# ---- block 1 ----
--- config.mk ---
export PLATFORM = sky130hd
export DESIGN_NAME = joybus_device
export DESIGN_NICKNAME = d
export VERILOG_FILES = /design/src/rtl/joybus_pkg.sv /design/src/rtl/joybus_dev_tx.sv /design/src/rtl/joybus_device.sv
export SDC_FILE = /design/constraint.sdc
export NUM_CORES = 1
export LEC_CHECK = 0
export ABC_AREA = 1
export CAP_MARGIN = 20
export CELL_PAD_IN_SITES_DETAIL_PLACEMENT = 1
export CELL_PAD_IN_SITES_GLOBAL_PLACEMENT = 1
export CORE_ASPECT_RATIO = 1.1
export CORE_MARGIN = 1.5
export CORE_UTILIZATION = 47
export CTS_CLUSTER_DIAMETER = 40
export CTS_CLUSTER_SIZE = 25
export DETAILED_ROUTE_END_ITERATION = 10
export MAX_ROUTING_LAYER = met4
export PLACE_DENSITY = 0.86
export SLEW_MARGIN = 40
export SYNTH_ARGS = -nofsm -noshare
export SYNTH_HDL_FRONTEND = slang
export SYNTH_SLANG_ARGS = --single-unit
--- constraint.sdc ---
create_clock -name clk -period 3.8 [get_ports clk]
set_input_delay 0.57 -clock clk [delete_from_list [all_inputs] [get_ports clk]]
set_output_delay 0.57 -clock clk [all_outputs]
set_load 0.01 [all_outputs]
--- src/rtl/joybus_pkg.sv ---
// Shared JOYBUS device definitions: command codes, info word, FSM states.
// JOYBUS_DEV_INFO_EN enables answering 0x00/0xFF with the info word; otherwise only poll is answered.
package joybus_pkg;

  localparam logic [7:0]  CMD_INFO  = 8'h00;
  localparam logic [7:0]  CMD_POLL  = 8'h01;
  localparam logic [7:0]  CMD_RESET = 8'hFF;
  localparam logic [23:0] INFO_WORD = 24'h050002;

  typedef enum logic [2:0] {
    IDLE, RX_SAMPLE, RX_WAIT, RX_STOP, TURN, TX_BIT, TX_STOP, IGNORE
  } state_t;

  function automatic logic cmd_supported(input logic [7:0] c);
`ifdef JOYBUS_DEV_INFO_EN
    return (c == CMD_POLL) || (c == CMD_INFO) || (c == CMD_RESET);
`else
    return (c == CMD_POLL);
`endif
  endfunction

endpackage

--- src/rtl/joybus_dev_tx.sv ---
// JOYBUS response transmitter: shift register, 4 us bit-cell timer, bit counter.
// Drive output is registered so reset releases the line without a combinational glitch.
module joybus_dev_tx
  import joybus_pkg::*;
#(
  parameter int CYCLES_PER_US = 25
) (
  input  logic        clk,
  input  logic        rst_n,
  input  logic        i_load,
  input  logic [31:0] i_data,
  input  logic [5:0]  i_nbits,
  input  logic        i_bit_en,
  input  logic        i_stop_en,
  output logic        o_low,
  output logic        o_bits_done,
  output logic        o_stop_done
);

  localparam logic [15:0] ONE_LOW  = 16'(CYCLES_PER_US);
  localparam logic [15:0] ZERO_LOW = 16'(3 * CYCLES_PER_US);
  localparam logic [15:0] CELL_END = 16'(4 * CYCLES_PER_US - 1);
  localparam logic [15:0] STOP_END = 16'(2 * CYCLES_PER_US - 1);

  logic [31:0] r_shift;
  logic [5:0]  r_left;
  logic [15:0] r_tmr;
  logic        r_low;
  logic        w_cell_end;
  logic        w_low;

  assign w_cell_end  = i_bit_en && (r_tmr == CELL_END);
  assign w_low       = (i_bit_en && (r_tmr < (r_shift[31] ? ONE_LOW : ZERO_LOW))) || i_stop_en;
  assign o_bits_done = w_cell_end && (r_left == 6'd1);
  assign o_stop_done = i_stop_en && (r_tmr == STOP_END);
  assign o_low       = r_low;

  always_ff @(posedge clk or negedge rst_n) begin
    if (!rst_n) begin
      r_shift <= '0;
      r_left  <= '0;
      r_tmr   <= '0;
      r_low   <= 1'b0;
    end else begin
      r_low <= w_low;
      if (i_load) begin
        r_shift <= i_data;
        r_left  <= i_nbits;
        r_tmr   <= '0;
      end else if (w_cell_end) begin
        // cells are back to back: next bit starts on the following cycle
        r_shift <= {r_shift[30:0], 1'b0};
        r_left  <= r_left - 6'd1;
        r_tmr   <= '0;
      end else if (i_bit_en || i_stop_en) begin
        r_tmr <= r_tmr + 16'd1;
      end else begin
        r_tmr <= '0;
      end
    end
  end

endmodule

--- src/rtl/joybus_device.sv ---
// JOYBUS controller-side device: receives a host command byte and answers poll/info.
// Build with JOYBUS_DEV_INFO_EN to also answer 0x00/0xFF with the info word.
module joybus_device
  import joybus_pkg::*;
#(
  parameter int CYCLES_PER_US = 25,
  parameter int TURN_US       = 2,
  parameter int ABORT_US      = 8
) (
  input  logic        clk,
  input  logic        rst_n,
  input  logic        jb_in,
  output logic        jb_drive_low,
  input  logic [31:0] btn_state,
  output logic        cmd_valid,
  output logic [7:0]  cmd,
  output logic        busy
);

  localparam logic [15:0] SAMPLE_END = 16'(2 * CYCLES_PER_US - 1);
  localparam logic [15:0] ABORT_END  = 16'(ABORT_US * CYCLES_PER_US - 1);
  localparam logic [15:0] TURN_END   = 16'(TURN_US * CYCLES_PER_US - 1);

  logic [1:0]  r_sync;
  logic        r_line_d;
  logic [2:0]  r_own;
  state_t      r_state, w_next;
  logic [15:0] r_cnt;
  logic [7:0]  r_shift;
  logic [3:0]  r_nbits;
  logic        r_cmd_valid;
  logic [7:0]  r_cmd;
  logic        w_line, w_fall, w_rise;
  logic        w_cmd_valid, w_sample;
  logic        w_tx_low, w_tx_bits_done, w_tx_stop_done;
  logic [31:0] w_tx_data;
  logic [5:0]  w_tx_nbits;

  // our own drive reaches the synchronized line up to 3 cycles late; mask edges that long
  assign w_line = r_sync[1];
  assign w_fall = r_line_d && !w_line && !(|r_own) && !w_tx_low;
  assign w_rise = !r_line_d && w_line;

  always_ff @(posedge clk or negedge rst_n) begin
    if (!rst_n) begin
      r_sync   <= 2'b11;
      r_line_d <= 1'b1;
      r_own    <= '0;
    end else begin
      r_sync   <= {r_sync[0], jb_in};
      r_line_d <= w_line;
      r_own    <= {r_own[1:0], w_tx_low};
    end
  end

  always_comb begin
    w_next      = r_state;
    w_cmd_valid = 1'b0;
    w_sample    = 1'b0;
    case (r_state)
      IDLE:      if (w_fall) w_next = RX_SAMPLE;
      RX_SAMPLE: if (r_cnt == SAMPLE_END) begin
                   w_sample = 1'b1;
                   w_next   = RX_WAIT;
                 end
      RX_WAIT:   if (w_fall) w_next = (r_nbits == 4'd8) ? RX_STOP : RX_SAMPLE;
                 else if (r_cnt == ABORT_END) w_next = IDLE;
      RX_STOP:   if (w_rise) begin
                   w_cmd_valid = 1'b1;
                   w_next      = cmd_supported(r_shift) ? TURN : IGNORE;
                 end
      TURN:      if (r_cnt == TURN_END) w_next = TX_BIT;
      TX_BIT:    if (w_tx_bits_done) w_next = TX_STOP;
      TX_STOP:   if (w_tx_stop_done) w_next = IDLE;
      IGNORE:    if (r_cnt == ABORT_END) w_next = IDLE;
      default:   w_next = IDLE;
    endcase
  end

  always_ff @(posedge clk or negedge rst_n) begin
    if (!rst_n) begin
      r_state     <= IDLE;
      r_cnt       <= '0;
      r_shift     <= '0;
      r_nbits     <= '0;
      r_cmd_valid <= 1'b0;
      r_cmd       <= '0;
    end else begin
      r_state     <= w_next;
      r_cmd_valid <= w_cmd_valid;
      if (w_cmd_valid) r_cmd <= r_shift;
      // in the high-timeout states the counter measures continuous line-high time
      if ((w_next != r_state) || (r_state == IDLE))
        r_cnt <= '0;
      else if (((r_state == RX_WAIT) || (r_state == IGNORE)) && !w_line)
        r_cnt <= '0;
      else
        r_cnt <= r_cnt + 16'd1;
      if (r_state == IDLE) begin
        r_nbits <= '0;
      end else if (w_sample) begin
        r_shift <= {r_shift[6:0], w_line};
        r_nbits <= r_nbits + 4'd1;
      end
    end
  end

  assign w_tx_data  = (r_cmd == CMD_POLL) ? btn_state : {INFO_WORD, 8'h00};
  assign w_tx_nbits = (r_cmd == CMD_POLL) ? 6'd32 : 6'd24;

  joybus_dev_tx #(.CYCLES_PER_US(CYCLES_PER_US)) u_tx (
    .clk        (clk),
    .rst_n      (rst_n),
    .i_load     (r_cmd_valid),
    .i_data     (w_tx_data),
    .i_nbits    (w_tx_nbits),
    .i_bit_en   (r_state == TX_BIT),
    .i_stop_en  (r_state == TX_STOP),
    .o_low      (w_tx_low),
    .o_bits_done(w_tx_bits_done),
    .o_stop_done(w_tx_stop_done)
  );

  assign jb_drive_low = w_tx_low;
  assign cmd_valid    = r_cmd_valid;
  assign cmd          = r_cmd;
  assign busy         = (r_state != IDLE);

endmodule

# ---- block 2 ----
File: src/rtl/mdio_slave_if.sv
// rtl/mdio_slave_if.sv - Clause 22 MDIO slave decoding oversampled MDC/MDIO into regfile strobes
module mdio_slave_if #(
    parameter logic [4:0]  PHY_ADDR = 5'h01,
    parameter int unsigned PRE_LEN  = 32
) (
    input  logic        clk_200m,
    input  logic        rstn_200m,
    input  logic        mdc,
    input  logic        mdio_in,
    output logic        mdio_out,
    output logic        mdio_oen,
    output logic [4:0]  reg_addr,
    output logic [15:0] reg_wdata,
    output logic        reg_wr_en,
    output logic        reg_rd_en,
    input  logic [15:0] reg_rdata
);

    typedef enum logic [2:0] {
        S_IDLE,
        S_ST,
        S_OP,
        S_PHYAD,
        S_REGAD,
        S_TA,
        S_DATA
    } state_t;

    localparam logic [5:0] PRE_MIN = 6'(PRE_LEN);

    state_t      state_q, state_d;
    logic [1:0]  mdc_sync_q, mdio_sync_q;
    logic        mdc_prev_q;
    logic        rise, bit_in, drive_rd;
    logic [4:0]  shifted5;

    logic [5:0]  ones_cnt_q, ones_cnt_d;
    logic [3:0]  bit_cnt_q, bit_cnt_d;
    logic [4:0]  addr_sh_q, addr_sh_d;
    logic        is_read_q, is_read_d;
    logic        match_q, match_d;
    logic        rd_dly_q, rd_dly_d;
    logic [15:0] shift_q, shift_d;

    logic        mdio_out_q, mdio_out_d;
    logic        mdio_oen_q, mdio_oen_d;
    logic [4:0]  reg_addr_q, reg_addr_d;
    logic [15:0] reg_wdata_q, reg_wdata_d;
    logic        reg_wr_en_q, reg_wr_en_d;
    logic        reg_rd_en_q, reg_rd_en_d;

    // Two-flop synchronisers for the pad nets plus the previous MDC level for edge detect
    always_ff @(posedge clk_200m or negedge rstn_200m) begin
        if (!rstn_200m) begin
            mdc_sync_q  <= 2'b00;
            mdio_sync_q <= 2'b00;
            mdc_prev_q  <= 1'b0;
        end else begin
            mdc_sync_q  <= {mdc_sync_q[0], mdc};
            mdio_sync_q <= {mdio_sync_q[0], mdio_in};
            mdc_prev_q  <= mdc_sync_q[1];
        end
    end

    assign rise     = mdc_sync_q[1] & ~mdc_prev_q;
    assign bit_in   = mdio_sync_q[1];
    assign drive_rd = is_read_q & match_q;
    assign shifted5 = {addr_sh_q[3:0], bit_in};

    // Frame state register and all datapath/output registers
    always_ff @(posedge clk_200m or negedge rstn_200m) begin
        if (!rstn_200m) begin
            state_q     <= S_IDLE;
            ones_cnt_q  <= '0;
            bit_cnt_q   <= '0;
            addr_sh_q   <= '0;
            is_read_q   <= 1'b0;
            match_q     <= 1'b0;
            rd_dly_q    <= 1'b0;
            shift_q     <= '0;
            mdio_out_q  <= 1'b0;
            mdio_oen_q  <= 1'b1;
            reg_addr_q  <= '0;
            reg_wdata_q <= '0;
            reg_wr_en_q <= 1'b0;
            reg_rd_en_q <= 1'b0;
        end else begin
            state_q     <= state_d;
            ones_cnt_q  <= ones_cnt_d;
            bit_cnt_q   <= bit_cnt_d;
            addr_sh_q   <= addr_sh_d;
            is_read_q   <= is_read_d;
            match_q     <= match_d;
            rd_dly_q    <= rd_dly_d;
            shift_q     <= shift_d;
            mdio_out_q  <= mdio_out_d;
            mdio_oen_q  <= mdio_oen_d;
            reg_addr_q  <= reg_addr_d;
            reg_wdata_q <= reg_wdata_d;
            reg_wr_en_q <= reg_wr_en_d;
            reg_rd_en_q <= reg_rd_en_d;
        end
    end

    // Next-state decode; everything advances on MDC rise except the read-data latch
    always_comb begin
        state_d     = state_q;
        ones_cnt_d  = ones_cnt_q;
        bit_cnt_d   = bit_cnt_q;
        addr_sh_d   = addr_sh_q;
        is_read_d   = is_read_q;
        match_d     = match_q;
        rd_dly_d    = reg_rd_en_q;
        shift_d     = shift_q;
        mdio_out_d  = mdio_out_q;
        mdio_oen_d  = mdio_oen_q;
        reg_addr_d  = reg_addr_q;
        reg_wdata_d = reg_wdata_q;
        reg_wr_en_d = 1'b0;
        reg_rd_en_d = 1'b0;

        // Regfile answers one cycle after the read strobe
        if (rd_dly_q) begin
            shift_d = reg_rdata;
        end

        if (rise) begin
            case (state_q)
                S_IDLE: begin
                    if (bit_in) begin
                        if (ones_cnt_q != 6'd63) begin
                            ones_cnt_d = ones_cnt_q + 6'd1;
                        end
                    end else if (ones_cnt_q >= PRE_MIN) begin
                        // Count is spent once ST starts so every frame needs its own preamble
                        state_d    = S_ST;
                        ones_cnt_d = '0;
                    end else begin
                        ones_cnt_d = '0;
                    end
                end
                S_ST: begin
                    bit_cnt_d = '0;
                    if (bit_in) begin
                        state_d = S_OP;
                    end else begin
                        state_d    = S_IDLE;
                        ones_cnt_d = '0;
                    end
                end
                S_OP: begin
                    if (bit_cnt_q == 4'd0) begin
                        addr_sh_d = {4'b0000, bit_in};
                        bit_cnt_d = 4'd1;
                    end else begin
                        bit_cnt_d = '0;
                        case ({addr_sh_q[0], bit_in})
                            2'b01: begin
                                is_read_d = 1'b0;
                                state_d   = S_PHYAD;
                            end
                            2'b10: begin
                                is_read_d = 1'b1;
                                state_d   = S_PHYAD;
                            end
                            default: begin
                                state_d    = S_IDLE;
                                ones_cnt_d = '0;
                            end
                        endcase
                    end
                end
                S_PHYAD: begin
                    addr_sh_d = shifted5;
                    if (bit_cnt_q == 4'd4) begin
                        match_d   = (shifted5 == PHY_ADDR);
                        bit_cnt_d = '0;
                        state_d   = S_REGAD;
                    end else begin
                        bit_cnt_d = bit_cnt_q + 4'd1;
                    end
                end
                S_REGAD: begin
                    addr_sh_d = shifted5;
                    if (bit_cnt_q == 4'd4) begin
                        reg_addr_d  = shifted5;
                        reg_rd_en_d = drive_rd;
                        bit_cnt_d   = '0;
                        state_d     = S_TA;
                    end else begin
                        bit_cnt_d = bit_cnt_q + 4'd1;
                    end
                end
                S_TA: begin
                    if (bit_cnt_q == 4'd0) begin
                        if (drive_rd) begin
                            mdio_oen_d = 1'b0;
                            mdio_out_d = 1'b0;
                        end
                        bit_cnt_d = 4'd1;
                    end else begin
                        // Present D15 now so the master sees it at the first DATA rise
                        if (drive_rd) begin
                            mdio_out_d = shift_q[15];
                            shift_d    = {shift_q[14:0], 1'b0};
                        end
                        bit_cnt_d = '0;
                        state_d   = S_DATA;
                    end
                end
                S_DATA: begin
                    if (is_read_q) begin
                        if (bit_cnt_q == 4'd15) begin
                            mdio_oen_d = 1'b1;
                            mdio_out_d = 1'b0;
                        end else if (match_q) begin
                            mdio_out_d = shift_q[15];
                            shift_d    = {shift_q[14:0], 1'b0};
                        end
                    end else begin
                        shift_d = {shift_q[14:0], bit_in};
                    end
                    if (bit_cnt_q == 4'd15) begin
                        if (!is_read_q && match_q) begin
                            reg_wdata_d = {shift_q[14:0], bit_in};
                            reg_wr_en_d = 1'b1;
                        end
                        bit_cnt_d  = '0;
                        ones_cnt_d = '0;
                        state_d    = S_IDLE;
                    end else begin
                        bit_cnt_d = bit_cnt_q + 4'd1;
                    end
                end
                default: begin
                    state_d    = S_IDLE;
                    ones_cnt_d = '0;
                    bit_cnt_d  = '0;
                end
            endcase
        end
    end

    assign mdio_out  = mdio_out_q;
    assign mdio_oen  = mdio_oen_q;
    assign reg_addr  = reg_addr_q;
    assign reg_wdata = reg_wdata_q;
    assign reg_wr_en = reg_wr_en_q;
    assign reg_rd_en = reg_rd_en_q;

endmodule

File: config.mk
export PLATFORM = sky130hd
export DESIGN_NAME = mdio_slave_if
export DESIGN_NICKNAME = d
export VERILOG_FILES = /design/src/rtl/mdio_slave_if.sv
export SDC_FILE = /design/constraint.sdc
export NUM_CORES = 1
export LEC_CHECK = 0
export ABC_AREA = 1
export CORE_MARGIN = 2
export CORE_UTILIZATION = 45
export CTS_CLUSTER_SIZE = 20
export DETAILED_ROUTE_END_ITERATION = 16
export GPL_ROUTABILITY_DRIVEN = 1
export PLACE_DENSITY = 0.67
export SETUP_SLACK_MARGIN = 0.15
export SLEW_MARGIN = 20
export SYNTH_ARGS = -nofsm -noshare
export SYNTH_HDL_FRONTEND = slang
export SYNTH_SLANG_ARGS = --single-unit
export TNS_END_PERCENT = 100
File: constraint.sdc
create_clock -name clk_200m -period 1.85 [get_ports clk_200m]
set_input_delay 0.185 -clock clk_200m [delete_from_list [all_inputs] [get_ports clk_200m]]
set_output_delay 0.185 -clock clk_200m [all_outputs]
set_load 0.01 [all_outputs]
### Zoomed window, block 2

The bar under the picture is 5 um long. Window x 36 to 56, y 55 to 75 um. Cells in gray, sequential cells in the stronger gray; small squares are vias.
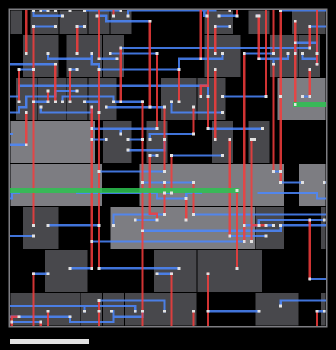
[red] metal 2
[green] metal 3
[blue] metal 1
netlist names of flops here include: shift_q (4)
most frequent: nand2_1 (7), inv_1 (6)
cells with their middle in the window: 37
sequential cells in the window: 4

==> reports/results.ini, block 2 <==
[drt]
dr_wl_met3_um=349
dr_wl_met2_mm=3.43

[layout]
flops=66
nonClkBufAreaFrac_pct=12.7
final-clk-cell-share_pct=5.71
fin_nets=491
layout_top_cell=nand2_1
register_area_mm2=0.00166

[worst_setup_path]
cp-end-kind=flop
slowest_stage=dfrtp_1
slowest_delay_ns=0.40

[clock_tree]
numCtsBuffers=9
clock_latency_ns=0.34
clock_sinks=66
post_cts_resized=1

[power]
seq_power_share_pct=47.3
power_leader=the clock network
p_leak_nw=2.02

[floorplanning]
boundaryPins=45
dieWidth_um=92.4
taps=102
rows=32

[timing]
finalClockPeriodUsage_pct=86.6
tns_ns=0
fin_ws_ns=0.248

[worst_hold_path]
min_to=mdc_sync_q[0]$_DFF_PN0_
worstHoldStart=mdc

[place]
place.gp.congestion=0.899
placed_area_mm2=0.00402

[logic_synthesis]
ys_sh_simple_pct=31.5
adder_share_pct=2.14
yosysWarnings=0
yosysUniqueCellTypes=34
ys_cells=412
async_flop_share_pct=100

[run_status]
status=finished clean

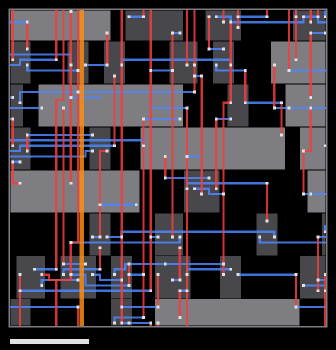
*Zoomed window, block 1*
The bar under the picture is 5 um long. Window x 41 to 61, y 69 to 89 um. Cells in gray, sequential cells in the stronger gray; small squares are vias.
[blue] metal 1
[orange] metal 4
[red] metal 2
sequential cells in the window: 5
netlist names of flops here include: u_tx.r_shift (5)
cells with their middle in the window: 27
most frequent: a31oi_1 (7)

==> reports/results.ini, block 1 <==
[run_status]
status=finished clean

[global_route]
grt_pass1_wl_mm=22.5

[logic_synthesis]
yosysUniqueCellTypes=37
topCellsByArea=dfrtp_1 (48%), nand2_1 (8.4%), nor2_1 (6.3%)
synth_flops=101
synth-edff-count=0
async_flop_share_pct=100

[layout]
area.combinational_mm2=0.00224
area_growth_syn_to_layout_pct=17.4

[worst_hold_path]
hold_path_class=input port to async pin

[power]
power_leader=registers
ir_drop_v=0.000321
power.density_mw_per_mm2=531

[worst_setup_path]
slowest_stage=clkdlybuf4s50_1
r2r-end=u_tx.r_tmr[11]$_DFF_PN0_

[clock_tree]
post_cts_buffers=0

[place]
placed_cells_incl_taps=805

[timing]
hold_violations=0


# ---- block 3 ----
$ cat config.mk
export PLATFORM = sky130hd
export DESIGN_NAME = alu
export DESIGN_NICKNAME = d
export VERILOG_FILES = /design/src/rtl/alu_pkg.sv /design/src/rtl/alu_addsub.sv /design/src/rtl/alu.sv
export SDC_FILE = /design/constraint.sdc
export NUM_CORES = 1
export LEC_CHECK = 0
export ABC_AREA = 0
export CAP_MARGIN = 10
export CORE_MARGIN = 1
export CORE_UTILIZATION = 43
export CTS_CLUSTER_DIAMETER = 30
export CTS_CLUSTER_SIZE = 25
export DETAILED_ROUTE_END_ITERATION = 10
export GPL_TIMING_DRIVEN = 0
export PLACE_DENSITY = 0.83
export SLEW_MARGIN = 20
export SYNTH_ARGS = -nofsm -noshare
export SYNTH_HDL_FRONTEND = slang
export SYNTH_SLANG_ARGS = --single-unit
$ cat constraint.sdc
create_clock -name clk -period 0.87 [get_ports clk]
set_input_delay 0.174 -clock clk [delete_from_list [all_inputs] [get_ports clk]]
set_output_delay 0.174 -clock clk [all_outputs]
set_load 0.005 [all_outputs]
$ cat src/rtl/alu_pkg.sv
// alu_pkg
// Shared definitions for the execute-stage ALU.
//   alu_op_e : operation select codes carried on ALUControl
//   FLAG_*   : bit positions of N, Z, C and V inside ALUFlags
package alu_pkg;

    typedef enum logic [1:0] {
        ALU_ADD = 2'b00,
        ALU_SUB = 2'b01,
        ALU_AND = 2'b10,
        ALU_OR  = 2'b11
    } alu_op_e;

    localparam int FLAG_N = 3;
    localparam int FLAG_Z = 2;
    localparam int FLAG_C = 1;
    localparam int FLAG_V = 0;

endpackage

$ cat src/rtl/alu_addsub.sv
// alu_addsub
// Combinational WIDTH-bit adder/subtractor shared by ADD and SUB.
//   A, B     : operands
//   sub      : 0 = A + B, 1 = A + ~B + 1
//   sum      : low WIDTH bits of the result
//   carry    : carry out of the top bit (for SUB, 1 means no borrow)
//   overflow : two's-complement overflow
module alu_addsub #(
    parameter int WIDTH = 4
) (
    input  logic [WIDTH-1:0] A,
    input  logic [WIDTH-1:0] B,
    input  logic             sub,
    output logic [WIDTH-1:0] sum,
    output logic             carry,
    output logic             overflow
);

    logic [WIDTH-1:0] b_eff;
    logic [WIDTH:0]   full;

    // Subtraction reuses the adder: invert B and inject the +1 as carry-in.
    always_comb begin
        b_eff    = sub ? ~B : B;
        full     = {1'b0, A} + {1'b0, b_eff} + {{WIDTH{1'b0}}, sub};
        sum      = full[WIDTH-1:0];
        carry    = full[WIDTH];
        // Overflow when both adder inputs share a sign the sum does not.
        // For SUB this is "A and B differ in sign, result differs from A".
        overflow = (A[WIDTH-1] == b_eff[WIDTH-1]) && (sum[WIDTH-1] != A[WIDTH-1]);
    end

endmodule

$ cat src/rtl/alu.sv
// alu
// Registered integer ALU with NZCV flags, one cycle of latency.
//   clk, rst_n  : clock and asynchronous active-low reset
//   in_valid    : capture A, B and ALUControl on this rising edge
//   A, B        : WIDTH-bit operands
//   ALUControl  : 00 ADD, 01 SUB, 10 AND, 11 OR
//   Result      : registered result
//   ALUFlags    : registered flags {N, Z, C, V}
//   out_valid   : one-cycle pulse when Result/ALUFlags were just loaded
module alu #(
    parameter int WIDTH = 4
) (
    input  logic             clk,
    input  logic             rst_n,
    input  logic             in_valid,
    input  logic [WIDTH-1:0] A,
    input  logic [WIDTH-1:0] B,
    input  logic [1:0]       ALUControl,
    output logic [WIDTH-1:0] Result,
    output logic [3:0]       ALUFlags,
    output logic             out_valid
);

    import alu_pkg::*;

    alu_op_e          op;
    logic             sub_sel;
    logic [WIDTH-1:0] as_sum;
    logic             as_carry;
    logic             as_overflow;
    logic [WIDTH-1:0] and_result;
    logic [WIDTH-1:0] or_result;
    logic [WIDTH-1:0] next_result;
    logic [3:0]       next_flags;

    assign op         = alu_op_e'(ALUControl);
    assign sub_sel    = (op == ALU_SUB);
    assign and_result = A & B;
    assign or_result  = A | B;

    alu_addsub #(
        .WIDTH (WIDTH)
    ) u_addsub (
        .A        (A),
        .B        (B),
        .sub      (sub_sel),
        .sum      (as_sum),
        .carry    (as_carry),
        .overflow (as_overflow)
    );

    // Result mux and flag generation. C and V only come from the adder
    // path; the logic operations leave them clear.
    always_comb begin
        next_result = '0;
        next_flags  = '0;
        case (op)
            ALU_ADD, ALU_SUB: begin
                next_result         = as_sum;
                next_flags[FLAG_C]  = as_carry;
                next_flags[FLAG_V]  = as_overflow;
            end
            ALU_AND: next_result = and_result;
            ALU_OR:  next_result = or_result;
            default: next_result = '0;
        endcase
        next_flags[FLAG_N] = next_result[WIDTH-1];
        next_flags[FLAG_Z] = (next_result == '0);
    end

    // Result and flags load together so they always describe one operation.
    always_ff @(posedge clk or negedge rst_n) begin
        if (!rst_n) begin
            Result    <= '0;
            ALUFlags  <= '0;
            out_valid <= 1'b0;
        end else begin
            out_valid <= in_valid;
            if (in_valid) begin
                Result   <= next_result;
                ALUFlags <= next_flags;
            end
        end
    end

endmodule

# ---- block 4 ----
## config.mk

```make
export PLATFORM = sky130hd
export DESIGN_NAME = mem_port_arbiter_flat
export DESIGN_NICKNAME = d
export VERILOG_FILES = /design/src/rtl/mem_port_arbiter_pkg.sv /design/src/rtl/mem_port_arbiter_if.sv /design/src/rtl/mem_port_arbiter_sat_counter.sv /design/src/rtl/mem_port_arbiter.sv /design/src/flat_wrapper.sv
export SDC_FILE = /design/constraint.sdc
export NUM_CORES = 1
export LEC_CHECK = 0
export ABC_AREA = 1
export CAP_MARGIN = 25
export CORE_UTILIZATION = 28
export CTS_CLUSTER_SIZE = 10
export DETAILED_ROUTE_END_ITERATION = 8
export PLACE_DENSITY = 0.8
export SLEW_MARGIN = 10
export SYNTH_ARGS = -nofsm -noshare
export SYNTH_HDL_FRONTEND = slang
export SYNTH_HIERARCHICAL = 1
export SYNTH_SLANG_ARGS = --single-unit
export TNS_END_PERCENT = 50
```

## constraint.sdc

```tcl
create_clock -name clk -period 1 [get_ports clk]
set_input_delay 0.3 -clock clk [delete_from_list [all_inputs] [get_ports clk]]
set_output_delay 0.3 -clock clk [all_outputs]
set_load 0.02 [all_outputs]
```

## src/rtl/mem_port_arbiter_pkg.sv

```systemverilog
// mem_port_arbiter_pkg
//   Shared definitions for the memory port arbiter:
//   - arb_state_t and the ARB_IDLE / ARB_REQ / ARB_RESP state encodings
//   - requester IDs ARB_R0 (instruction fetch) and ARB_R1 (load/store unit)
//   - rr_pick(): the round-robin winner selection used in IDLE
package mem_port_arbiter_pkg;

   typedef logic [1:0] arb_state_t;

   localparam arb_state_t ARB_IDLE = 2'd0;
   localparam arb_state_t ARB_REQ  = 2'd1;
   localparam arb_state_t ARB_RESP = 2'd2;

   localparam logic ARB_R0 = 1'b0;
   localparam logic ARB_R1 = 1'b1;

   // A lone requester always wins. On a tie, the requester that was not
   // served last wins, which alternates the grant under continuous load.
   function automatic logic rr_pick(input logic v0, input logic v1, input logic last);
      logic winner;
      if (v0 && v1) begin
         winner = ~last;
      end else if (v1) begin
         winner = ARB_R1;
      end else begin
         winner = ARB_R0;
      end
      return winner;
   endfunction

endpackage

```

## src/rtl/mem_port_arbiter_if.sv

```systemverilog
// mem_port_arbiter_if
//   Bundles the two requester handshakes and the memory port handshake.
//
//   Handshake semantics (all channels): a transfer happens in a cycle where
//   valid and ready are both high at the rising clock edge. Once valid is
//   raised the requester holds it and its payload stable until ready is seen.
//   Response strobes (rN_resp_valid, mem_resp_valid) are single-cycle pulses
//   with no back-pressure.
//
//   Signals:
//     r0_req_valid / r0_req_ready / r0_resp_valid   requester 0 (fetch)
//     r1_req_valid / r1_req_ready / r1_resp_valid   requester 1 (load/store)
//     mem_req_valid / mem_req_ready / mem_resp_valid  shared memory port
//     mem_sel   steering select for the external payload muxes (0 = r0, 1 = r1)
//
//   Modports:
//     slave   the arbiter itself
//     master  the surrounding requesters and memory
interface mem_port_arbiter_if;

   logic r0_req_valid;
   logic r0_req_ready;
   logic r0_resp_valid;
   logic r1_req_valid;
   logic r1_req_ready;
   logic r1_resp_valid;
   logic mem_req_valid;
   logic mem_req_ready;
   logic mem_resp_valid;
   logic mem_sel;

   modport slave (
      input  r0_req_valid,
      output r0_req_ready,
      output r0_resp_valid,
      input  r1_req_valid,
      output r1_req_ready,
      output r1_resp_valid,
      output mem_req_valid,
      input  mem_req_ready,
      input  mem_resp_valid,
      output mem_sel
   );

   modport master (
      output r0_req_valid,
      input  r0_req_ready,
      input  r0_resp_valid,
      output r1_req_valid,
      input  r1_req_ready,
      input  r1_resp_valid,
      input  mem_req_valid,
      output mem_req_ready,
      output mem_resp_valid,
      input  mem_sel
   );

endinterface

```

## src/rtl/mem_port_arbiter_sat_counter.sv

```systemverilog
// sat_counter
//   Event counter that stops at all-ones instead of wrapping.
//   Ports:
//     clk    system clock, rising edge
//     rst_n  asynchronous active-low reset, clears the count
//     inc    count one event this cycle
//     count  current value, CNT_WIDTH bits
module sat_counter #(
   parameter int CNT_WIDTH = 16
) (
   input  logic                 clk,
   input  logic                 rst_n,
   input  logic                 inc,
   output logic [CNT_WIDTH-1:0] count
);

   always_ff @(posedge clk or negedge rst_n) begin
      if (!rst_n) begin
         count <= '0;
      end else if (inc && (count != '1)) begin
         count <= count + CNT_WIDTH'(1);
      end
   end

endmodule

```

## src/rtl/mem_port_arbiter.sv

```systemverilog
// mem_port_arbiter
//   Shares one memory port between requester 0 (instruction fetch) and
//   requester 1 (load/store unit) with a round-robin arbiter and a single
//   outstanding transaction. mem_sel drives the external payload muxes;
//   read data is broadcast outside this block.
//
//   Optional feature: define MEM_ARB_PERF_EN to build the saturating perf
//   counters. Without it the counter outputs are tied to 0 and no counter
//   flops exist; arbitration is the same either way.
//
//   Ports:
//     clk           system clock, rising edge
//     rst_n         asynchronous active-low reset
//     bus           mem_port_arbiter_if.slave, requester and memory handshakes
//     gnt_cnt0      grants (req_ready handshakes) to requester 0
//     gnt_cnt1      grants (req_ready handshakes) to requester 1
//     conflict_cnt  IDLE cycles with both requesters valid
//     dbg_state     current FSM state for observation
module mem_port_arbiter
   import mem_port_arbiter_pkg::*;
#(
   parameter int CNT_WIDTH = 16
) (
   input  logic                 clk,
   input  logic                 rst_n,
   mem_port_arbiter_if.slave    bus,
   output logic [CNT_WIDTH-1:0] gnt_cnt0,
   output logic [CNT_WIDTH-1:0] gnt_cnt1,
   output logic [CNT_WIDTH-1:0] conflict_cnt,
   output arb_state_t           dbg_state
);

   arb_state_t state;
   arb_state_t state_next;
   logic       owner;
   logic       owner_next;
   logic       last_grant;
   logic       last_grant_next;

   // last_grant resets to r1 so that r0 wins the first tie.
   always_ff @(posedge clk or negedge rst_n) begin
      if (!rst_n) begin
         state      <= ARB_IDLE;
         owner      <= ARB_R0;
         last_grant <= ARB_R1;
      end else begin
         state      <= state_next;
         owner      <= owner_next;
         last_grant <= last_grant_next;
      end
   end

   // owner only changes on the IDLE->REQ transition, so it is frozen for the
   // whole transaction and keeps its last value while idle.
   always_comb begin
      state_next      = state;
      owner_next      = owner;
      last_grant_next = last_grant;
      case (state)
         ARB_IDLE: begin
            if (bus.r0_req_valid || bus.r1_req_valid) begin
               owner_next = rr_pick(bus.r0_req_valid, bus.r1_req_valid, last_grant);
               state_next = ARB_REQ;
            end
         end
         ARB_REQ: begin
            if (bus.mem_req_ready) begin
               state_next = ARB_RESP;
            end
         end
         ARB_RESP: begin
            if (bus.mem_resp_valid) begin
               last_grant_next = owner;
               state_next      = ARB_IDLE;
            end
         end
         default: begin
            state_next = ARB_IDLE;
         end
      endcase
   end

   // Ready and response are combinational pass-throughs of the memory side,
   // gated to the owner; mem_resp_valid outside RESP never reaches a requester.
   always_comb begin
      bus.mem_req_valid = 1'b0;
      bus.r0_req_ready  = 1'b0;
      bus.r1_req_ready  = 1'b0;
      bus.r0_resp_valid = 1'b0;
      bus.r1_resp_valid = 1'b0;
      bus.mem_sel       = owner;
      case (state)
         ARB_REQ: begin
            bus.mem_req_valid = 1'b1;
            bus.r0_req_ready  = bus.mem_req_ready && (owner == ARB_R0);
            bus.r1_req_ready  = bus.mem_req_ready && (owner == ARB_R1);
         end
         ARB_RESP: begin
            bus.r0_resp_valid = bus.mem_resp_valid && (owner == ARB_R0);
            bus.r1_resp_valid = bus.mem_resp_valid && (owner == ARB_R1);
         end
         default: begin
         end
      endcase
   end

   assign dbg_state = state;

`ifdef MEM_ARB_PERF_EN
   logic conflict;
   assign conflict = (state == ARB_IDLE) && bus.r0_req_valid && bus.r1_req_valid;

   sat_counter #(.CNT_WIDTH(CNT_WIDTH)) u_gnt_cnt0 (
      .clk   (clk),
      .rst_n (rst_n),
      .inc   (bus.r0_req_ready),
      .count (gnt_cnt0)
   );

   sat_counter #(.CNT_WIDTH(CNT_WIDTH)) u_gnt_cnt1 (
      .clk   (clk),
      .rst_n (rst_n),
      .inc   (bus.r1_req_ready),
      .count (gnt_cnt1)
   );

   sat_counter #(.CNT_WIDTH(CNT_WIDTH)) u_conflict_cnt (
      .clk   (clk),
      .rst_n (rst_n),
      .inc   (conflict),
      .count (conflict_cnt)
   );
`else
   assign gnt_cnt0     = '0;
   assign gnt_cnt1     = '0;
   assign conflict_cnt = '0;
`endif

endmodule

```

## src/flat_wrapper.sv

```systemverilog
// flat-port wrapper written by rule: the top's interface ports become plain ports
module mem_port_arbiter_flat import mem_port_arbiter_pkg::*;
#(
   parameter int CNT_WIDTH = 16
)
  (clk, rst_n, gnt_cnt0, gnt_cnt1, conflict_cnt, dbg_state, bus_r0_req_valid, bus_r0_req_ready, bus_r0_resp_valid, bus_r1_req_valid, bus_r1_req_ready, bus_r1_resp_valid, bus_mem_req_valid, bus_mem_req_ready, bus_mem_resp_valid, bus_mem_sel);
  mem_port_arbiter_if bus_i ();
  input  logic clk;
  input  logic rst_n;
  output logic [CNT_WIDTH-1:0] gnt_cnt0;
  output logic [CNT_WIDTH-1:0] gnt_cnt1;
  output logic [CNT_WIDTH-1:0] conflict_cnt;
  output arb_state_t dbg_state;
  input wire logic [$bits(bus_i.r0_req_valid)-1:0] bus_r0_req_valid;
  output wire logic [$bits(bus_i.r0_req_ready)-1:0] bus_r0_req_ready;
  output wire logic [$bits(bus_i.r0_resp_valid)-1:0] bus_r0_resp_valid;
  input wire logic [$bits(bus_i.r1_req_valid)-1:0] bus_r1_req_valid;
  output wire logic [$bits(bus_i.r1_req_ready)-1:0] bus_r1_req_ready;
  output wire logic [$bits(bus_i.r1_resp_valid)-1:0] bus_r1_resp_valid;
  output wire logic [$bits(bus_i.mem_req_valid)-1:0] bus_mem_req_valid;
  input wire logic [$bits(bus_i.mem_req_ready)-1:0] bus_mem_req_ready;
  input wire logic [$bits(bus_i.mem_resp_valid)-1:0] bus_mem_resp_valid;
  output wire logic [$bits(bus_i.mem_sel)-1:0] bus_mem_sel;
  assign bus_i.r0_req_valid = bus_r0_req_valid;
  assign bus_r0_req_ready = bus_i.r0_req_ready;
  assign bus_r0_resp_valid = bus_i.r0_resp_valid;
  assign bus_i.r1_req_valid = bus_r1_req_valid;
  assign bus_r1_req_ready = bus_i.r1_req_ready;
  assign bus_r1_resp_valid = bus_i.r1_resp_valid;
  assign bus_mem_req_valid = bus_i.mem_req_valid;
  assign bus_i.mem_req_ready = bus_mem_req_ready;
  assign bus_i.mem_resp_valid = bus_mem_resp_valid;
  assign bus_mem_sel = bus_i.mem_sel;
  mem_port_arbiter #(.CNT_WIDTH(CNT_WIDTH)) u_core (.clk(clk), .rst_n(rst_n), .bus(bus_i), .gnt_cnt0(gnt_cnt0), .gnt_cnt1(gnt_cnt1), .conflict_cnt(conflict_cnt), .dbg_state(dbg_state));
endmodule
```


==> gallery <==
Signal metal coverage by tile.
panel A
The die is cut into 9 by 9 equal tiles; white is low, dark blue is high, scaled to the fullest tile. Values are wire area over tile area, all layers added.
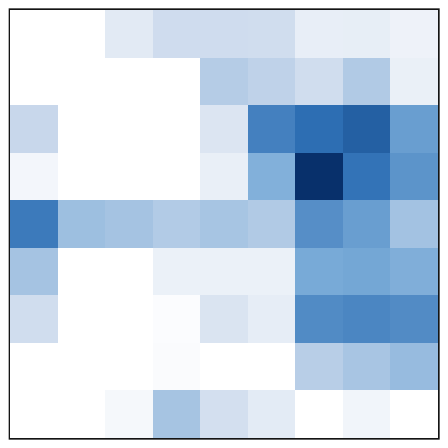
panel B
The die is cut into 8 by 8 equal tiles; white is low, dark blue is high, scaled to the fullest tile. Values are wire area over tile area, all layers added.
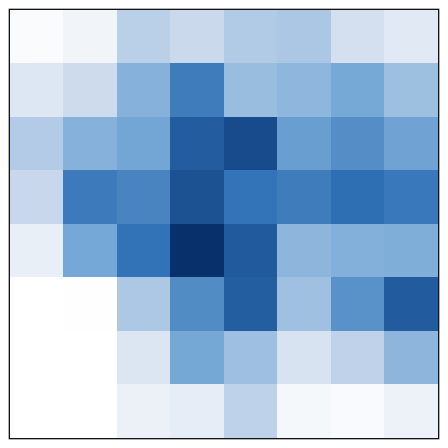
For block 3, see panel B.
For block 4, see panel A.

Key to panel A:
fullest tile: 0.30
nearly empty tiles: 32%
tiles over half the peak: 19%

### I/O pins on the die edge, block 4

The bar under the picture is 10 um long. Pins as bars across the die edge, other pins in gray.
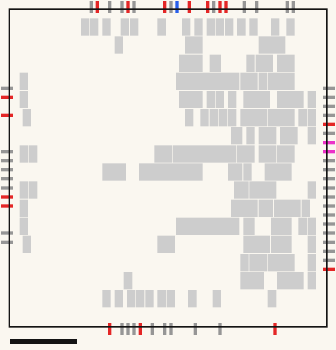
[magenta] dbg_state | pins: 2 | direction: output | edge: right
[red] gnt_cnt1 | pins: 16 | direction: output | edge: 7 top, 4 left, 3 bottom, 2 right
[blue] bus_r1_req_valid | pins: 1 | direction: input | edge: top
all pins by edge: 21 right, 18 top, 12 left, 11 bottom
Die Ht: 47.4 um
IO Port Bufs: 13
die width: 47.4 um

==> reports/results.ini, block 4 <==
[run_status]
status=complete, but fails checks
violations=setup timing

[worst_hold_path]
hold_path_class=input port to async pin

[worst_setup_path]
slowest_delay_ns=0.45
critical_path_class=flop to primary output
cpMostUsedCell=nor2_4
r2r-end=u_core/bus.mem_sel$_DFFE_PN0P_
path_max_fanout=6
r2r_slack_ns=0.03
crit_cells=4
crit_chain=nor2_4 > nand2_2 > nor2_4 > buf_6

[floorplanning]
boundaryPins=62
taps=27

[logic_synthesis]
netlist_area_um2=578
synth_flops=4
synth-edff-count=0
ys_sh_aoi_pct=1.73
yosysMostFrequentCell=buf_4
yosysUniqueCellTypes=13
mux_share_pct=0
top_area_share_pct=62.3
yosysWarnings=6
topCellsByArea=buf_4 (62%), dfrtp_1 (13%), nand2_1 (6.5%)
xor_share_pct=0
synth_area_per_cell_um2=7.32

[power]
swShare_pct=48.1
p_clk_mw=0.221
internal-power_mw=0.937
power.density_mw_per_mm2=2590
p_comb_share_pct=67.7
p_clk_share_pct=12.2
seq_power_share_pct=20.1

[timing]
fin_ws_ns=-0.378
holdWs_ns=0.264
fin_skew_ns=0.00745
setup_violations=8
max_freq_mhz=726

[clock_tree]
clock_sinks=4
clkTransAtPathRegs_ns=0.04
post_cts_buffers=2
cts_buffer_depth=2

[layout]
inverters=5
fin_area_um2=696
n_fill_cell=206
clock_buffers=4
final-clk-cell-share_pct=3.78
drive_gt1_share_pct=31.4

[drt]
route.detailed.drc=0
avgRoutedWirePerCell_um=7.04
dr_wl_met2_um=583
first_pass_iters=1

[global_route]
grt_usage_pct=8.29
grt_util_met2_pct=17.5
grt_pass1_vias=304

[place]
hpwlAfterDp_um=793

[flow_run]
cap_violations=0

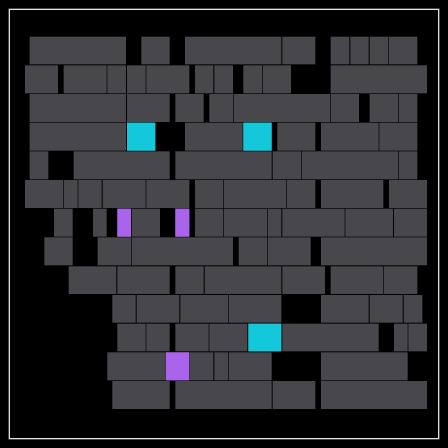
*Gate families picked out, block 3*
[purple] nor cells | cells: 3
[cyan] non-inverting ao/oa cells | cells: 3
highest-count logic cell in the final layout: buf_4
Comb/total area: 48.3%
Layout Cells excl Fill: 113

==> reports/results.ini, block 3 <==
[logic_synthesis]
top_area_share_pct=31.3
synth_top_flop_cell=dfrtp_1
synth_flops=8
ys_sh_aoi_pct=20.2
top_logic_kind=AND-OR/OR-AND gates
synthCells=61
seq_area_frac_synth_pct=31.3
yosys.area.top_type=dfrtp_1
topCellsByArea=dfrtp_1 (31%), ha_1 (9.8%), mux2_2 (7.0%)
ys_cells=61

[worst_setup_path]
path_buffers=3
crit_cells=9
r2r-start=Result[1]$_DFFE_PN0P_
r2r_slack_ns=0
rr_worst_depth=2
critical_path_class=input port to flop
r2r-end=Result[1]$_DFFE_PN0P_
worstSetupStartpoint=ALUControl[1]
cpMostUsedCell=buf_8
required_ns=1.02
slowest_stage=or4b_4
start_kind=input port

[timing]
max_freq_mhz=530
fin_ws_ns=-1.02
rsz0062_at_grt=yes
hold_violations=0
holdWs_ns=0.178
setup_violations=15

[drt]
ant_nets=0
drt_iter0_markers=1
vias=601
highest_layer=met4
m1WireLength_um=731

[layout]
final-clk-cell-share_pct=2.00
seq_share_pct=17.8
logic_gate_count=45
flops=8
fin_area_mm2=0.00112
inverters=5
drive_gt1_share_pct=62.2
buffers_excl_clock=37
top_regs=Result x4, ALUFlags x3, out_valid x1
diodes=0
layout_top_cells=buf_4 (10), buf_2 (9), dfrtp_1 (8), buf_6 (8)

[global_route]
grt_overflow=0
grt_use_met3_pct=6.67
grt_util_met2_pct=41.7

[power]
internal-power_mw=1.02
powerSeq_mw=0.450
p_comb_share_pct=50.1
swShare_pct=31.7

[place]
io_buffers=21
placed_area_um2=932

[floorplanning]
chip_area_mm2=0.00165
taps=15
initCoreUtil_pct=47.4

[clock_tree]
ctsHoldBuffers=0
ctsHtreeMaxLevel=1
numCtsBuffers=3
clkTransAtPathRegs_ns=0.06
post_cts_buffers=9
post_cts_resized=76

[run_status]
status=complete, but fails checks
violations=setup timing


# ---- block 5 ----
### Clock routing, block 5

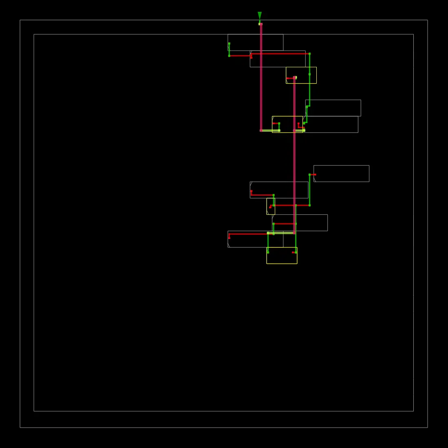

[config.mk]
export PLATFORM = sky130hd
export DESIGN_NAME = pipe_hazard_ctrl
export DESIGN_NICKNAME = d
export VERILOG_FILES = /design/src/rtl/pipe_hazard_ctrl.sv
export SDC_FILE = /design/constraint.sdc
export NUM_CORES = 1
export LEC_CHECK = 0
export ABC_AREA = 1
export CORE_MARGIN = 2
export CORE_UTILIZATION = 31
export CTS_BUF_LIST = sky130_fd_sc_hd__clkbuf_8
export DETAILED_ROUTE_END_ITERATION = 7
export PLACE_DENSITY = 0.86
export SYNTH_ARGS = -nofsm -noshare
export SYNTH_HDL_FRONTEND = slang
export SYNTH_SLANG_ARGS = --single-unit
[constraint.sdc]
create_clock -name clk -period 2 [get_ports clk]
set_clock_uncertainty 0.15 [all_clocks]
set_input_delay 0.6 -clock clk [delete_from_list [all_inputs] [get_ports clk]]
set_output_delay 0.6 -clock clk [all_outputs]
set_load 0.1 [all_outputs]
[src/rtl/pipe_hazard_ctrl.sv]
// ---------------------------------------------------------------------------
// pipe_hazard_ctrl
//
// Hazard and stall controller for the five-stage integer pipeline. Produces
// the load enables and bubble (flush) controls for the PC register and the
// IF/ID, ID/EX and EX/MEM pipeline registers.
//
// Conditions handled, highest priority first:
//   1. data-memory wait (mem_busy)  -> full freeze
//   2. mul/div occupancy            -> hold front end, let EX/MEM take bubbles
//   3. taken branch in EX           -> squash IF/ID and ID/EX (two bubbles)
//   4. load-use dependency          -> one-cycle stall with ID/EX bubble
//
// A two-state FSM (RUN / MD_WAIT) tracks the mul/div unit. A watchdog counts
// non-frozen MD_WAIT cycles; when it reaches MD_MAX_CYCLES the pipeline is
// released and md_timeout latches until reset.
//
// Optional feature: define PIPE_HAZARD_CTRL_PERF_EN to build the stall-cycle
// and branch-flush performance counters. Without it both ports read zero and
// no counter flops exist.
//
// Parameters:
//   MD_MAX_CYCLES   watchdog limit on cycles spent waiting for md_done (>= 2)
//
// Ports:
//   clk                          pipeline clock, rising edge
//   rst                          asynchronous reset, active-low
//   id_rs1_addr, id_rs2_addr     source registers of the ID instruction
//   id_rs1_used, id_rs2_used     ID instruction really reads rs1 / rs2
//   ex_rd_addr                   destination register of the EX instruction
//   ex_mem_read                  EX instruction is a load
//   ex_branch_taken              EX resolved a taken branch/jump
//   ex_md_start                  EX issues a mul/div this cycle
//   md_done                      mul/div result valid this cycle
//   mem_busy                     data memory not ready, MEM must hold
//   pc_en, if_id_en, id_ex_en, ex_mem_en   register load enables
//   if_id_flush, id_ex_flush     load a bubble instead of data
//   md_busy                      FSM is in MD_WAIT
//   md_timeout                   sticky watchdog error
//   stall_cycles                 cycles with pc_en = 0 (perf build only)
//   flush_count                  taken-branch flush events (perf build only)
// ---------------------------------------------------------------------------
module pipe_hazard_ctrl #(
    parameter int MD_MAX_CYCLES = 34
) (
    input  logic        clk,
    input  logic        rst,
    input  logic [4:0]  id_rs1_addr,
    input  logic [4:0]  id_rs2_addr,
    input  logic        id_rs1_used,
    input  logic        id_rs2_used,
    input  logic [4:0]  ex_rd_addr,
    input  logic        ex_mem_read,
    input  logic        ex_branch_taken,
    input  logic        ex_md_start,
    input  logic        md_done,
    input  logic        mem_busy,
    output logic        pc_en,
    output logic        if_id_en,
    output logic        id_ex_en,
    output logic        ex_mem_en,
    output logic        if_id_flush,
    output logic        id_ex_flush,
    output logic        md_busy,
    output logic        md_timeout,
    output logic [31:0] stall_cycles,
    output logic [31:0] flush_count
);

    localparam int WD_W = $clog2(MD_MAX_CYCLES + 1);

    typedef enum logic {
        RUN     = 1'b0,
        MD_WAIT = 1'b1
    } state_t;

    state_t          state;
    logic [WD_W-1:0] wd_cnt;

    logic load_use;
    logic md_issue_stall;
    logic wd_expire;
    logic md_release;
    logic md_hold;

    // A load whose destination feeds the ID instruction; x0 is never a hazard.
    assign load_use = ex_mem_read && (ex_rd_addr != 5'd0) &&
                      ((id_rs1_used && (id_rs1_addr == ex_rd_addr)) ||
                       (id_rs2_used && (id_rs2_addr == ex_rd_addr)));

    // A mul/div that finishes in its issue cycle needs no stall at all.
    assign md_issue_stall = (state == RUN) && ex_md_start && !md_done;

    // The watchdog expires in the cycle that would bring it to MD_MAX_CYCLES;
    // that cycle releases the pipeline exactly like md_done, so the held
    // mul/div leaves EX instead of re-triggering the stall from RUN.
    assign wd_expire  = (state == MD_WAIT) && (wd_cnt == WD_W'(MD_MAX_CYCLES - 1));
    assign md_release = (state == MD_WAIT) && (md_done || wd_expire);
    assign md_hold    = ((state == MD_WAIT) && !md_release) || md_issue_stall;

    assign md_busy = (state == MD_WAIT);

    always_comb begin
        pc_en       = 1'b0;
        if_id_en    = 1'b0;
        id_ex_en    = 1'b0;
        ex_mem_en   = 1'b0;
        if_id_flush = 1'b0;
        id_ex_flush = 1'b0;
        if (!rst || mem_busy) begin
            // reset or memory wait: everything frozen
        end else if (md_hold) begin
            // EX stage gates its own write while the mul/div is busy
            ex_mem_en = 1'b1;
        end else if (md_release) begin
            pc_en     = 1'b1;
            if_id_en  = 1'b1;
            id_ex_en  = 1'b1;
            ex_mem_en = 1'b1;
        end else if (ex_branch_taken) begin
            pc_en       = 1'b1;
            if_id_en    = 1'b1;
            id_ex_en    = 1'b1;
            ex_mem_en   = 1'b1;
            if_id_flush = 1'b1;
            id_ex_flush = 1'b1;
        end else if (load_use) begin
            id_ex_en    = 1'b1;
            ex_mem_en   = 1'b1;
            id_ex_flush = 1'b1;
        end else begin
            pc_en     = 1'b1;
            if_id_en  = 1'b1;
            id_ex_en  = 1'b1;
            ex_mem_en = 1'b1;
        end
    end

    always_ff @(posedge clk or negedge rst) begin
        if (!rst) begin
            state      <= RUN;
            wd_cnt     <= '0;
            md_timeout <= 1'b0;
        end else if (!mem_busy) begin
            case (state)
                RUN: begin
                    if (md_issue_stall) begin
                        state  <= MD_WAIT;
                        wd_cnt <= '0;
                    end
                end
                MD_WAIT: begin
                    if (md_release) begin
                        state <= RUN;
                        if (!md_done) begin
                            md_timeout <= 1'b1;
                        end
                    end else begin
                        wd_cnt <= wd_cnt + WD_W'(1);
                    end
                end
                default: state <= RUN;
            endcase
        end
    end

`ifdef PIPE_HAZARD_CTRL_PERF_EN
    logic [31:0] stall_q;
    logic [31:0] flush_q;
    logic        branch_fire;

    assign branch_fire = rst && !mem_busy && !md_hold && !md_release && ex_branch_taken;

    // Both counters wrap naturally at 2^32.
    always_ff @(posedge clk or negedge rst) begin
        if (!rst) begin
            stall_q <= '0;
            flush_q <= '0;
        end else begin
            if (!pc_en) begin
                stall_q <= stall_q + 32'd1;
            end
            if (branch_fire) begin
                flush_q <= flush_q + 32'd1;
            end
        end
    end

    assign stall_cycles = stall_q;
    assign flush_count  = flush_q;
`else
    assign stall_cycles = 32'd0;
    assign flush_count  = 32'd0;
`endif

endmodule

# ---- block 6 ----
### config.mk
export PLATFORM = sky130hd
export DESIGN_NAME = bip_control_unit
export DESIGN_NICKNAME = d
export VERILOG_FILES = /design/src/rtl/bip_pkg.sv /design/src/rtl/bip_instr_decoder.sv /design/src/rtl/bip_control_unit.sv
export SDC_FILE = /design/constraint.sdc
export NUM_CORES = 1
export LEC_CHECK = 0
export ABC_AREA = 1
export ABC_CLOCK_PERIOD_IN_PS = 2500
export CAP_MARGIN = 20
export CELL_PAD_IN_SITES_DETAIL_PLACEMENT = 0
export CELL_PAD_IN_SITES_GLOBAL_PLACEMENT = 1
export CORE_MARGIN = 2
export CORE_UTILIZATION = 34
export DETAILED_ROUTE_END_ITERATION = 7
export PLACE_DENSITY = 0.88
export SLEW_MARGIN = 25
export SYNTH_ARGS = -nofsm -noshare
export SYNTH_HDL_FRONTEND = slang
export SYNTH_HIERARCHICAL = 1
export SYNTH_SLANG_ARGS = --single-unit
### constraint.sdc
create_clock -name i_clk -period 2.5 [get_ports i_clk]
set_input_delay 0.5 -clock i_clk [delete_from_list [all_inputs] [get_ports i_clk]]
set_output_delay 0.5 -clock i_clk [all_outputs]
set_load 0.005 [all_outputs]
### src/rtl/bip_pkg.sv
// Shared definitions for the BIP control unit: opcodes, FSM states and
// the bundle of datapath controls produced by the instruction decoder.
package bip_pkg;

   localparam int OPC_W = 5;

   localparam logic [OPC_W-1:0] OPC_HLT  = 5'b00000;
   localparam logic [OPC_W-1:0] OPC_STO  = 5'b00001;
   localparam logic [OPC_W-1:0] OPC_LD   = 5'b00010;
   localparam logic [OPC_W-1:0] OPC_LDI  = 5'b00011;
   localparam logic [OPC_W-1:0] OPC_ADD  = 5'b00100;
   localparam logic [OPC_W-1:0] OPC_ADDI = 5'b00101;
   localparam logic [OPC_W-1:0] OPC_SUB  = 5'b00110;
   localparam logic [OPC_W-1:0] OPC_SUBI = 5'b00111;

   localparam logic [1:0] SEL_A_MEM = 2'b00;
   localparam logic [1:0] SEL_A_IMM = 2'b01;
   localparam logic [1:0] SEL_A_ALU = 2'b10;

   typedef enum logic [1:0] {
      ST_FETCH  = 2'b00,
      ST_DECODE = 2'b01,
      ST_EXEC   = 2'b10,
      ST_HALT   = 2'b11
   } state_t;

   typedef struct packed {
      logic [1:0] selA;
      logic       selB;
      logic       opCode;
      logic       wrAcc;
      logic       dataRd;
      logic       dataWr;
   } ctrl_t;

endpackage

### src/rtl/bip_instr_decoder.sv
// Pure combinational opcode decoder; unknown opcodes fall through as NOP
// (every control zero).
module bip_instr_decoder
   import bip_pkg::*;
(
   input  logic [OPC_W-1:0] i_opcode,
   output ctrl_t            o_ctrl
);

   always_comb begin
      o_ctrl = '0;
      case (i_opcode)
         OPC_STO: o_ctrl.dataWr = 1'b1;
         OPC_LD: begin
            o_ctrl.dataRd = 1'b1;
            o_ctrl.wrAcc  = 1'b1;
            o_ctrl.selA   = SEL_A_MEM;
         end
         OPC_LDI: begin
            o_ctrl.wrAcc = 1'b1;
            o_ctrl.selA  = SEL_A_IMM;
         end
         OPC_ADD: begin
            o_ctrl.dataRd = 1'b1;
            o_ctrl.wrAcc  = 1'b1;
            o_ctrl.selA   = SEL_A_ALU;
            o_ctrl.opCode = 1'b1;
         end
         OPC_ADDI: begin
            o_ctrl.wrAcc  = 1'b1;
            o_ctrl.selA   = SEL_A_ALU;
            o_ctrl.selB   = 1'b1;
            o_ctrl.opCode = 1'b1;
         end
         OPC_SUB: begin
            o_ctrl.dataRd = 1'b1;
            o_ctrl.wrAcc  = 1'b1;
            o_ctrl.selA   = SEL_A_ALU;
         end
         OPC_SUBI: begin
            o_ctrl.wrAcc = 1'b1;
            o_ctrl.selA  = SEL_A_ALU;
            o_ctrl.selB  = 1'b1;
         end
         default: o_ctrl = '0;
      endcase
   end

endmodule

### src/rtl/bip_control_unit.sv
// BIP sequencer: three-cycle FETCH/DECODE/EXEC loop over a sync-read program
// ROM, driving accumulator-datapath controls and data-RAM strobes.
module bip_control_unit
   import bip_pkg::*;
#(
   parameter int NB_BITS = 16,
   parameter int NB_ADDR = 11,
   parameter int NB_OPC  = 5,
   parameter int NB_CYC  = 32
)
(
   input  logic               i_clk,
   input  logic               i_rst,
   input  logic               i_enable,
   input  logic [NB_BITS-1:0] i_instr,
   output logic [NB_ADDR-1:0] o_instr_addr,
   output logic [NB_ADDR-1:0] o_data_addr,
   output logic               o_data_rd,
   output logic               o_data_wr,
   output logic [NB_ADDR-1:0] o_operand,
   output logic [1:0]         o_sel_a,
   output logic               o_sel_b,
   output logic               o_op_code,
   output logic               o_wr_acc,
   output logic               o_halt,
   output logic [NB_CYC-1:0]  o_cycles
);

   state_t             r_state;
   logic [NB_ADDR-1:0] r_pc;
   logic [NB_BITS-1:0] r_ir;
   logic [NB_CYC-1:0]  r_cycles;

   logic [NB_OPC-1:0]  w_opcode;
   ctrl_t              w_ctrl;
   logic               w_run;

   assign w_run = i_enable && !i_rst;

   // DECODE must see the ROM word before it lands in IR, so it decodes i_instr directly.
   assign w_opcode = (r_state == ST_DECODE) ? i_instr[NB_BITS-1 -: NB_OPC]
                                            : r_ir[NB_BITS-1 -: NB_OPC];

   bip_instr_decoder u_decoder (
      .i_opcode (w_opcode),
      .o_ctrl   (w_ctrl)
   );

   always_ff @(posedge i_clk) begin
      if (i_rst) begin
         r_state  <= ST_FETCH;
         r_pc     <= '0;
         r_ir     <= '0;
         r_cycles <= '0;
      end else if (i_enable) begin
         if (r_state != ST_HALT && r_cycles != {NB_CYC{1'b1}})
            r_cycles <= r_cycles + 1'b1;
         case (r_state)
            ST_FETCH:  r_state <= ST_DECODE;
            ST_DECODE: begin
               r_ir    <= i_instr;
               r_state <= (i_instr[NB_BITS-1 -: NB_OPC] == OPC_HLT) ? ST_HALT : ST_EXEC;
            end
            ST_EXEC: begin
               r_pc    <= r_pc + 1'b1;
               r_state <= ST_FETCH;
            end
            default:   r_state <= ST_HALT;
         endcase
      end
   end

   assign o_instr_addr = r_pc;
   assign o_operand    = r_ir[NB_ADDR-1:0];
   assign o_cycles     = r_cycles;

   // Strobes are only live while running; reset and disable both silence them.
   always_comb begin
      o_data_addr = (r_state == ST_DECODE) ? i_instr[NB_ADDR-1:0] : r_ir[NB_ADDR-1:0];
      o_data_rd   = 1'b0;
      o_data_wr   = 1'b0;
      o_sel_a     = SEL_A_MEM;
      o_sel_b     = 1'b0;
      o_op_code   = 1'b0;
      o_wr_acc    = 1'b0;
      o_halt      = (r_state == ST_HALT) && !i_rst;
      if (w_run) begin
         if (r_state == ST_DECODE) begin
            o_data_rd = w_ctrl.dataRd;
         end else if (r_state == ST_EXEC) begin
            o_data_wr = w_ctrl.dataWr;
            o_wr_acc  = w_ctrl.wrAcc;
            o_sel_a   = w_ctrl.selA;
            o_sel_b   = w_ctrl.selB;
            o_op_code = w_ctrl.opCode;
         end
      end
   end

endmodule

### I/O pins on the die edge, block 6

The bar under the picture is 20 um long. Pins as bars across the die edge, other pins in gray.
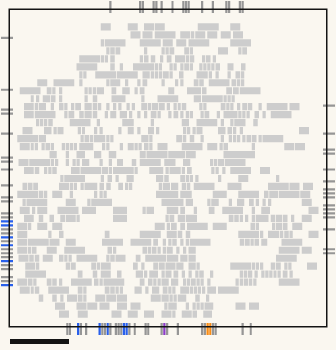
[orange] o_sel_a | pins: 2 | direction: output | edge: bottom
[blue] o_operand | pins: 11 | direction: output | edge: 6 left, 5 bottom
[purple] o_halt | pins: 1 | direction: output | edge: bottom
all pins by edge: 31 bottom, 29 left, 16 right, 16 top
IO Port Bufs: 91
Die Ht: 108 um
die width: 108 um

==> reports/results.ini, block 6 <==
[run_status]
status=finished clean

[worst_setup_path]
crit_cells=6
slowest_delay_ns=0.54
path_buffers=3
critical_path_class=flop to primary output
r2r-start=o_cycles[1]$_SDFFE_PP0P_

[timing]
fin_ws_ns=0.117
tns_ns=0
min_period_ns=2.38

[logic_synthesis]
top_area_share_pct=33.3
xor_share_pct=0.478
synthesis.nets=588

[layout]
final_core_util_pct=48.0
clock_buffers=11
inverters=74
stdcell_count=807
fin_area_mm2=0.00498

[drt]
first_pass_iters=5
ant_nets=0

[worst_hold_path]
min_path_cells=2

[power]
powerSeq_mw=1.01
swShare_pct=26.3

[floorplanning]
initCoreUtil_pct=35.3

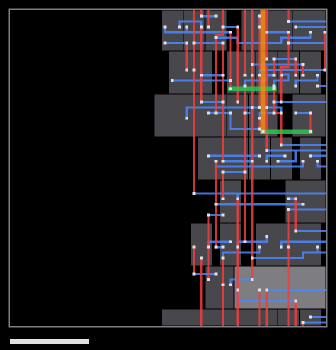
*Zoomed window, block 5*
The bar under the picture is 5 um long. Window x 24 to 44, y 37 to 57 um. Cells in gray, sequential cells in the stronger gray; small squares are vias.
[green] metal 3
[blue] metal 1
[red] metal 2
[orange] metal 4
netlist names of flops here include: md_busy (1)
sequential cells in the window: 1
cells with their middle in the window: 24
most frequent: nand2_1 (9), nand3_1 (3), nor2_1 (3)

Notes on 'Clock routing' of block 5 above:
flip-flops: 8
cts bufs inserted: 3
Clk power: 0.205 mW

==> reports/results.ini, block 5 <==
[flow_run]
warning_count=30
cap_violations=0

[logic_synthesis]
adder_share_pct=1.99
yosysMostFrequentCell=buf_4
top_area_share_pct=38.8
synthCells=195
yosysUniqueCellTypes=23

[worst_setup_path]
r2r-end=wd_cnt[3]$_DFFE_PN0P_
slowest_stage=dfrtp_1
worstSetupEndpoint=pc_en
slowest_delay_ns=0.38
cp.arrival_ns=1.72
r2r-start=wd_cnt[1]$_DFFE_PN0P_
cp-end-kind=primary output
path_delay_family=simple AND/OR/NAND/NOR gates
crit_cells=11
worstSetupStartpoint=wd_cnt[1]$_DFFE_PN0P_

[layout]
drive_gt1_share_pct=32.7
diodes=0
buffers_excl_clock=51
nonClkBufAreaFrac_pct=29.0
register_area_um2=201
layout_top_cell=conb_1
seq_share_pct=11.9
stdcell_count=298

[run_status]
status=complete, but fails checks
violations=setup timing

[timing]
fin_ws_ns=-0.468
setup_violations=5
min_period_ns=2.47

[global_route]
grt_pass1_wl_mm=3.73
grt_max_degree=10

[worst_hold_path]
hold_path_class=input port to async pin

[drt]
route.detailed.drc=0
highest_layer=met4
first_pass_iters=4

[clock_tree]
ctsHtreeMaxLevel=1
cts_buffer_depth=2
ctsHoldBuffers=0

[floorplanning]
dieWidth_um=67.7
die_h_um=67.7

[power]
p_sw_mw=0.896
seq_power_share_pct=14.5


## Gallery

Gate families picked out.
picture 1
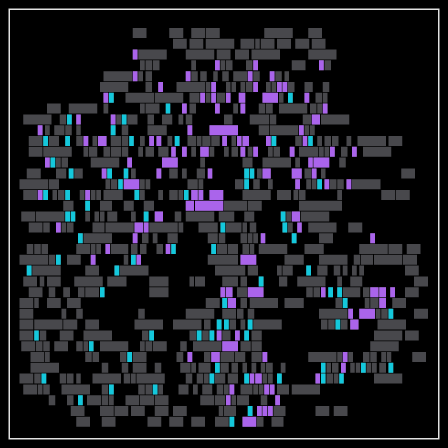
picture 2
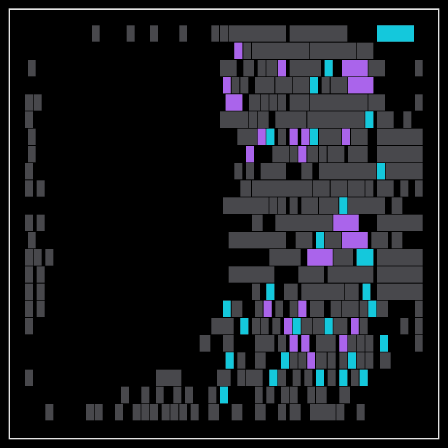
Picture 1 is block 6.
Picture 2 is block 5.
- most cells: picture 1


# ---- block 7 ----
## config.mk

```make
export PLATFORM = sky130hd
export DESIGN_NAME = vme_master_wide64
export DESIGN_NICKNAME = d
export VERILOG_FILES = /design/src/rtl/vme_master_wide64.sv
export SDC_FILE = /design/constraint.sdc
export NUM_CORES = 1
export LEC_CHECK = 0
export ABC_AREA = 1
export CELL_PAD_IN_SITES_DETAIL_PLACEMENT = 1
export CELL_PAD_IN_SITES_GLOBAL_PLACEMENT = 1
export CORE_UTILIZATION = 35
export DETAILED_ROUTE_END_ITERATION = 8
export PLACE_DENSITY = 0.83
export SETUP_SLACK_MARGIN = 0.4
export SKIP_LAST_GASP = 1
export SYNTH_ARGS = -nofsm -noshare
export SYNTH_HDL_FRONTEND = slang
export SYNTH_SLANG_ARGS = --single-unit
```

## constraint.sdc

```tcl
create_clock -name Clk -period 7.65 [get_ports Clk]
set_input_delay 0.765 -clock Clk [delete_from_list [all_inputs] [get_ports Clk]]
set_output_delay 0.765 -clock Clk [all_outputs]
set_load 0.005 [all_outputs]
```

## src/rtl/vme_master_wide64.sv

```systemverilog
// 64-bit host request initiator: splits each request into two 32-bit single-strobe VME accesses.
// Optional per-word Done timeout is enabled by defining VME_MASTER_TIMEOUT_EN.
module vme_master_wide64 #(
    parameter int ADDR_WIDTH     = 3,
    parameter int TIMEOUT_CYCLES = 255
) (
    input  logic                  Clk,
    input  logic                  Rst,
    input  logic                  req_valid,
    output logic                  req_ready,
    input  logic                  req_write,
    input  logic [ADDR_WIDTH-1:0] req_addr,
    input  logic [63:0]           req_wdata,
    output logic                  resp_valid,
    output logic [63:0]           resp_rdata,
    output logic                  resp_err,
    output logic [ADDR_WIDTH-3:0] VMEAddr,
    output logic [31:0]           VMEWrData,
    input  logic [31:0]           VMERdData,
    output logic                  VMERdMem,
    output logic                  VMEWrMem,
    input  logic                  VMERdDone,
    input  logic                  VMEWrDone
);
    localparam int AW = ADDR_WIDTH - 2;

    typedef enum logic [2:0] {
        IDLE, ISSUE_HI, WAIT_HI, ISSUE_LO, WAIT_LO, RESP
    } state_t;

    state_t        state, state_nxt;
    logic          write_q;
    logic [AW-1:0] base_q;
    logic [63:0]   wdata_q;
    logic [63:0]   rdata_q;
    logic          err_q;
    logic          accept;
    logic          done;
    logic          timeout;
    logic          drive_bus;
    logic          lo_word;

    assign accept    = req_valid & req_ready;
    // Only the acknowledge matching the issued command counts.
    assign done      = write_q ? VMEWrDone : VMERdDone;
    assign drive_bus = (state == ISSUE_HI) || (state == WAIT_HI) ||
                       (state == ISSUE_LO) || (state == WAIT_LO);
    assign lo_word   = (state == ISSUE_LO) || (state == WAIT_LO);

    assign VMEAddr    = drive_bus ? (base_q | AW'(lo_word)) : '0;
    assign VMEWrData  = drive_bus ? (lo_word ? wdata_q[31:0] : wdata_q[63:32]) : '0;
    assign resp_rdata = rdata_q;
    assign resp_err   = err_q;

`ifdef VME_MASTER_TIMEOUT_EN
    localparam int CNT_W = ($clog2(TIMEOUT_CYCLES + 1) > 8) ? $clog2(TIMEOUT_CYCLES + 1) : 8;
    logic [CNT_W-1:0] wait_cnt;
    logic             in_wait;

    assign in_wait = (state == WAIT_HI) || (state == WAIT_LO);
    // The limit cycle is the TIMEOUT_CYCLES-th wait cycle; a Done there still wins.
    assign timeout = in_wait && !done && (wait_cnt == CNT_W'(TIMEOUT_CYCLES - 1));

    always_ff @(posedge Clk or posedge Rst) begin
        if (Rst)
            wait_cnt <= '0;
        else if ((state == ISSUE_HI) || (state == ISSUE_LO))
            wait_cnt <= '0;
        else if (in_wait)
            wait_cnt <= wait_cnt + CNT_W'(1);
    end
`else
    assign timeout = 1'b0;
`endif

    always_ff @(posedge Clk or posedge Rst) begin
        if (Rst)
            state <= IDLE;
        else
            state <= state_nxt;
    end

    always_comb begin
        // NOTE: every output gets a default before the case so no path infers a latch.
        state_nxt  = state;
        req_ready  = 1'b0;
        resp_valid = 1'b0;
        VMERdMem   = 1'b0;
        VMEWrMem   = 1'b0;
        case (state)
            IDLE: begin
                req_ready = 1'b1;
                if (req_valid) state_nxt = ISSUE_HI;
            end
            ISSUE_HI, ISSUE_LO: begin
                VMEWrMem  = write_q;
                VMERdMem  = !write_q;
                state_nxt = (state == ISSUE_HI) ? WAIT_HI : WAIT_LO;
            end
            WAIT_HI: begin
                if (done)         state_nxt = ISSUE_LO;
                else if (timeout) state_nxt = RESP;
            end
            WAIT_LO: begin
                if (done || timeout) state_nxt = RESP;
            end
            RESP: begin
                resp_valid = 1'b1;
                state_nxt  = IDLE;
            end
            default: state_nxt = IDLE;
        endcase
    end

    // NOTE: captured command and data are cleared by reset too, so outputs read 0 after it.
    always_ff @(posedge Clk or posedge Rst) begin
        if (Rst) begin
            write_q <= 1'b0;
            base_q  <= '0;
            wdata_q <= '0;
            rdata_q <= '0;
            err_q   <= 1'b0;
        end else begin
            if (accept) begin
                write_q <= req_write;
                base_q  <= AW'(req_addr >> 2) & ~AW'(1);
                wdata_q <= req_wdata;
                rdata_q <= '0;
                err_q   <= 1'b0;
            end
            if ((state == WAIT_HI) && done && !write_q)
                rdata_q[63:32] <= VMERdData;
            if ((state == WAIT_LO) && done && !write_q)
                rdata_q[31:0] <= VMERdData;
            if (timeout)
                err_q <= 1'b1;
        end
    end

endmodule

```

# ---- block 8 ----
--- src/rtl/dpr_copy_engine_pkg.sv ---
// Shared definitions for the dual-port RAM copy engine:
// default geometry and FSM state encoding.
package dpr_copy_engine_pkg;

    localparam int DPR_ADDR_SIZE = 8;
    localparam int DPR_DATA_SIZE = 8;

    typedef enum logic [2:0] {
        ST_IDLE = 3'd0,
        ST_RUN  = 3'd1,
        ST_LAST = 3'd2,
        ST_DONE = 3'd3,
        ST_ERR  = 3'd4
    } dpr_state_t;

endpackage

--- src/rtl/dpr_copy_engine_addr_gen.sv ---
// Loadable up/down word-address counter with remaining-count tracking;
// last is high while the final address of the range is presented.
module dpr_copy_engine_addr_gen
    import dpr_copy_engine_pkg::*;
#(
    parameter int ADDR_SIZE = DPR_ADDR_SIZE
) (
    input  logic                 clk,
    input  logic                 rst_n,
    input  logic                 load,
    input  logic                 step,
    input  logic                 down,
    input  logic [ADDR_SIZE-1:0] first_addr,
    input  logic [ADDR_SIZE:0]   count,
    output logic [ADDR_SIZE-1:0] addr,
    output logic                 last
);

    logic [ADDR_SIZE:0] remaining;
    logic               dir_down;

    // Stepping stops on the last word so the address never wraps past the range.
    always_ff @(posedge clk) begin
        if (!rst_n) begin
            addr      <= '0;
            remaining <= '0;
            dir_down  <= 1'b0;
        end else if (load) begin
            addr      <= first_addr;
            remaining <= count;
            dir_down  <= down;
        end else if (step && !last) begin
            addr      <= dir_down ? addr - ADDR_SIZE'(1) : addr + ADDR_SIZE'(1);
            remaining <= remaining - (ADDR_SIZE+1)'(1);
        end
    end

    assign last = (remaining == (ADDR_SIZE+1)'(1));

endmodule

--- src/rtl/dpr_copy_engine.sv ---
// Block-copy initiator for a true dual-port RAM: reads a word range through
// port A and writes it through port B at one word per cycle.
module dpr_copy_engine
    import dpr_copy_engine_pkg::*;
#(
    parameter int ADDR_SIZE = DPR_ADDR_SIZE,
    parameter int DATA_SIZE = DPR_DATA_SIZE,
    parameter int RAM_SIZE  = 1 << ADDR_SIZE
) (
    input  logic                 clk,
    input  logic                 rst_n,
    input  logic                 start,
    input  logic [ADDR_SIZE-1:0] src_addr,
    input  logic [ADDR_SIZE-1:0] dst_addr,
    input  logic [ADDR_SIZE:0]   len,
    output logic                 busy,
    output logic                 done,
    output logic                 err,
    output logic                 en_a,
    output logic                 we_a,
    output logic [ADDR_SIZE-1:0] addr_a,
    output logic [DATA_SIZE-1:0] din_a,
    input  logic [DATA_SIZE-1:0] dout_a,
    output logic                 en_b,
    output logic                 we_b,
    output logic [ADDR_SIZE-1:0] addr_b,
    output logic [DATA_SIZE-1:0] din_b
);

    localparam logic [ADDR_SIZE+1:0] RAM_LIMIT = (ADDR_SIZE+2)'(RAM_SIZE);

    dpr_state_t state, next_state;

    logic [ADDR_SIZE+1:0] src_end, dst_end;
    logic                 range_err, descend;
    logic [ADDR_SIZE-1:0] src_first, dst_first;
    logic [ADDR_SIZE-1:0] src_cur, dst_cur;
    logic                 src_last, dst_last;
    logic                 load, run;
    logic                 wr_valid;
    logic [ADDR_SIZE-1:0] wr_addr;

    // One bit of headroom beyond len so a full-RAM range still compares correctly.
    assign src_end = {2'b00, src_addr} + {1'b0, len};
    assign dst_end = {2'b00, dst_addr} + {1'b0, len};

    always_comb begin
        range_err = (src_end > RAM_LIMIT) || (dst_end > RAM_LIMIT);
        descend   = (dst_addr > src_addr) && ({2'b00, dst_addr} < src_end);
        src_first = descend ? src_end[ADDR_SIZE-1:0] - ADDR_SIZE'(1) : src_addr;
        dst_first = descend ? dst_end[ADDR_SIZE-1:0] - ADDR_SIZE'(1) : dst_addr;
    end

    dpr_copy_engine_addr_gen #(.ADDR_SIZE(ADDR_SIZE)) u_src_gen (
        .clk        (clk),
        .rst_n      (rst_n),
        .load       (load),
        .step       (run),
        .down       (descend),
        .first_addr (src_first),
        .count      (len),
        .addr       (src_cur),
        .last       (src_last)
    );

    dpr_copy_engine_addr_gen #(.ADDR_SIZE(ADDR_SIZE)) u_dst_gen (
        .clk        (clk),
        .rst_n      (rst_n),
        .load       (load),
        .step       (run),
        .down       (descend),
        .first_addr (dst_first),
        .count      (len),
        .addr       (dst_cur),
        .last       (dst_last)
    );

    always_ff @(posedge clk) begin
        if (!rst_n) begin
            state    <= ST_IDLE;
            wr_valid <= 1'b0;
            wr_addr  <= '0;
        end else begin
            state    <= next_state;
            wr_valid <= run;
            if (run) begin
                wr_addr <= dst_cur;
            end
        end
    end

    always_comb begin
        next_state = state;
        load       = 1'b0;
        busy       = 1'b0;
        done       = 1'b0;
        err        = 1'b0;
        case (state)
            ST_IDLE: begin
                if (start) begin
                    if (range_err) begin
                        next_state = ST_ERR;
                    end else if (len == '0) begin
                        next_state = ST_DONE;
                    end else begin
                        next_state = ST_RUN;
                        load       = 1'b1;
                    end
                end
            end
            ST_RUN: begin
                busy = 1'b1;
                if (src_last && dst_last) begin
                    next_state = ST_LAST;
                end
            end
            ST_LAST: begin
                busy       = 1'b1;
                next_state = ST_DONE;
            end
            ST_DONE: begin
                done       = 1'b1;
                next_state = ST_IDLE;
            end
            ST_ERR: begin
                err        = 1'b1;
                next_state = ST_IDLE;
            end
            default: next_state = ST_IDLE;
        endcase
    end

    // Port B trails port A by the one-cycle RAM read latency.
    always_comb begin
        run    = (state == ST_RUN);
        en_a   = run;
        we_a   = 1'b0;
        addr_a = run ? src_cur : '0;
        din_a  = '0;
        en_b   = wr_valid;
        we_b   = wr_valid;
        addr_b = wr_addr;
        din_b  = wr_valid ? dout_a : '0;
    end

endmodule

--- config.mk ---
export PLATFORM = sky130hd
export DESIGN_NAME = dpr_copy_engine
export DESIGN_NICKNAME = d
export VERILOG_FILES = /design/src/rtl/dpr_copy_engine_pkg.sv /design/src/rtl/dpr_copy_engine_addr_gen.sv /design/src/rtl/dpr_copy_engine.sv
export SDC_FILE = /design/constraint.sdc
export NUM_CORES = 1
export LEC_CHECK = 0
export CAP_MARGIN = 20
export CORE_MARGIN = 2
export CORE_UTILIZATION = 33
export CTS_CLUSTER_DIAMETER = 60
export DETAILED_ROUTE_END_ITERATION = 6
export PLACE_DENSITY = 0.5
export SYNTH_ARGS = -nofsm -noshare
export SYNTH_HDL_FRONTEND = slang
export SYNTH_SLANG_ARGS = --single-unit
--- constraint.sdc ---
create_clock -name clk -period 5 [get_ports clk]
set_input_delay 0.75 -clock clk [delete_from_list [all_inputs] [get_ports clk]]
set_output_delay 0.75 -clock clk [all_outputs]
set_load 0.01 [all_outputs]
# ---- block 9 ----
[config.mk]
export PLATFORM = sky130hd
export DESIGN_NAME = alu_op_sequencer
export DESIGN_NICKNAME = d
export VERILOG_FILES = /design/src/rtl/alu_op_sequencer.sv
export SDC_FILE = /design/constraint.sdc
export NUM_CORES = 1
export LEC_CHECK = 0
export CAP_MARGIN = 20
export CORE_MARGIN = 3
export CORE_UTILIZATION = 32
export CTS_CLUSTER_SIZE = 10
export DETAILED_ROUTE_END_ITERATION = 10
export GPL_ROUTABILITY_DRIVEN = 0
export PLACE_DENSITY = 0.59
export SYNTH_ARGS = -nofsm -noshare
export SYNTH_HDL_FRONTEND = slang
export SYNTH_SLANG_ARGS = --single-unit
export TNS_END_PERCENT = 10
[constraint.sdc]
create_clock -name clk -period 2.5 [get_ports clk]
set_input_delay 0.625 -clock clk [delete_from_list [all_inputs] [get_ports clk]]
set_output_delay 0.625 -clock clk [all_outputs]
set_load 0.1 [all_outputs]
[src/rtl/alu_op_sequencer.sv]
// Multi-cycle control sequencer for the arithmetic datapath: single-step, ALU and ones-count scan paths.
// Optional ALU_TIMEOUT_EN macro adds a WAIT/SWAIT watchdog that aborts to ILL after TIMEOUT cycles.
module alu_op_sequencer #(
    parameter  int unsigned NREG    = 16,
    parameter  int unsigned TIMEOUT = 15,
    localparam int unsigned IW      = 16,
    localparam int unsigned AW      = 4
) (
    input  logic          clk,
    input  logic          resetn,
    input  logic          instr_valid,
    output logic          instr_ready,
    input  logic [IW-1:0] instr,
    output logic [AW-1:0] rf_raddr,
    output logic          a_ld,
    output logic          b_ld,
    output logic [3:0]    alu_op,
    output logic          alu_start,
    input  logic          alu_done,
    output logic          acc_clr,
    output logic          acc_en,
    output logic          step_en,
    output logic          rf_we,
    output logic [AW-1:0] rf_waddr,
    output logic          wb_sel,
    output logic          busy,
    output logic          done,
    output logic          illegal
);

    localparam logic [3:0] OP_ALU_LO = 4'd4;
    localparam logic [3:0] OP_ONES   = 4'd10;

    if (NREG == 0 || NREG > 16 || (NREG & (NREG - 1)) != 0) begin : g_bad_nreg
        $error("NREG must be a power of two no larger than 16");
    end
    if (TIMEOUT == 0 || TIMEOUT > 15) begin : g_bad_timeout
        $error("TIMEOUT must be in 1..15");
    end

    typedef enum logic [3:0] {
        S_IDLE, S_STEP, S_RDA, S_RDB, S_EXEC, S_WAIT, S_WB,
        S_SCLR, S_SRD, S_SEX, S_SWAIT, S_SACC, S_ILL
    } state_e;

    state_e        state_q, state_d;
    logic [IW-1:0] ir_q, ir_d;
    logic [AW-1:0] idx_q, idx_d;

`ifdef ALU_TIMEOUT_EN
    localparam int unsigned CW = 4;
    logic [CW-1:0] tmo_q, tmo_d;
`endif

    logic          instr_ready_d, a_ld_d, b_ld_d, alu_start_d, acc_clr_d, acc_en_d;
    logic          step_en_d, rf_we_d, wb_sel_d, busy_d, done_d, illegal_d;
    logic [AW-1:0] rf_raddr_d;

    // Next-state, instruction capture and scan index
    always_comb begin
        state_d = state_q;
        ir_d    = ir_q;
        idx_d   = idx_q;
`ifdef ALU_TIMEOUT_EN
        tmo_d   = tmo_q;
`endif
        case (state_q)
            S_IDLE: begin
                if (instr_valid) begin
                    ir_d = instr;
                    if (instr[15:12] < OP_ALU_LO) begin
                        state_d = S_STEP;
                    end else if (instr[15:12] < OP_ONES) begin
                        state_d = S_RDA;
                    end else if (instr[15:12] == OP_ONES) begin
                        state_d = S_SCLR;
                        idx_d   = '0;
                    end else begin
                        state_d = S_ILL;
                    end
                end
            end
            S_STEP: state_d = S_IDLE;
            S_RDA:  state_d = S_RDB;
            S_RDB:  state_d = S_EXEC;
            S_EXEC: begin
                state_d = S_WAIT;
`ifdef ALU_TIMEOUT_EN
                tmo_d   = '0;
`endif
            end
            S_WAIT: begin
                if (alu_done) begin
                    state_d = S_WB;
`ifdef ALU_TIMEOUT_EN
                end else if (tmo_q == CW'(TIMEOUT - 1)) begin
                    state_d = S_ILL;
                end else begin
                    tmo_d = tmo_q + CW'(1);
`endif
                end
            end
            S_WB:   state_d = S_IDLE;
            S_SCLR: state_d = S_SRD;
            S_SRD:  state_d = S_SEX;
            S_SEX: begin
                state_d = S_SWAIT;
`ifdef ALU_TIMEOUT_EN
                tmo_d   = '0;
`endif
            end
            S_SWAIT: begin
                if (alu_done) begin
                    state_d = S_SACC;
`ifdef ALU_TIMEOUT_EN
                end else if (tmo_q == CW'(TIMEOUT - 1)) begin
                    state_d = S_ILL;
                end else begin
                    tmo_d = tmo_q + CW'(1);
`endif
                end
            end
            S_SACC: begin
                if (idx_q == AW'(NREG - 1)) begin
                    state_d = S_WB;
                end else begin
                    idx_d   = idx_q + AW'(1);
                    state_d = S_SRD;
                end
            end
            S_ILL:   state_d = S_IDLE;
            default: state_d = S_IDLE;
        endcase
    end

    // Moore decode of the upcoming state so every control output leaves a flop
    always_comb begin
        instr_ready_d = (state_d == S_IDLE);
        busy_d        = (state_d != S_IDLE);
        rf_raddr_d    = '0;
        a_ld_d        = 1'b0;
        b_ld_d        = 1'b0;
        alu_start_d   = 1'b0;
        acc_clr_d     = 1'b0;
        acc_en_d      = 1'b0;
        step_en_d     = 1'b0;
        rf_we_d       = 1'b0;
        wb_sel_d      = 1'b0;
        done_d        = 1'b0;
        illegal_d     = 1'b0;
        case (state_d)
            S_STEP: begin
                step_en_d = 1'b1;
                done_d    = 1'b1;
            end
            S_RDA: begin
                rf_raddr_d = ir_d[7:4];
                a_ld_d     = 1'b1;
            end
            S_RDB: begin
                rf_raddr_d = ir_d[3:0];
                b_ld_d     = 1'b1;
            end
            S_EXEC, S_SEX: alu_start_d = 1'b1;
            S_WB: begin
                rf_we_d  = 1'b1;
                done_d   = 1'b1;
                wb_sel_d = (ir_d[15:12] == OP_ONES);
            end
            S_SCLR: acc_clr_d = 1'b1;
            S_SRD: begin
                rf_raddr_d = idx_d;
                a_ld_d     = 1'b1;
            end
            S_SACC:  acc_en_d  = 1'b1;
            S_ILL:   illegal_d = 1'b1;
            default: ;
        endcase
    end

    always_ff @(posedge clk or negedge resetn) begin
        if (!resetn) begin
            state_q     <= S_IDLE;
            ir_q        <= '0;
            idx_q       <= '0;
            instr_ready <= 1'b1;
            busy        <= 1'b0;
            rf_raddr    <= '0;
            a_ld        <= 1'b0;
            b_ld        <= 1'b0;
            alu_start   <= 1'b0;
            acc_clr     <= 1'b0;
            acc_en      <= 1'b0;
            step_en     <= 1'b0;
            rf_we       <= 1'b0;
            wb_sel      <= 1'b0;
            done        <= 1'b0;
            illegal     <= 1'b0;
        end else begin
            state_q     <= state_d;
            ir_q        <= ir_d;
            idx_q       <= idx_d;
            instr_ready <= instr_ready_d;
            busy        <= busy_d;
            rf_raddr    <= rf_raddr_d;
            a_ld        <= a_ld_d;
            b_ld        <= b_ld_d;
            alu_start   <= alu_start_d;
            acc_clr     <= acc_clr_d;
            acc_en      <= acc_en_d;
            step_en     <= step_en_d;
            rf_we       <= rf_we_d;
            wb_sel      <= wb_sel_d;
            done        <= done_d;
            illegal     <= illegal_d;
        end
    end

`ifdef ALU_TIMEOUT_EN
    always_ff @(posedge clk or negedge resetn) begin
        if (!resetn) begin
            tmo_q <= '0;
        end else begin
            tmo_q <= tmo_d;
        end
    end
`endif

    // Held instruction fields stay stable from acceptance until the next one
    assign rf_waddr = ir_q[11:8];
    assign alu_op   = ir_q[15:12];

endmodule

# ---- block 10 ----
===== src/rtl/npc_pkg.sv =====
// npc_pkg: shared types and constants for the NPC sequencer.
// Holds the FSM state encoding, reset PC default, NOP encoding and ecall cause.
// Imported by the controller, its next-PC mux and its bus interface.
package npc_pkg;

  typedef enum logic [2:0] {
    ST_RESET = 3'd0,
    ST_FETCH = 3'd1,
    ST_EXEC  = 3'd2,
    ST_MEM   = 3'd3,
    ST_WB    = 3'd4,
    ST_HALT  = 3'd5
  } state_e;

  localparam logic [31:0] RST_PC_DEF     = 32'h8000_0000;
  localparam logic [31:0] NOP_INST       = 32'h0000_0013;
  // mcause value the CSR file records when trap_wen fires.
  localparam logic [31:0] MCAUSE_ECALL_M = 32'd11;

endpackage


===== src/rtl/npc_ctrl_if.sv =====
// npc_ctrl_if: fetch and load/store request/valid handshakes of the NPC core.
// master = sequencer side (drives requests), slave = IFU/LSU bus side.
// Requests are held until the matching valid; errors are qualified by valid.
interface npc_ctrl_if #(
  parameter int DATA_LEN = 32
);
  logic                ifu_req;
  logic [DATA_LEN-1:0] ifu_addr;
  logic                ifu_valid;
  logic                ifu_err;
  logic [31:0]         ifu_rdata;
  logic                lsu_req;
  logic                lsu_valid;
  logic                lsu_err;

  modport master (
    output ifu_req, ifu_addr, lsu_req,
    input  ifu_valid, ifu_err, ifu_rdata, lsu_valid, lsu_err
  );

  modport slave (
    input  ifu_req, ifu_addr, lsu_req,
    output ifu_valid, ifu_err, ifu_rdata, lsu_valid, lsu_err
  );
endinterface


===== src/rtl/npc_next_pc.sv =====
// npc_next_pc: combinational next-PC priority mux (ecall, mret, jump, branch, pc+4).
// Latency: zero cycles, purely combinational.
// Backpressure: none; the sequencer only samples the result in WB.
module npc_next_pc #(
  parameter int DATA_LEN = 32
) (
  input  logic [DATA_LEN-1:0] pc_s_i,
  input  logic                ecall_i,
  input  logic                mret_i,
  input  logic                jump_without_i,
  input  logic                inst_jump_flag_i,
  input  logic                br_taken_i,
  input  logic [DATA_LEN-1:0] jump_target_i,
  input  logic [DATA_LEN-1:0] mtvec_i,
  input  logic [DATA_LEN-1:0] mepc_i,
  output logic [DATA_LEN-1:0] npc_o
);

  logic [DATA_LEN-1:0] sel;

  // Priority select; traps beat returns beat jumps beat branches beat fall-through.
  always_comb begin
    sel = pc_s_i;
    if (ecall_i)                               sel = mtvec_i;
    else if (mret_i)                           sel = mepc_i;
    else if (jump_without_i)                   sel = jump_target_i;
    else if (inst_jump_flag_i && br_taken_i)   sel = jump_target_i;
  end

  // Fetches are always word-aligned.
  assign npc_o = {sel[DATA_LEN-1:2], 2'b00};

endmodule


===== src/rtl/npc_ctrl.sv =====
// npc_ctrl: multi-cycle RESET/FETCH/EXEC/MEM/WB/HALT sequencer owning pc and inst.
// Latency: 3 cycles per non-memory instruction, 4+ for load/store (LSU wait extends MEM).
// Backpressure: FETCH/MEM hold their request until valid; optional counters under NPC_CTRL_PERF_EN.
module npc_ctrl
  import npc_pkg::*;
#(
  parameter int                  DATA_LEN = 32,
  parameter logic [DATA_LEN-1:0] RST_PC   = RST_PC_DEF
) (
  input  logic                clk,
  input  logic                rst_n,
  npc_ctrl_if.master          bus,
  output logic [31:0]         inst,
  output logic [DATA_LEN-1:0] pc,
  output logic [DATA_LEN-1:0] pc_s,
  input  logic                is_load,
  input  logic                is_store,
  input  logic                jump_without,
  input  logic                inst_jump_flag,
  input  logic                br_taken,
  input  logic [DATA_LEN-1:0] jump_target,
  input  logic                ecall,
  input  logic                mret,
  input  logic                ebreak,
  input  logic [DATA_LEN-1:0] mtvec,
  input  logic [DATA_LEN-1:0] mepc,
  input  logic                dest_wen,
  input  logic                csr_wen_in,
  output logic                rf_wen,
  output logic                csr_wen,
  output logic                trap_wen,
  output logic                unusual_flag,
  output logic                halted,
  output logic [63:0]         cycle_cnt,
  output logic [63:0]         instret_cnt
);

  state_e              state_q, state_d;
  logic [DATA_LEN-1:0] pc_q, pc_d;
  logic [31:0]         inst_q, inst_d;
  logic                unusual_q, unusual_d;
  logic [DATA_LEN-1:0] npc;
  logic                ifu_req_w, lsu_req_w;

  assign pc_s = pc_q + DATA_LEN'(4);

  npc_next_pc #(.DATA_LEN(DATA_LEN)) u_next_pc (
    .pc_s_i           (pc_s),
    .ecall_i          (ecall),
    .mret_i           (mret),
    .jump_without_i   (jump_without),
    .inst_jump_flag_i (inst_jump_flag),
    .br_taken_i       (br_taken),
    .jump_target_i    (jump_target),
    .mtvec_i          (mtvec),
    .mepc_i           (mepc),
    .npc_o            (npc)
  );

  // State, pc, instruction register and fault latch; reset aborts any transaction.
  always_ff @(posedge clk or negedge rst_n) begin
    if (!rst_n) begin
      state_q   <= ST_RESET;
      pc_q      <= RST_PC;
      inst_q    <= NOP_INST;
      unusual_q <= 1'b0;
    end else begin
      state_q   <= state_d;
      pc_q      <= pc_d;
      inst_q    <= inst_d;
      unusual_q <= unusual_d;
    end
  end

  // Next-state, register updates and per-state strobes.
  always_comb begin
    state_d   = state_q;
    pc_d      = pc_q;
    inst_d    = inst_q;
    unusual_d = unusual_q;
    ifu_req_w = 1'b0;
    lsu_req_w = 1'b0;
    rf_wen    = 1'b0;
    csr_wen   = 1'b0;
    trap_wen  = 1'b0;
    unique case (state_q)
      ST_RESET: state_d = ST_FETCH;
      ST_FETCH: begin
        ifu_req_w = 1'b1;
        if (bus.ifu_valid) begin
          inst_d    = bus.ifu_rdata;
          unusual_d = bus.ifu_err;
          state_d   = ST_EXEC;
        end
      end
      ST_EXEC: begin
        // A faulted fetch skips memory so no bus access is made on garbage.
        if (unusual_q)                state_d = ST_WB;
        else if (is_load || is_store) state_d = ST_MEM;
        else                          state_d = ST_WB;
      end
      ST_MEM: begin
        lsu_req_w = 1'b1;
        if (bus.lsu_valid) begin
          unusual_d = bus.lsu_err;
          state_d   = ST_WB;
        end
      end
      ST_WB: begin
        rf_wen   = dest_wen   & ~unusual_q;
        csr_wen  = csr_wen_in & ~unusual_q;
        trap_wen = ecall      & ~unusual_q;
        if (unusual_q || ebreak) begin
          state_d = ST_HALT;
        end else begin
          pc_d    = npc;
          state_d = ST_FETCH;
        end
      end
      ST_HALT: state_d = ST_HALT;
      default: state_d = ST_HALT;
    endcase
  end

  assign bus.ifu_req  = ifu_req_w;
  assign bus.ifu_addr = pc_q;
  assign bus.lsu_req  = lsu_req_w;
  assign inst         = inst_q;
  assign pc           = pc_q;
  assign unusual_flag = unusual_q;
  assign halted       = (state_q == ST_HALT);

`ifdef NPC_CTRL_PERF_EN
  logic [63:0] cycle_q, cycle_d;
  logic [63:0] instret_q, instret_d;

  // Count active cycles and cleanly retired instructions; both wrap at 2^64.
  always_comb begin
    cycle_d   = cycle_q;
    instret_d = instret_q;
    if (state_q != ST_RESET && state_q != ST_HALT) cycle_d = cycle_q + 64'd1;
    if (state_q == ST_WB && !unusual_q)             instret_d = instret_q + 64'd1;
  end

  // Performance counter registers.
  always_ff @(posedge clk or negedge rst_n) begin
    if (!rst_n) begin
      cycle_q   <= 64'd0;
      instret_q <= 64'd0;
    end else begin
      cycle_q   <= cycle_d;
      instret_q <= instret_d;
    end
  end

  assign cycle_cnt   = cycle_q;
  assign instret_cnt = instret_q;
`else
  assign cycle_cnt   = 64'd0;
  assign instret_cnt = 64'd0;
`endif

endmodule


===== src/flat_wrapper.sv =====
// flat-port wrapper written by rule: the top's interface ports become plain ports
module npc_ctrl_flat import npc_pkg::*;
#(
  parameter int                  DATA_LEN = 32,
  parameter logic [DATA_LEN-1:0] RST_PC   = RST_PC_DEF
)
  (clk, rst_n, inst, pc, pc_s, is_load, is_store, jump_without, inst_jump_flag, br_taken, jump_target, ecall, mret, ebreak, mtvec, mepc, dest_wen, csr_wen_in, rf_wen, csr_wen, trap_wen, unusual_flag, halted, cycle_cnt, instret_cnt, bus_ifu_req, bus_ifu_addr, bus_lsu_req, bus_ifu_valid, bus_ifu_err, bus_ifu_rdata, bus_lsu_valid, bus_lsu_err);
  npc_ctrl_if #(.DATA_LEN(DATA_LEN)) bus_i ();
  input  logic clk;
  input  logic rst_n;
  output logic [31:0] inst;
  output logic [DATA_LEN-1:0] pc;
  output logic [DATA_LEN-1:0] pc_s;
  input  logic is_load;
  input  logic is_store;
  input  logic jump_without;
  input  logic inst_jump_flag;
  input  logic br_taken;
  input  logic [DATA_LEN-1:0] jump_target;
  input  logic ecall;
  input  logic mret;
  input  logic ebreak;
  input  logic [DATA_LEN-1:0] mtvec;
  input  logic [DATA_LEN-1:0] mepc;
  input  logic dest_wen;
  input  logic csr_wen_in;
  output logic rf_wen;
  output logic csr_wen;
  output logic trap_wen;
  output logic unusual_flag;
  output logic halted;
  output logic [63:0] cycle_cnt;
  output logic [63:0] instret_cnt;
  output wire logic [$bits(bus_i.ifu_req)-1:0] bus_ifu_req;
  output wire logic [$bits(bus_i.ifu_addr)-1:0] bus_ifu_addr;
  output wire logic [$bits(bus_i.lsu_req)-1:0] bus_lsu_req;
  input wire logic [$bits(bus_i.ifu_valid)-1:0] bus_ifu_valid;
  input wire logic [$bits(bus_i.ifu_err)-1:0] bus_ifu_err;
  input wire logic [$bits(bus_i.ifu_rdata)-1:0] bus_ifu_rdata;
  input wire logic [$bits(bus_i.lsu_valid)-1:0] bus_lsu_valid;
  input wire logic [$bits(bus_i.lsu_err)-1:0] bus_lsu_err;
  assign bus_ifu_req = bus_i.ifu_req;
  assign bus_ifu_addr = bus_i.ifu_addr;
  assign bus_lsu_req = bus_i.lsu_req;
  assign bus_i.ifu_valid = bus_ifu_valid;
  assign bus_i.ifu_err = bus_ifu_err;
  assign bus_i.ifu_rdata = bus_ifu_rdata;
  assign bus_i.lsu_valid = bus_lsu_valid;
  assign bus_i.lsu_err = bus_lsu_err;
  npc_ctrl #(.DATA_LEN(DATA_LEN), .RST_PC(RST_PC)) u_core (.clk(clk), .rst_n(rst_n), .bus(bus_i), .inst(inst), .pc(pc), .pc_s(pc_s), .is_load(is_load), .is_store(is_store), .jump_without(jump_without), .inst_jump_flag(inst_jump_flag), .br_taken(br_taken), .jump_target(jump_target), .ecall(ecall), .mret(mret), .ebreak(ebreak), .mtvec(mtvec), .mepc(mepc), .dest_wen(dest_wen), .csr_wen_in(csr_wen_in), .rf_wen(rf_wen), .csr_wen(csr_wen), .trap_wen(trap_wen), .unusual_flag(unusual_flag), .halted(halted), .cycle_cnt(cycle_cnt), .instret_cnt(instret_cnt));
endmodule

===== config.mk =====
export PLATFORM = sky130hd
export DESIGN_NAME = npc_ctrl_flat
export DESIGN_NICKNAME = d
export VERILOG_FILES = /design/src/rtl/npc_pkg.sv /design/src/rtl/npc_ctrl_if.sv /design/src/rtl/npc_next_pc.sv /design/src/rtl/npc_ctrl.sv /design/src/flat_wrapper.sv
export SDC_FILE = /design/constraint.sdc
export NUM_CORES = 1
export LEC_CHECK = 0
export CORE_AREA = 2 2 156 158
export DETAILED_ROUTE_END_ITERATION = 16
export DIE_AREA = 0 0 158 160
export PLACE_DENSITY = 0.72
export SETUP_SLACK_MARGIN = 0.5
export SYNTH_ARGS = -nofsm -noshare
export SYNTH_HDL_FRONTEND = slang
export SYNTH_HIERARCHICAL = 1
export SYNTH_SLANG_ARGS = --single-unit

===== constraint.sdc =====
create_clock -name clk -period 2.8 [get_ports clk]
set_clock_uncertainty 0.05 [all_clocks]
set_input_delay 0.56 -clock clk [delete_from_list [all_inputs] [get_ports clk]]
set_output_delay 0.56 -clock clk [all_outputs]
set_load 0.01 [all_outputs]

### Clock routing, block 7

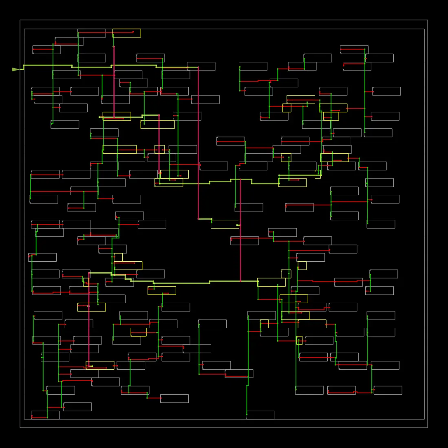
Clk power: 0.809 mW
Final Skew: 0.00585 ns
cts bufs inserted: 17

==> reports/results.ini, block 7 <==
[floorplanning]
rows=47
core_area_mm2=0.0168

[worst_setup_path]
slowest_stage=clkdlybuf4s50_1
cp.arrival_ns=2.96
r2r_slack_ns=4.71
cpMostUsedCell=nand2_1

[power]
swShare_pct=36.7
p_leak_nw=4.32

[timing]
maxSlewViolCount=0
setup_violations=0
tns_ns=0

[clock_tree]
post_cts_buffers=0
ctsHoldBuffers=0

[logic_synthesis]
top_logic_kind=simple AND/OR/NAND/NOR gates
synth_area_per_cell_um2=8.14
synth_flops=132
ys_sh_aoi_pct=2.96

[layout]
area_growth_syn_to_layout_pct=44.4
seq_share_pct=37.8
stdcell_count=1148

[drt]
route.detailed.drc=0

[run_status]
status=finished clean

[global_route]
grt_use_met3_pct=10.2

[worst_hold_path]
min_path_cells=2
min_to=wdata_q[62]$_DFFE_PP0P_

[flow_run]
cap_violations=0

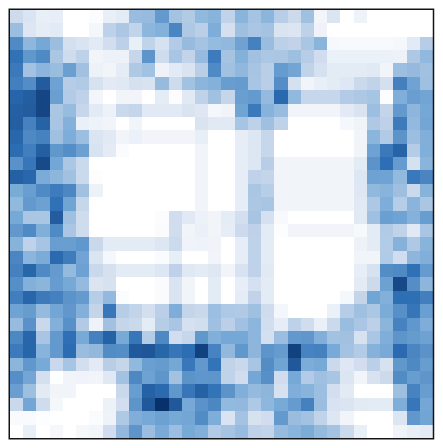
*Signal metal coverage by tile, block 10*
The die is cut into 32 by 32 equal tiles; white is low, dark blue is high, scaled to the fullest tile. Values are wire area over tile area, all layers added.
nearly empty tiles: 18%
mean over tiles: 0.13
tiles over half the peak: 23%
emptiest ninth of the die: middle
densest ninth of the die: bottom middle
fullest tile: 0.45
vias: 5232
global-route usage over all layers: 15.5%

==> reports/results.ini, block 10 <==
[run_status]
status=finished clean

[layout]
seq_share_pct=17.5
clock_buffers=9
n_fill_cell=2323
stdcell_count=1262
register_area_mm2=0.00172
layout_top_cell=clkdlybuf4s50_1
area.combinational_mm2=0.00375
drive_gt1_share_pct=38.3
area_growth_syn_to_layout_pct=61.3
sh_comb_area_pct=38.3

[logic_synthesis]
netlist_area_mm2=0.00607
xor_share_pct=4.04
seq_area_frac_synth_pct=28.1
synthCells=599
synth-edff-count=0
synth_area_per_cell_um2=10.1
ys_sh_simple_pct=18.9
yosys.area.top_type=dfrtp_1
yosysMostFrequentCell=buf_4
ys_sh_aoi_pct=9.47
synth_top_flop_cell=dfrtp_1
yosysWarnings=6

[floorplanning]
core_area_mm2=0.0238
chip_area_mm2=0.0253
boundaryPins=407

[clock_tree]
numCtsBuffers=9
clkTransAtPathRegs_ns=0.06
post_cts_resized=168
post_cts_buffers=44

[worst_setup_path]
slowest_stage=dfrtp_1
path_delay_family=buffers and inverters
required_ns=2.19
crit_chain=nand3_4 > buf_6 > nor4_4 > buf_6 > buf_6 > nand4_1 > xnor2_2 > buf_2
crit_cells=8
path_buffers=4
rr_worst_depth=13
worstSetupStartpoint=u_core/bus.ifu_addr[9]$_DFFE_PN0P_

[power]
powerSeq_mw=1.86
p_comb_share_pct=60.1
pg_comb_mw=4.67
p_leak_nw=4.46
internal-power_mw=4.92
power_leader=combinational cells
power.density_mw_per_mm2=793

[timing]
min_period_ns=2.62
finalClockPeriodUsage_pct=93.6
setup_violations=0
tns_ns=0
holdWs_ns=0.316
slew_headroom_pct=37.2
max_freq_mhz=382
hold_violations=0
fin_ws_ns=0.179

[drt]
first_pass_iters=4
route.detailed.drc=0
drt_iter0_markers=143
m1WireLength_mm=7.98
dr_wl_met3_mm=1.50
wl_mm=20.6
highest_layer=met4

[place]
place.gp.congestion=0.741
placed_area_mm2=0.00856
placed_cells_incl_taps=1178

[flow_run]
cap_violations=0

[global_route]
busiest_layer=met2

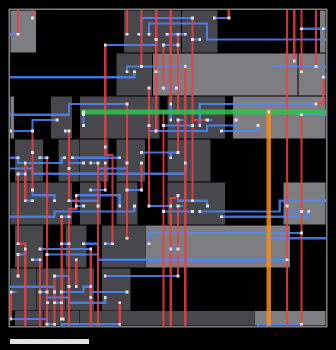
*Zoomed window, block 9*
The bar under the picture is 5 um long. Window x 31 to 51, y 48 to 68 um. Cells in gray, sequential cells in the stronger gray; small squares are vias.
[blue] metal 1
[red] metal 2
[orange] metal 4
[green] metal 3
sequential cells in the window: 3
cells with their middle in the window: 25
most frequent: o21ai_0 (4)
netlist names of flops here include: rf_raddr (2), idx_q (1)

==> reports/results.ini, block 9 <==
[layout]
area.combinational_um2=751
inverters=8
register_area_mm2=0.00100
area_growth_syn_to_layout_pct=28.9
sh_comb_area_pct=30.9
n_fill_cell=558

[timing]
rsz0062_at_grt=no
fin_skew_ns=0.0103

[logic_synthesis]
seq_area_frac_synth_pct=53.2
synth_area_per_cell_um2=10.2
synth_top_flop_cell=dfrtp_1

[global_route]
busiest_layer=met2
grt_pass1_wl_mm=6.11
grt_max_degree=24

[drt]
avgRoutedWirePerCell_um=13.3
ant_nets=0
dr_wl_met3_um=403

[clock_tree]
tritoncts=yes
clkTransAtPathRegs_ns=0.09

[worst_setup_path]
cp-end-kind=flop
cp.arrival_ns=2.48
path_max_fanout=5
start_kind=input port
r2r_slack_ns=0.39
slowest_delay_ns=0.53

[run_status]
status=finished clean

[floorplanning]
chip_area_mm2=0.00685

[power]
ir_drop_v=0.000652

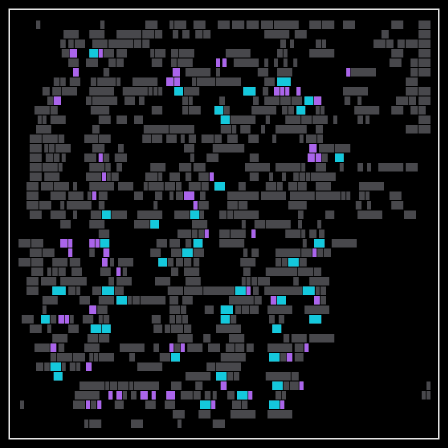
*Gate families picked out, block 8*
[cyan] non-inverting ao/oa cells | cells: 41
[purple] nor cells | cells: 59
highest-count logic cell in the final layout: clkdlybuf4s50_1
Layout Cells excl Fill: 805
Comb/total area: 60.3%

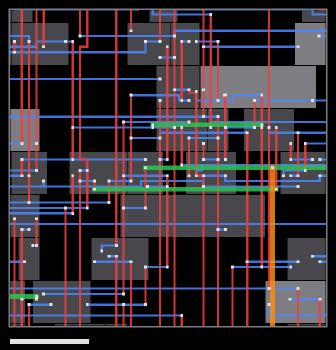
*Zoomed window, block 8*
The bar under the picture is 5 um long. Window x 51 to 71, y 76 to 96 um. Cells in gray, sequential cells in the stronger gray; small squares are vias.
[green] metal 3
[orange] metal 4
[blue] metal 1
[red] metal 2
most frequent: mux2i_1 (3)
cells with their middle in the window: 20
netlist names of flops here include: u_dst_gen.addr (2)
sequential cells in the window: 2

==> reports/results.ini, block 8 <==
[power]
p_clk_mw=0.380
p_sw_mw=0.844
p_leak_nw=2.27
powerSeq_mw=0.574
p_clk_share_pct=18.9
pg_comb_mw=1.06

[worst_setup_path]
path_delay_family=AND-OR/OR-AND gates
r2r-start=state[0]$_SDFFE_PN0P_
critical_path_class=input port to flop
cp-end-kind=flop
crit_chain=clkdlybuf4s50_1 > ha_1 > inv_1 > fa_1 > nor2b_1 > o2111a_1 > nor3_1 > xor2_1 > ha_1 > o21a_1 > o22a_1 > o311a_1 > a21oi_2 > buf_12 > mux2i_1 > and4_1 > a311oi_1
worstSetupEndpoint=u_dst_gen.addr[4]$_SDFFE_PN0P_
r2r-end=u_src_gen.remaining[6]$_SDFFE_PN0P_

[timing]
rsz0062_at_grt=no
min_period_ns=4.37
holdWs_ns=0.455
hold_violations=0
finalClockPeriodUsage_pct=87.5

[worst_hold_path]
min_path_cells=2

[run_status]
status=finished clean

[place]
placed_cells_incl_taps=798
placed_area_mm2=0.00543
dp_slack_ns=0.350

[floorplanning]
core_area_mm2=0.0138
rows=43
taps=180
initCoreUtil_pct=33.5
boundaryPins=75

[layout]
final_core_util_pct=40.5
area.combinational_mm2=0.00337
area_dominant_class=multi-input combinational cells
clock_buffers=5
top_regs=u_dst_gen.remaining x9, u_src_gen.remaining x9
drive_gt1_share_pct=7.20
final-clk-cell-share_pct=2.91
inverters=35
fin_nets=715

[drt]
dr_wl_met3_um=836
drt_iter0_markers=282
vias=4356

[logic_synthesis]
ys_sh_aoi_pct=25.3
xor_share_pct=6.04
ys_chip_area_mm2=0.00464
yosysUniqueCellTypes=79
synth_area_per_cell_um2=8.12
ys_sh_simple_pct=22.3
ys_cells=571
netlist_area_mm2=0.00464

[clock_tree]
cts_buffer_depth=2
clock_sinks=47
clock_latency_ns=0.29
ctsHtreeMaxLevel=2

[global_route]
met1_usage_pct=24.1
grt_max_degree=39
grt_util_met2_pct=33.9
grt_pass1_wl_mm=22.0



==> notes/layouts.md <==
Pictures saved along the way, in no particular order.

Zoomed window.
shot_01.png
The bar under the picture is 5 um long. Window x 10 to 30, y 18 to 38 um. Cells in gray, sequential cells in the stronger gray; small squares are vias.
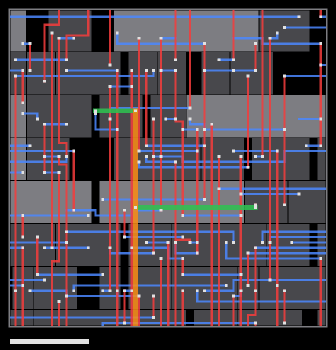
shot_02.png
The bar under the picture is 5 um long. Window x 14 to 34, y 23 to 43 um. Cells in gray, sequential cells in the stronger gray; small squares are vias.
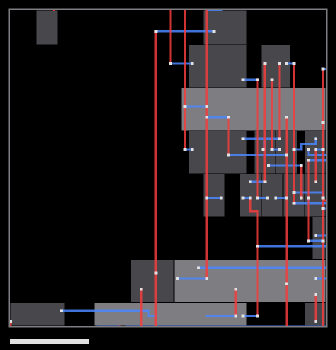
shot_03.png
The bar under the picture is 5 um long. Window x 57 to 77, y 83 to 103 um. Cells in gray, sequential cells in the stronger gray; small squares are vias.
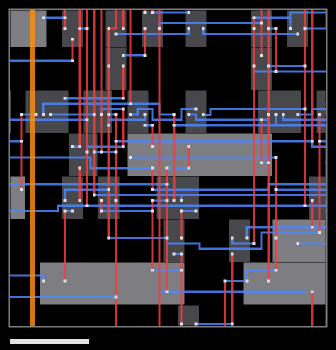
shot_04.png
The bar under the picture is 5 um long. Window x 44 to 64, y 65 to 85 um. Cells in gray, sequential cells in the stronger gray; small squares are vias.
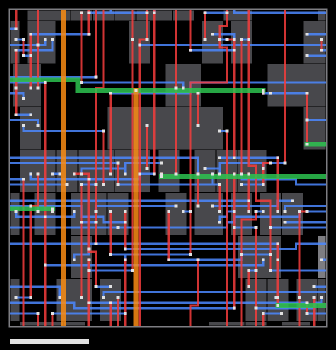
shot_01.png is block 3.
shot_03.png is block 7.
shot_04.png is block 6.
shot_02.png is block 4.
- largest die: shot_03.png
- smallest die: shot_01.png

Key to shot_04.png:
[green] metal 3
[orange] metal 4
[red] metal 2
[blue] metal 1
cells with their middle in the window: 34
most frequent: nand2_1 (9), nor2_1 (8), nand2_2 (3)
sequential cells in the window: 0


==> notes/layouts.md <==
Pictures saved along the way, in no particular order.

Signal metal coverage by tile.
image #1
The die is cut into 17 by 17 equal tiles; white is low, dark blue is high, scaled to the fullest tile. Values are wire area over tile area, all layers added.
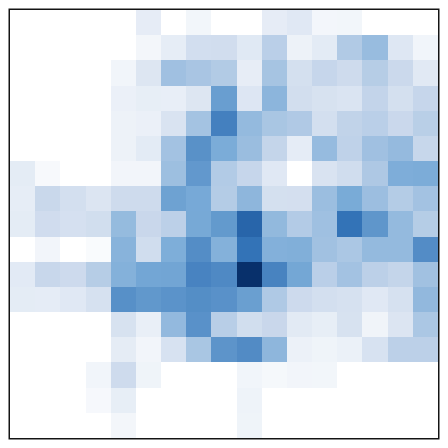
image #2
The die is cut into 22 by 22 equal tiles; white is low, dark blue is high, scaled to the fullest tile. Values are wire area over tile area, all layers added.
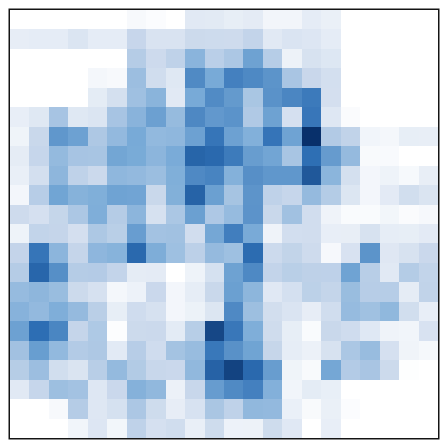
image #3
The die is cut into 27 by 27 equal tiles; white is low, dark blue is high, scaled to the fullest tile. Values are wire area over tile area, all layers added.
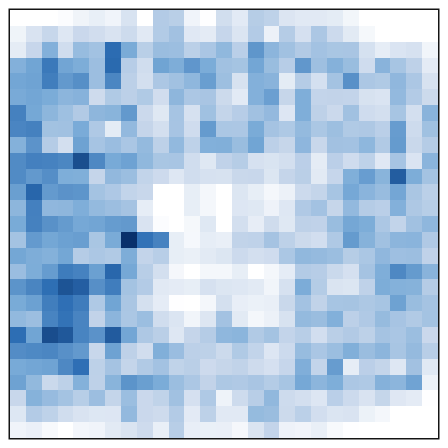
image #4
The die is cut into 18 by 18 equal tiles; white is low, dark blue is high, scaled to the fullest tile. Values are wire area over tile area, all layers added.
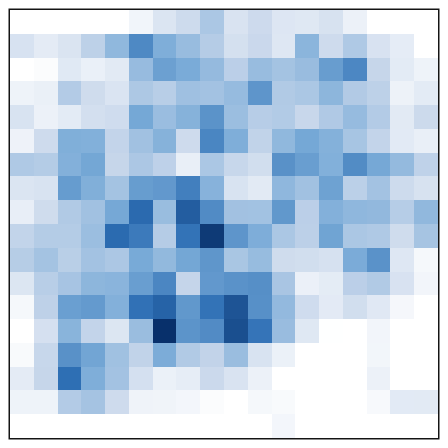
image #5
The die is cut into 20 by 22 equal tiles; white is low, dark blue is high, scaled to the fullest tile. Values are wire area over tile area, all layers added.
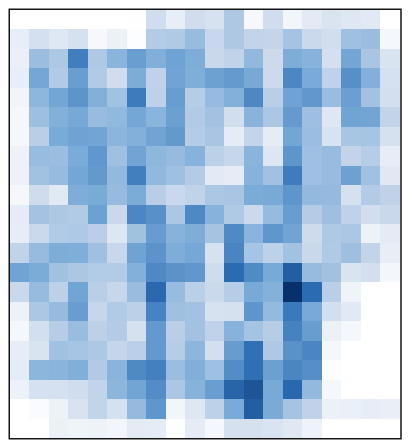
image #6
The die is cut into 25 by 25 equal tiles; white is low, dark blue is high, scaled to the fullest tile. Values are wire area over tile area, all layers added.
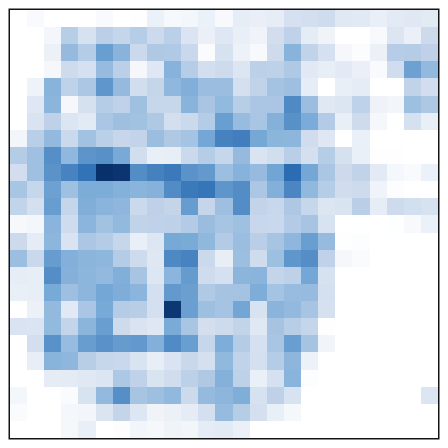
image #1: block 9
image #5: block 1
image #4: block 2
image #3: block 7
image #6: block 8
image #2: block 6

Key to image #6:
mean over tiles: 0.14
nearly empty tiles: 21%
emptiest ninth of the die: bottom right
fullest tile: 0.61

Power and IR drop assume default switching activity.
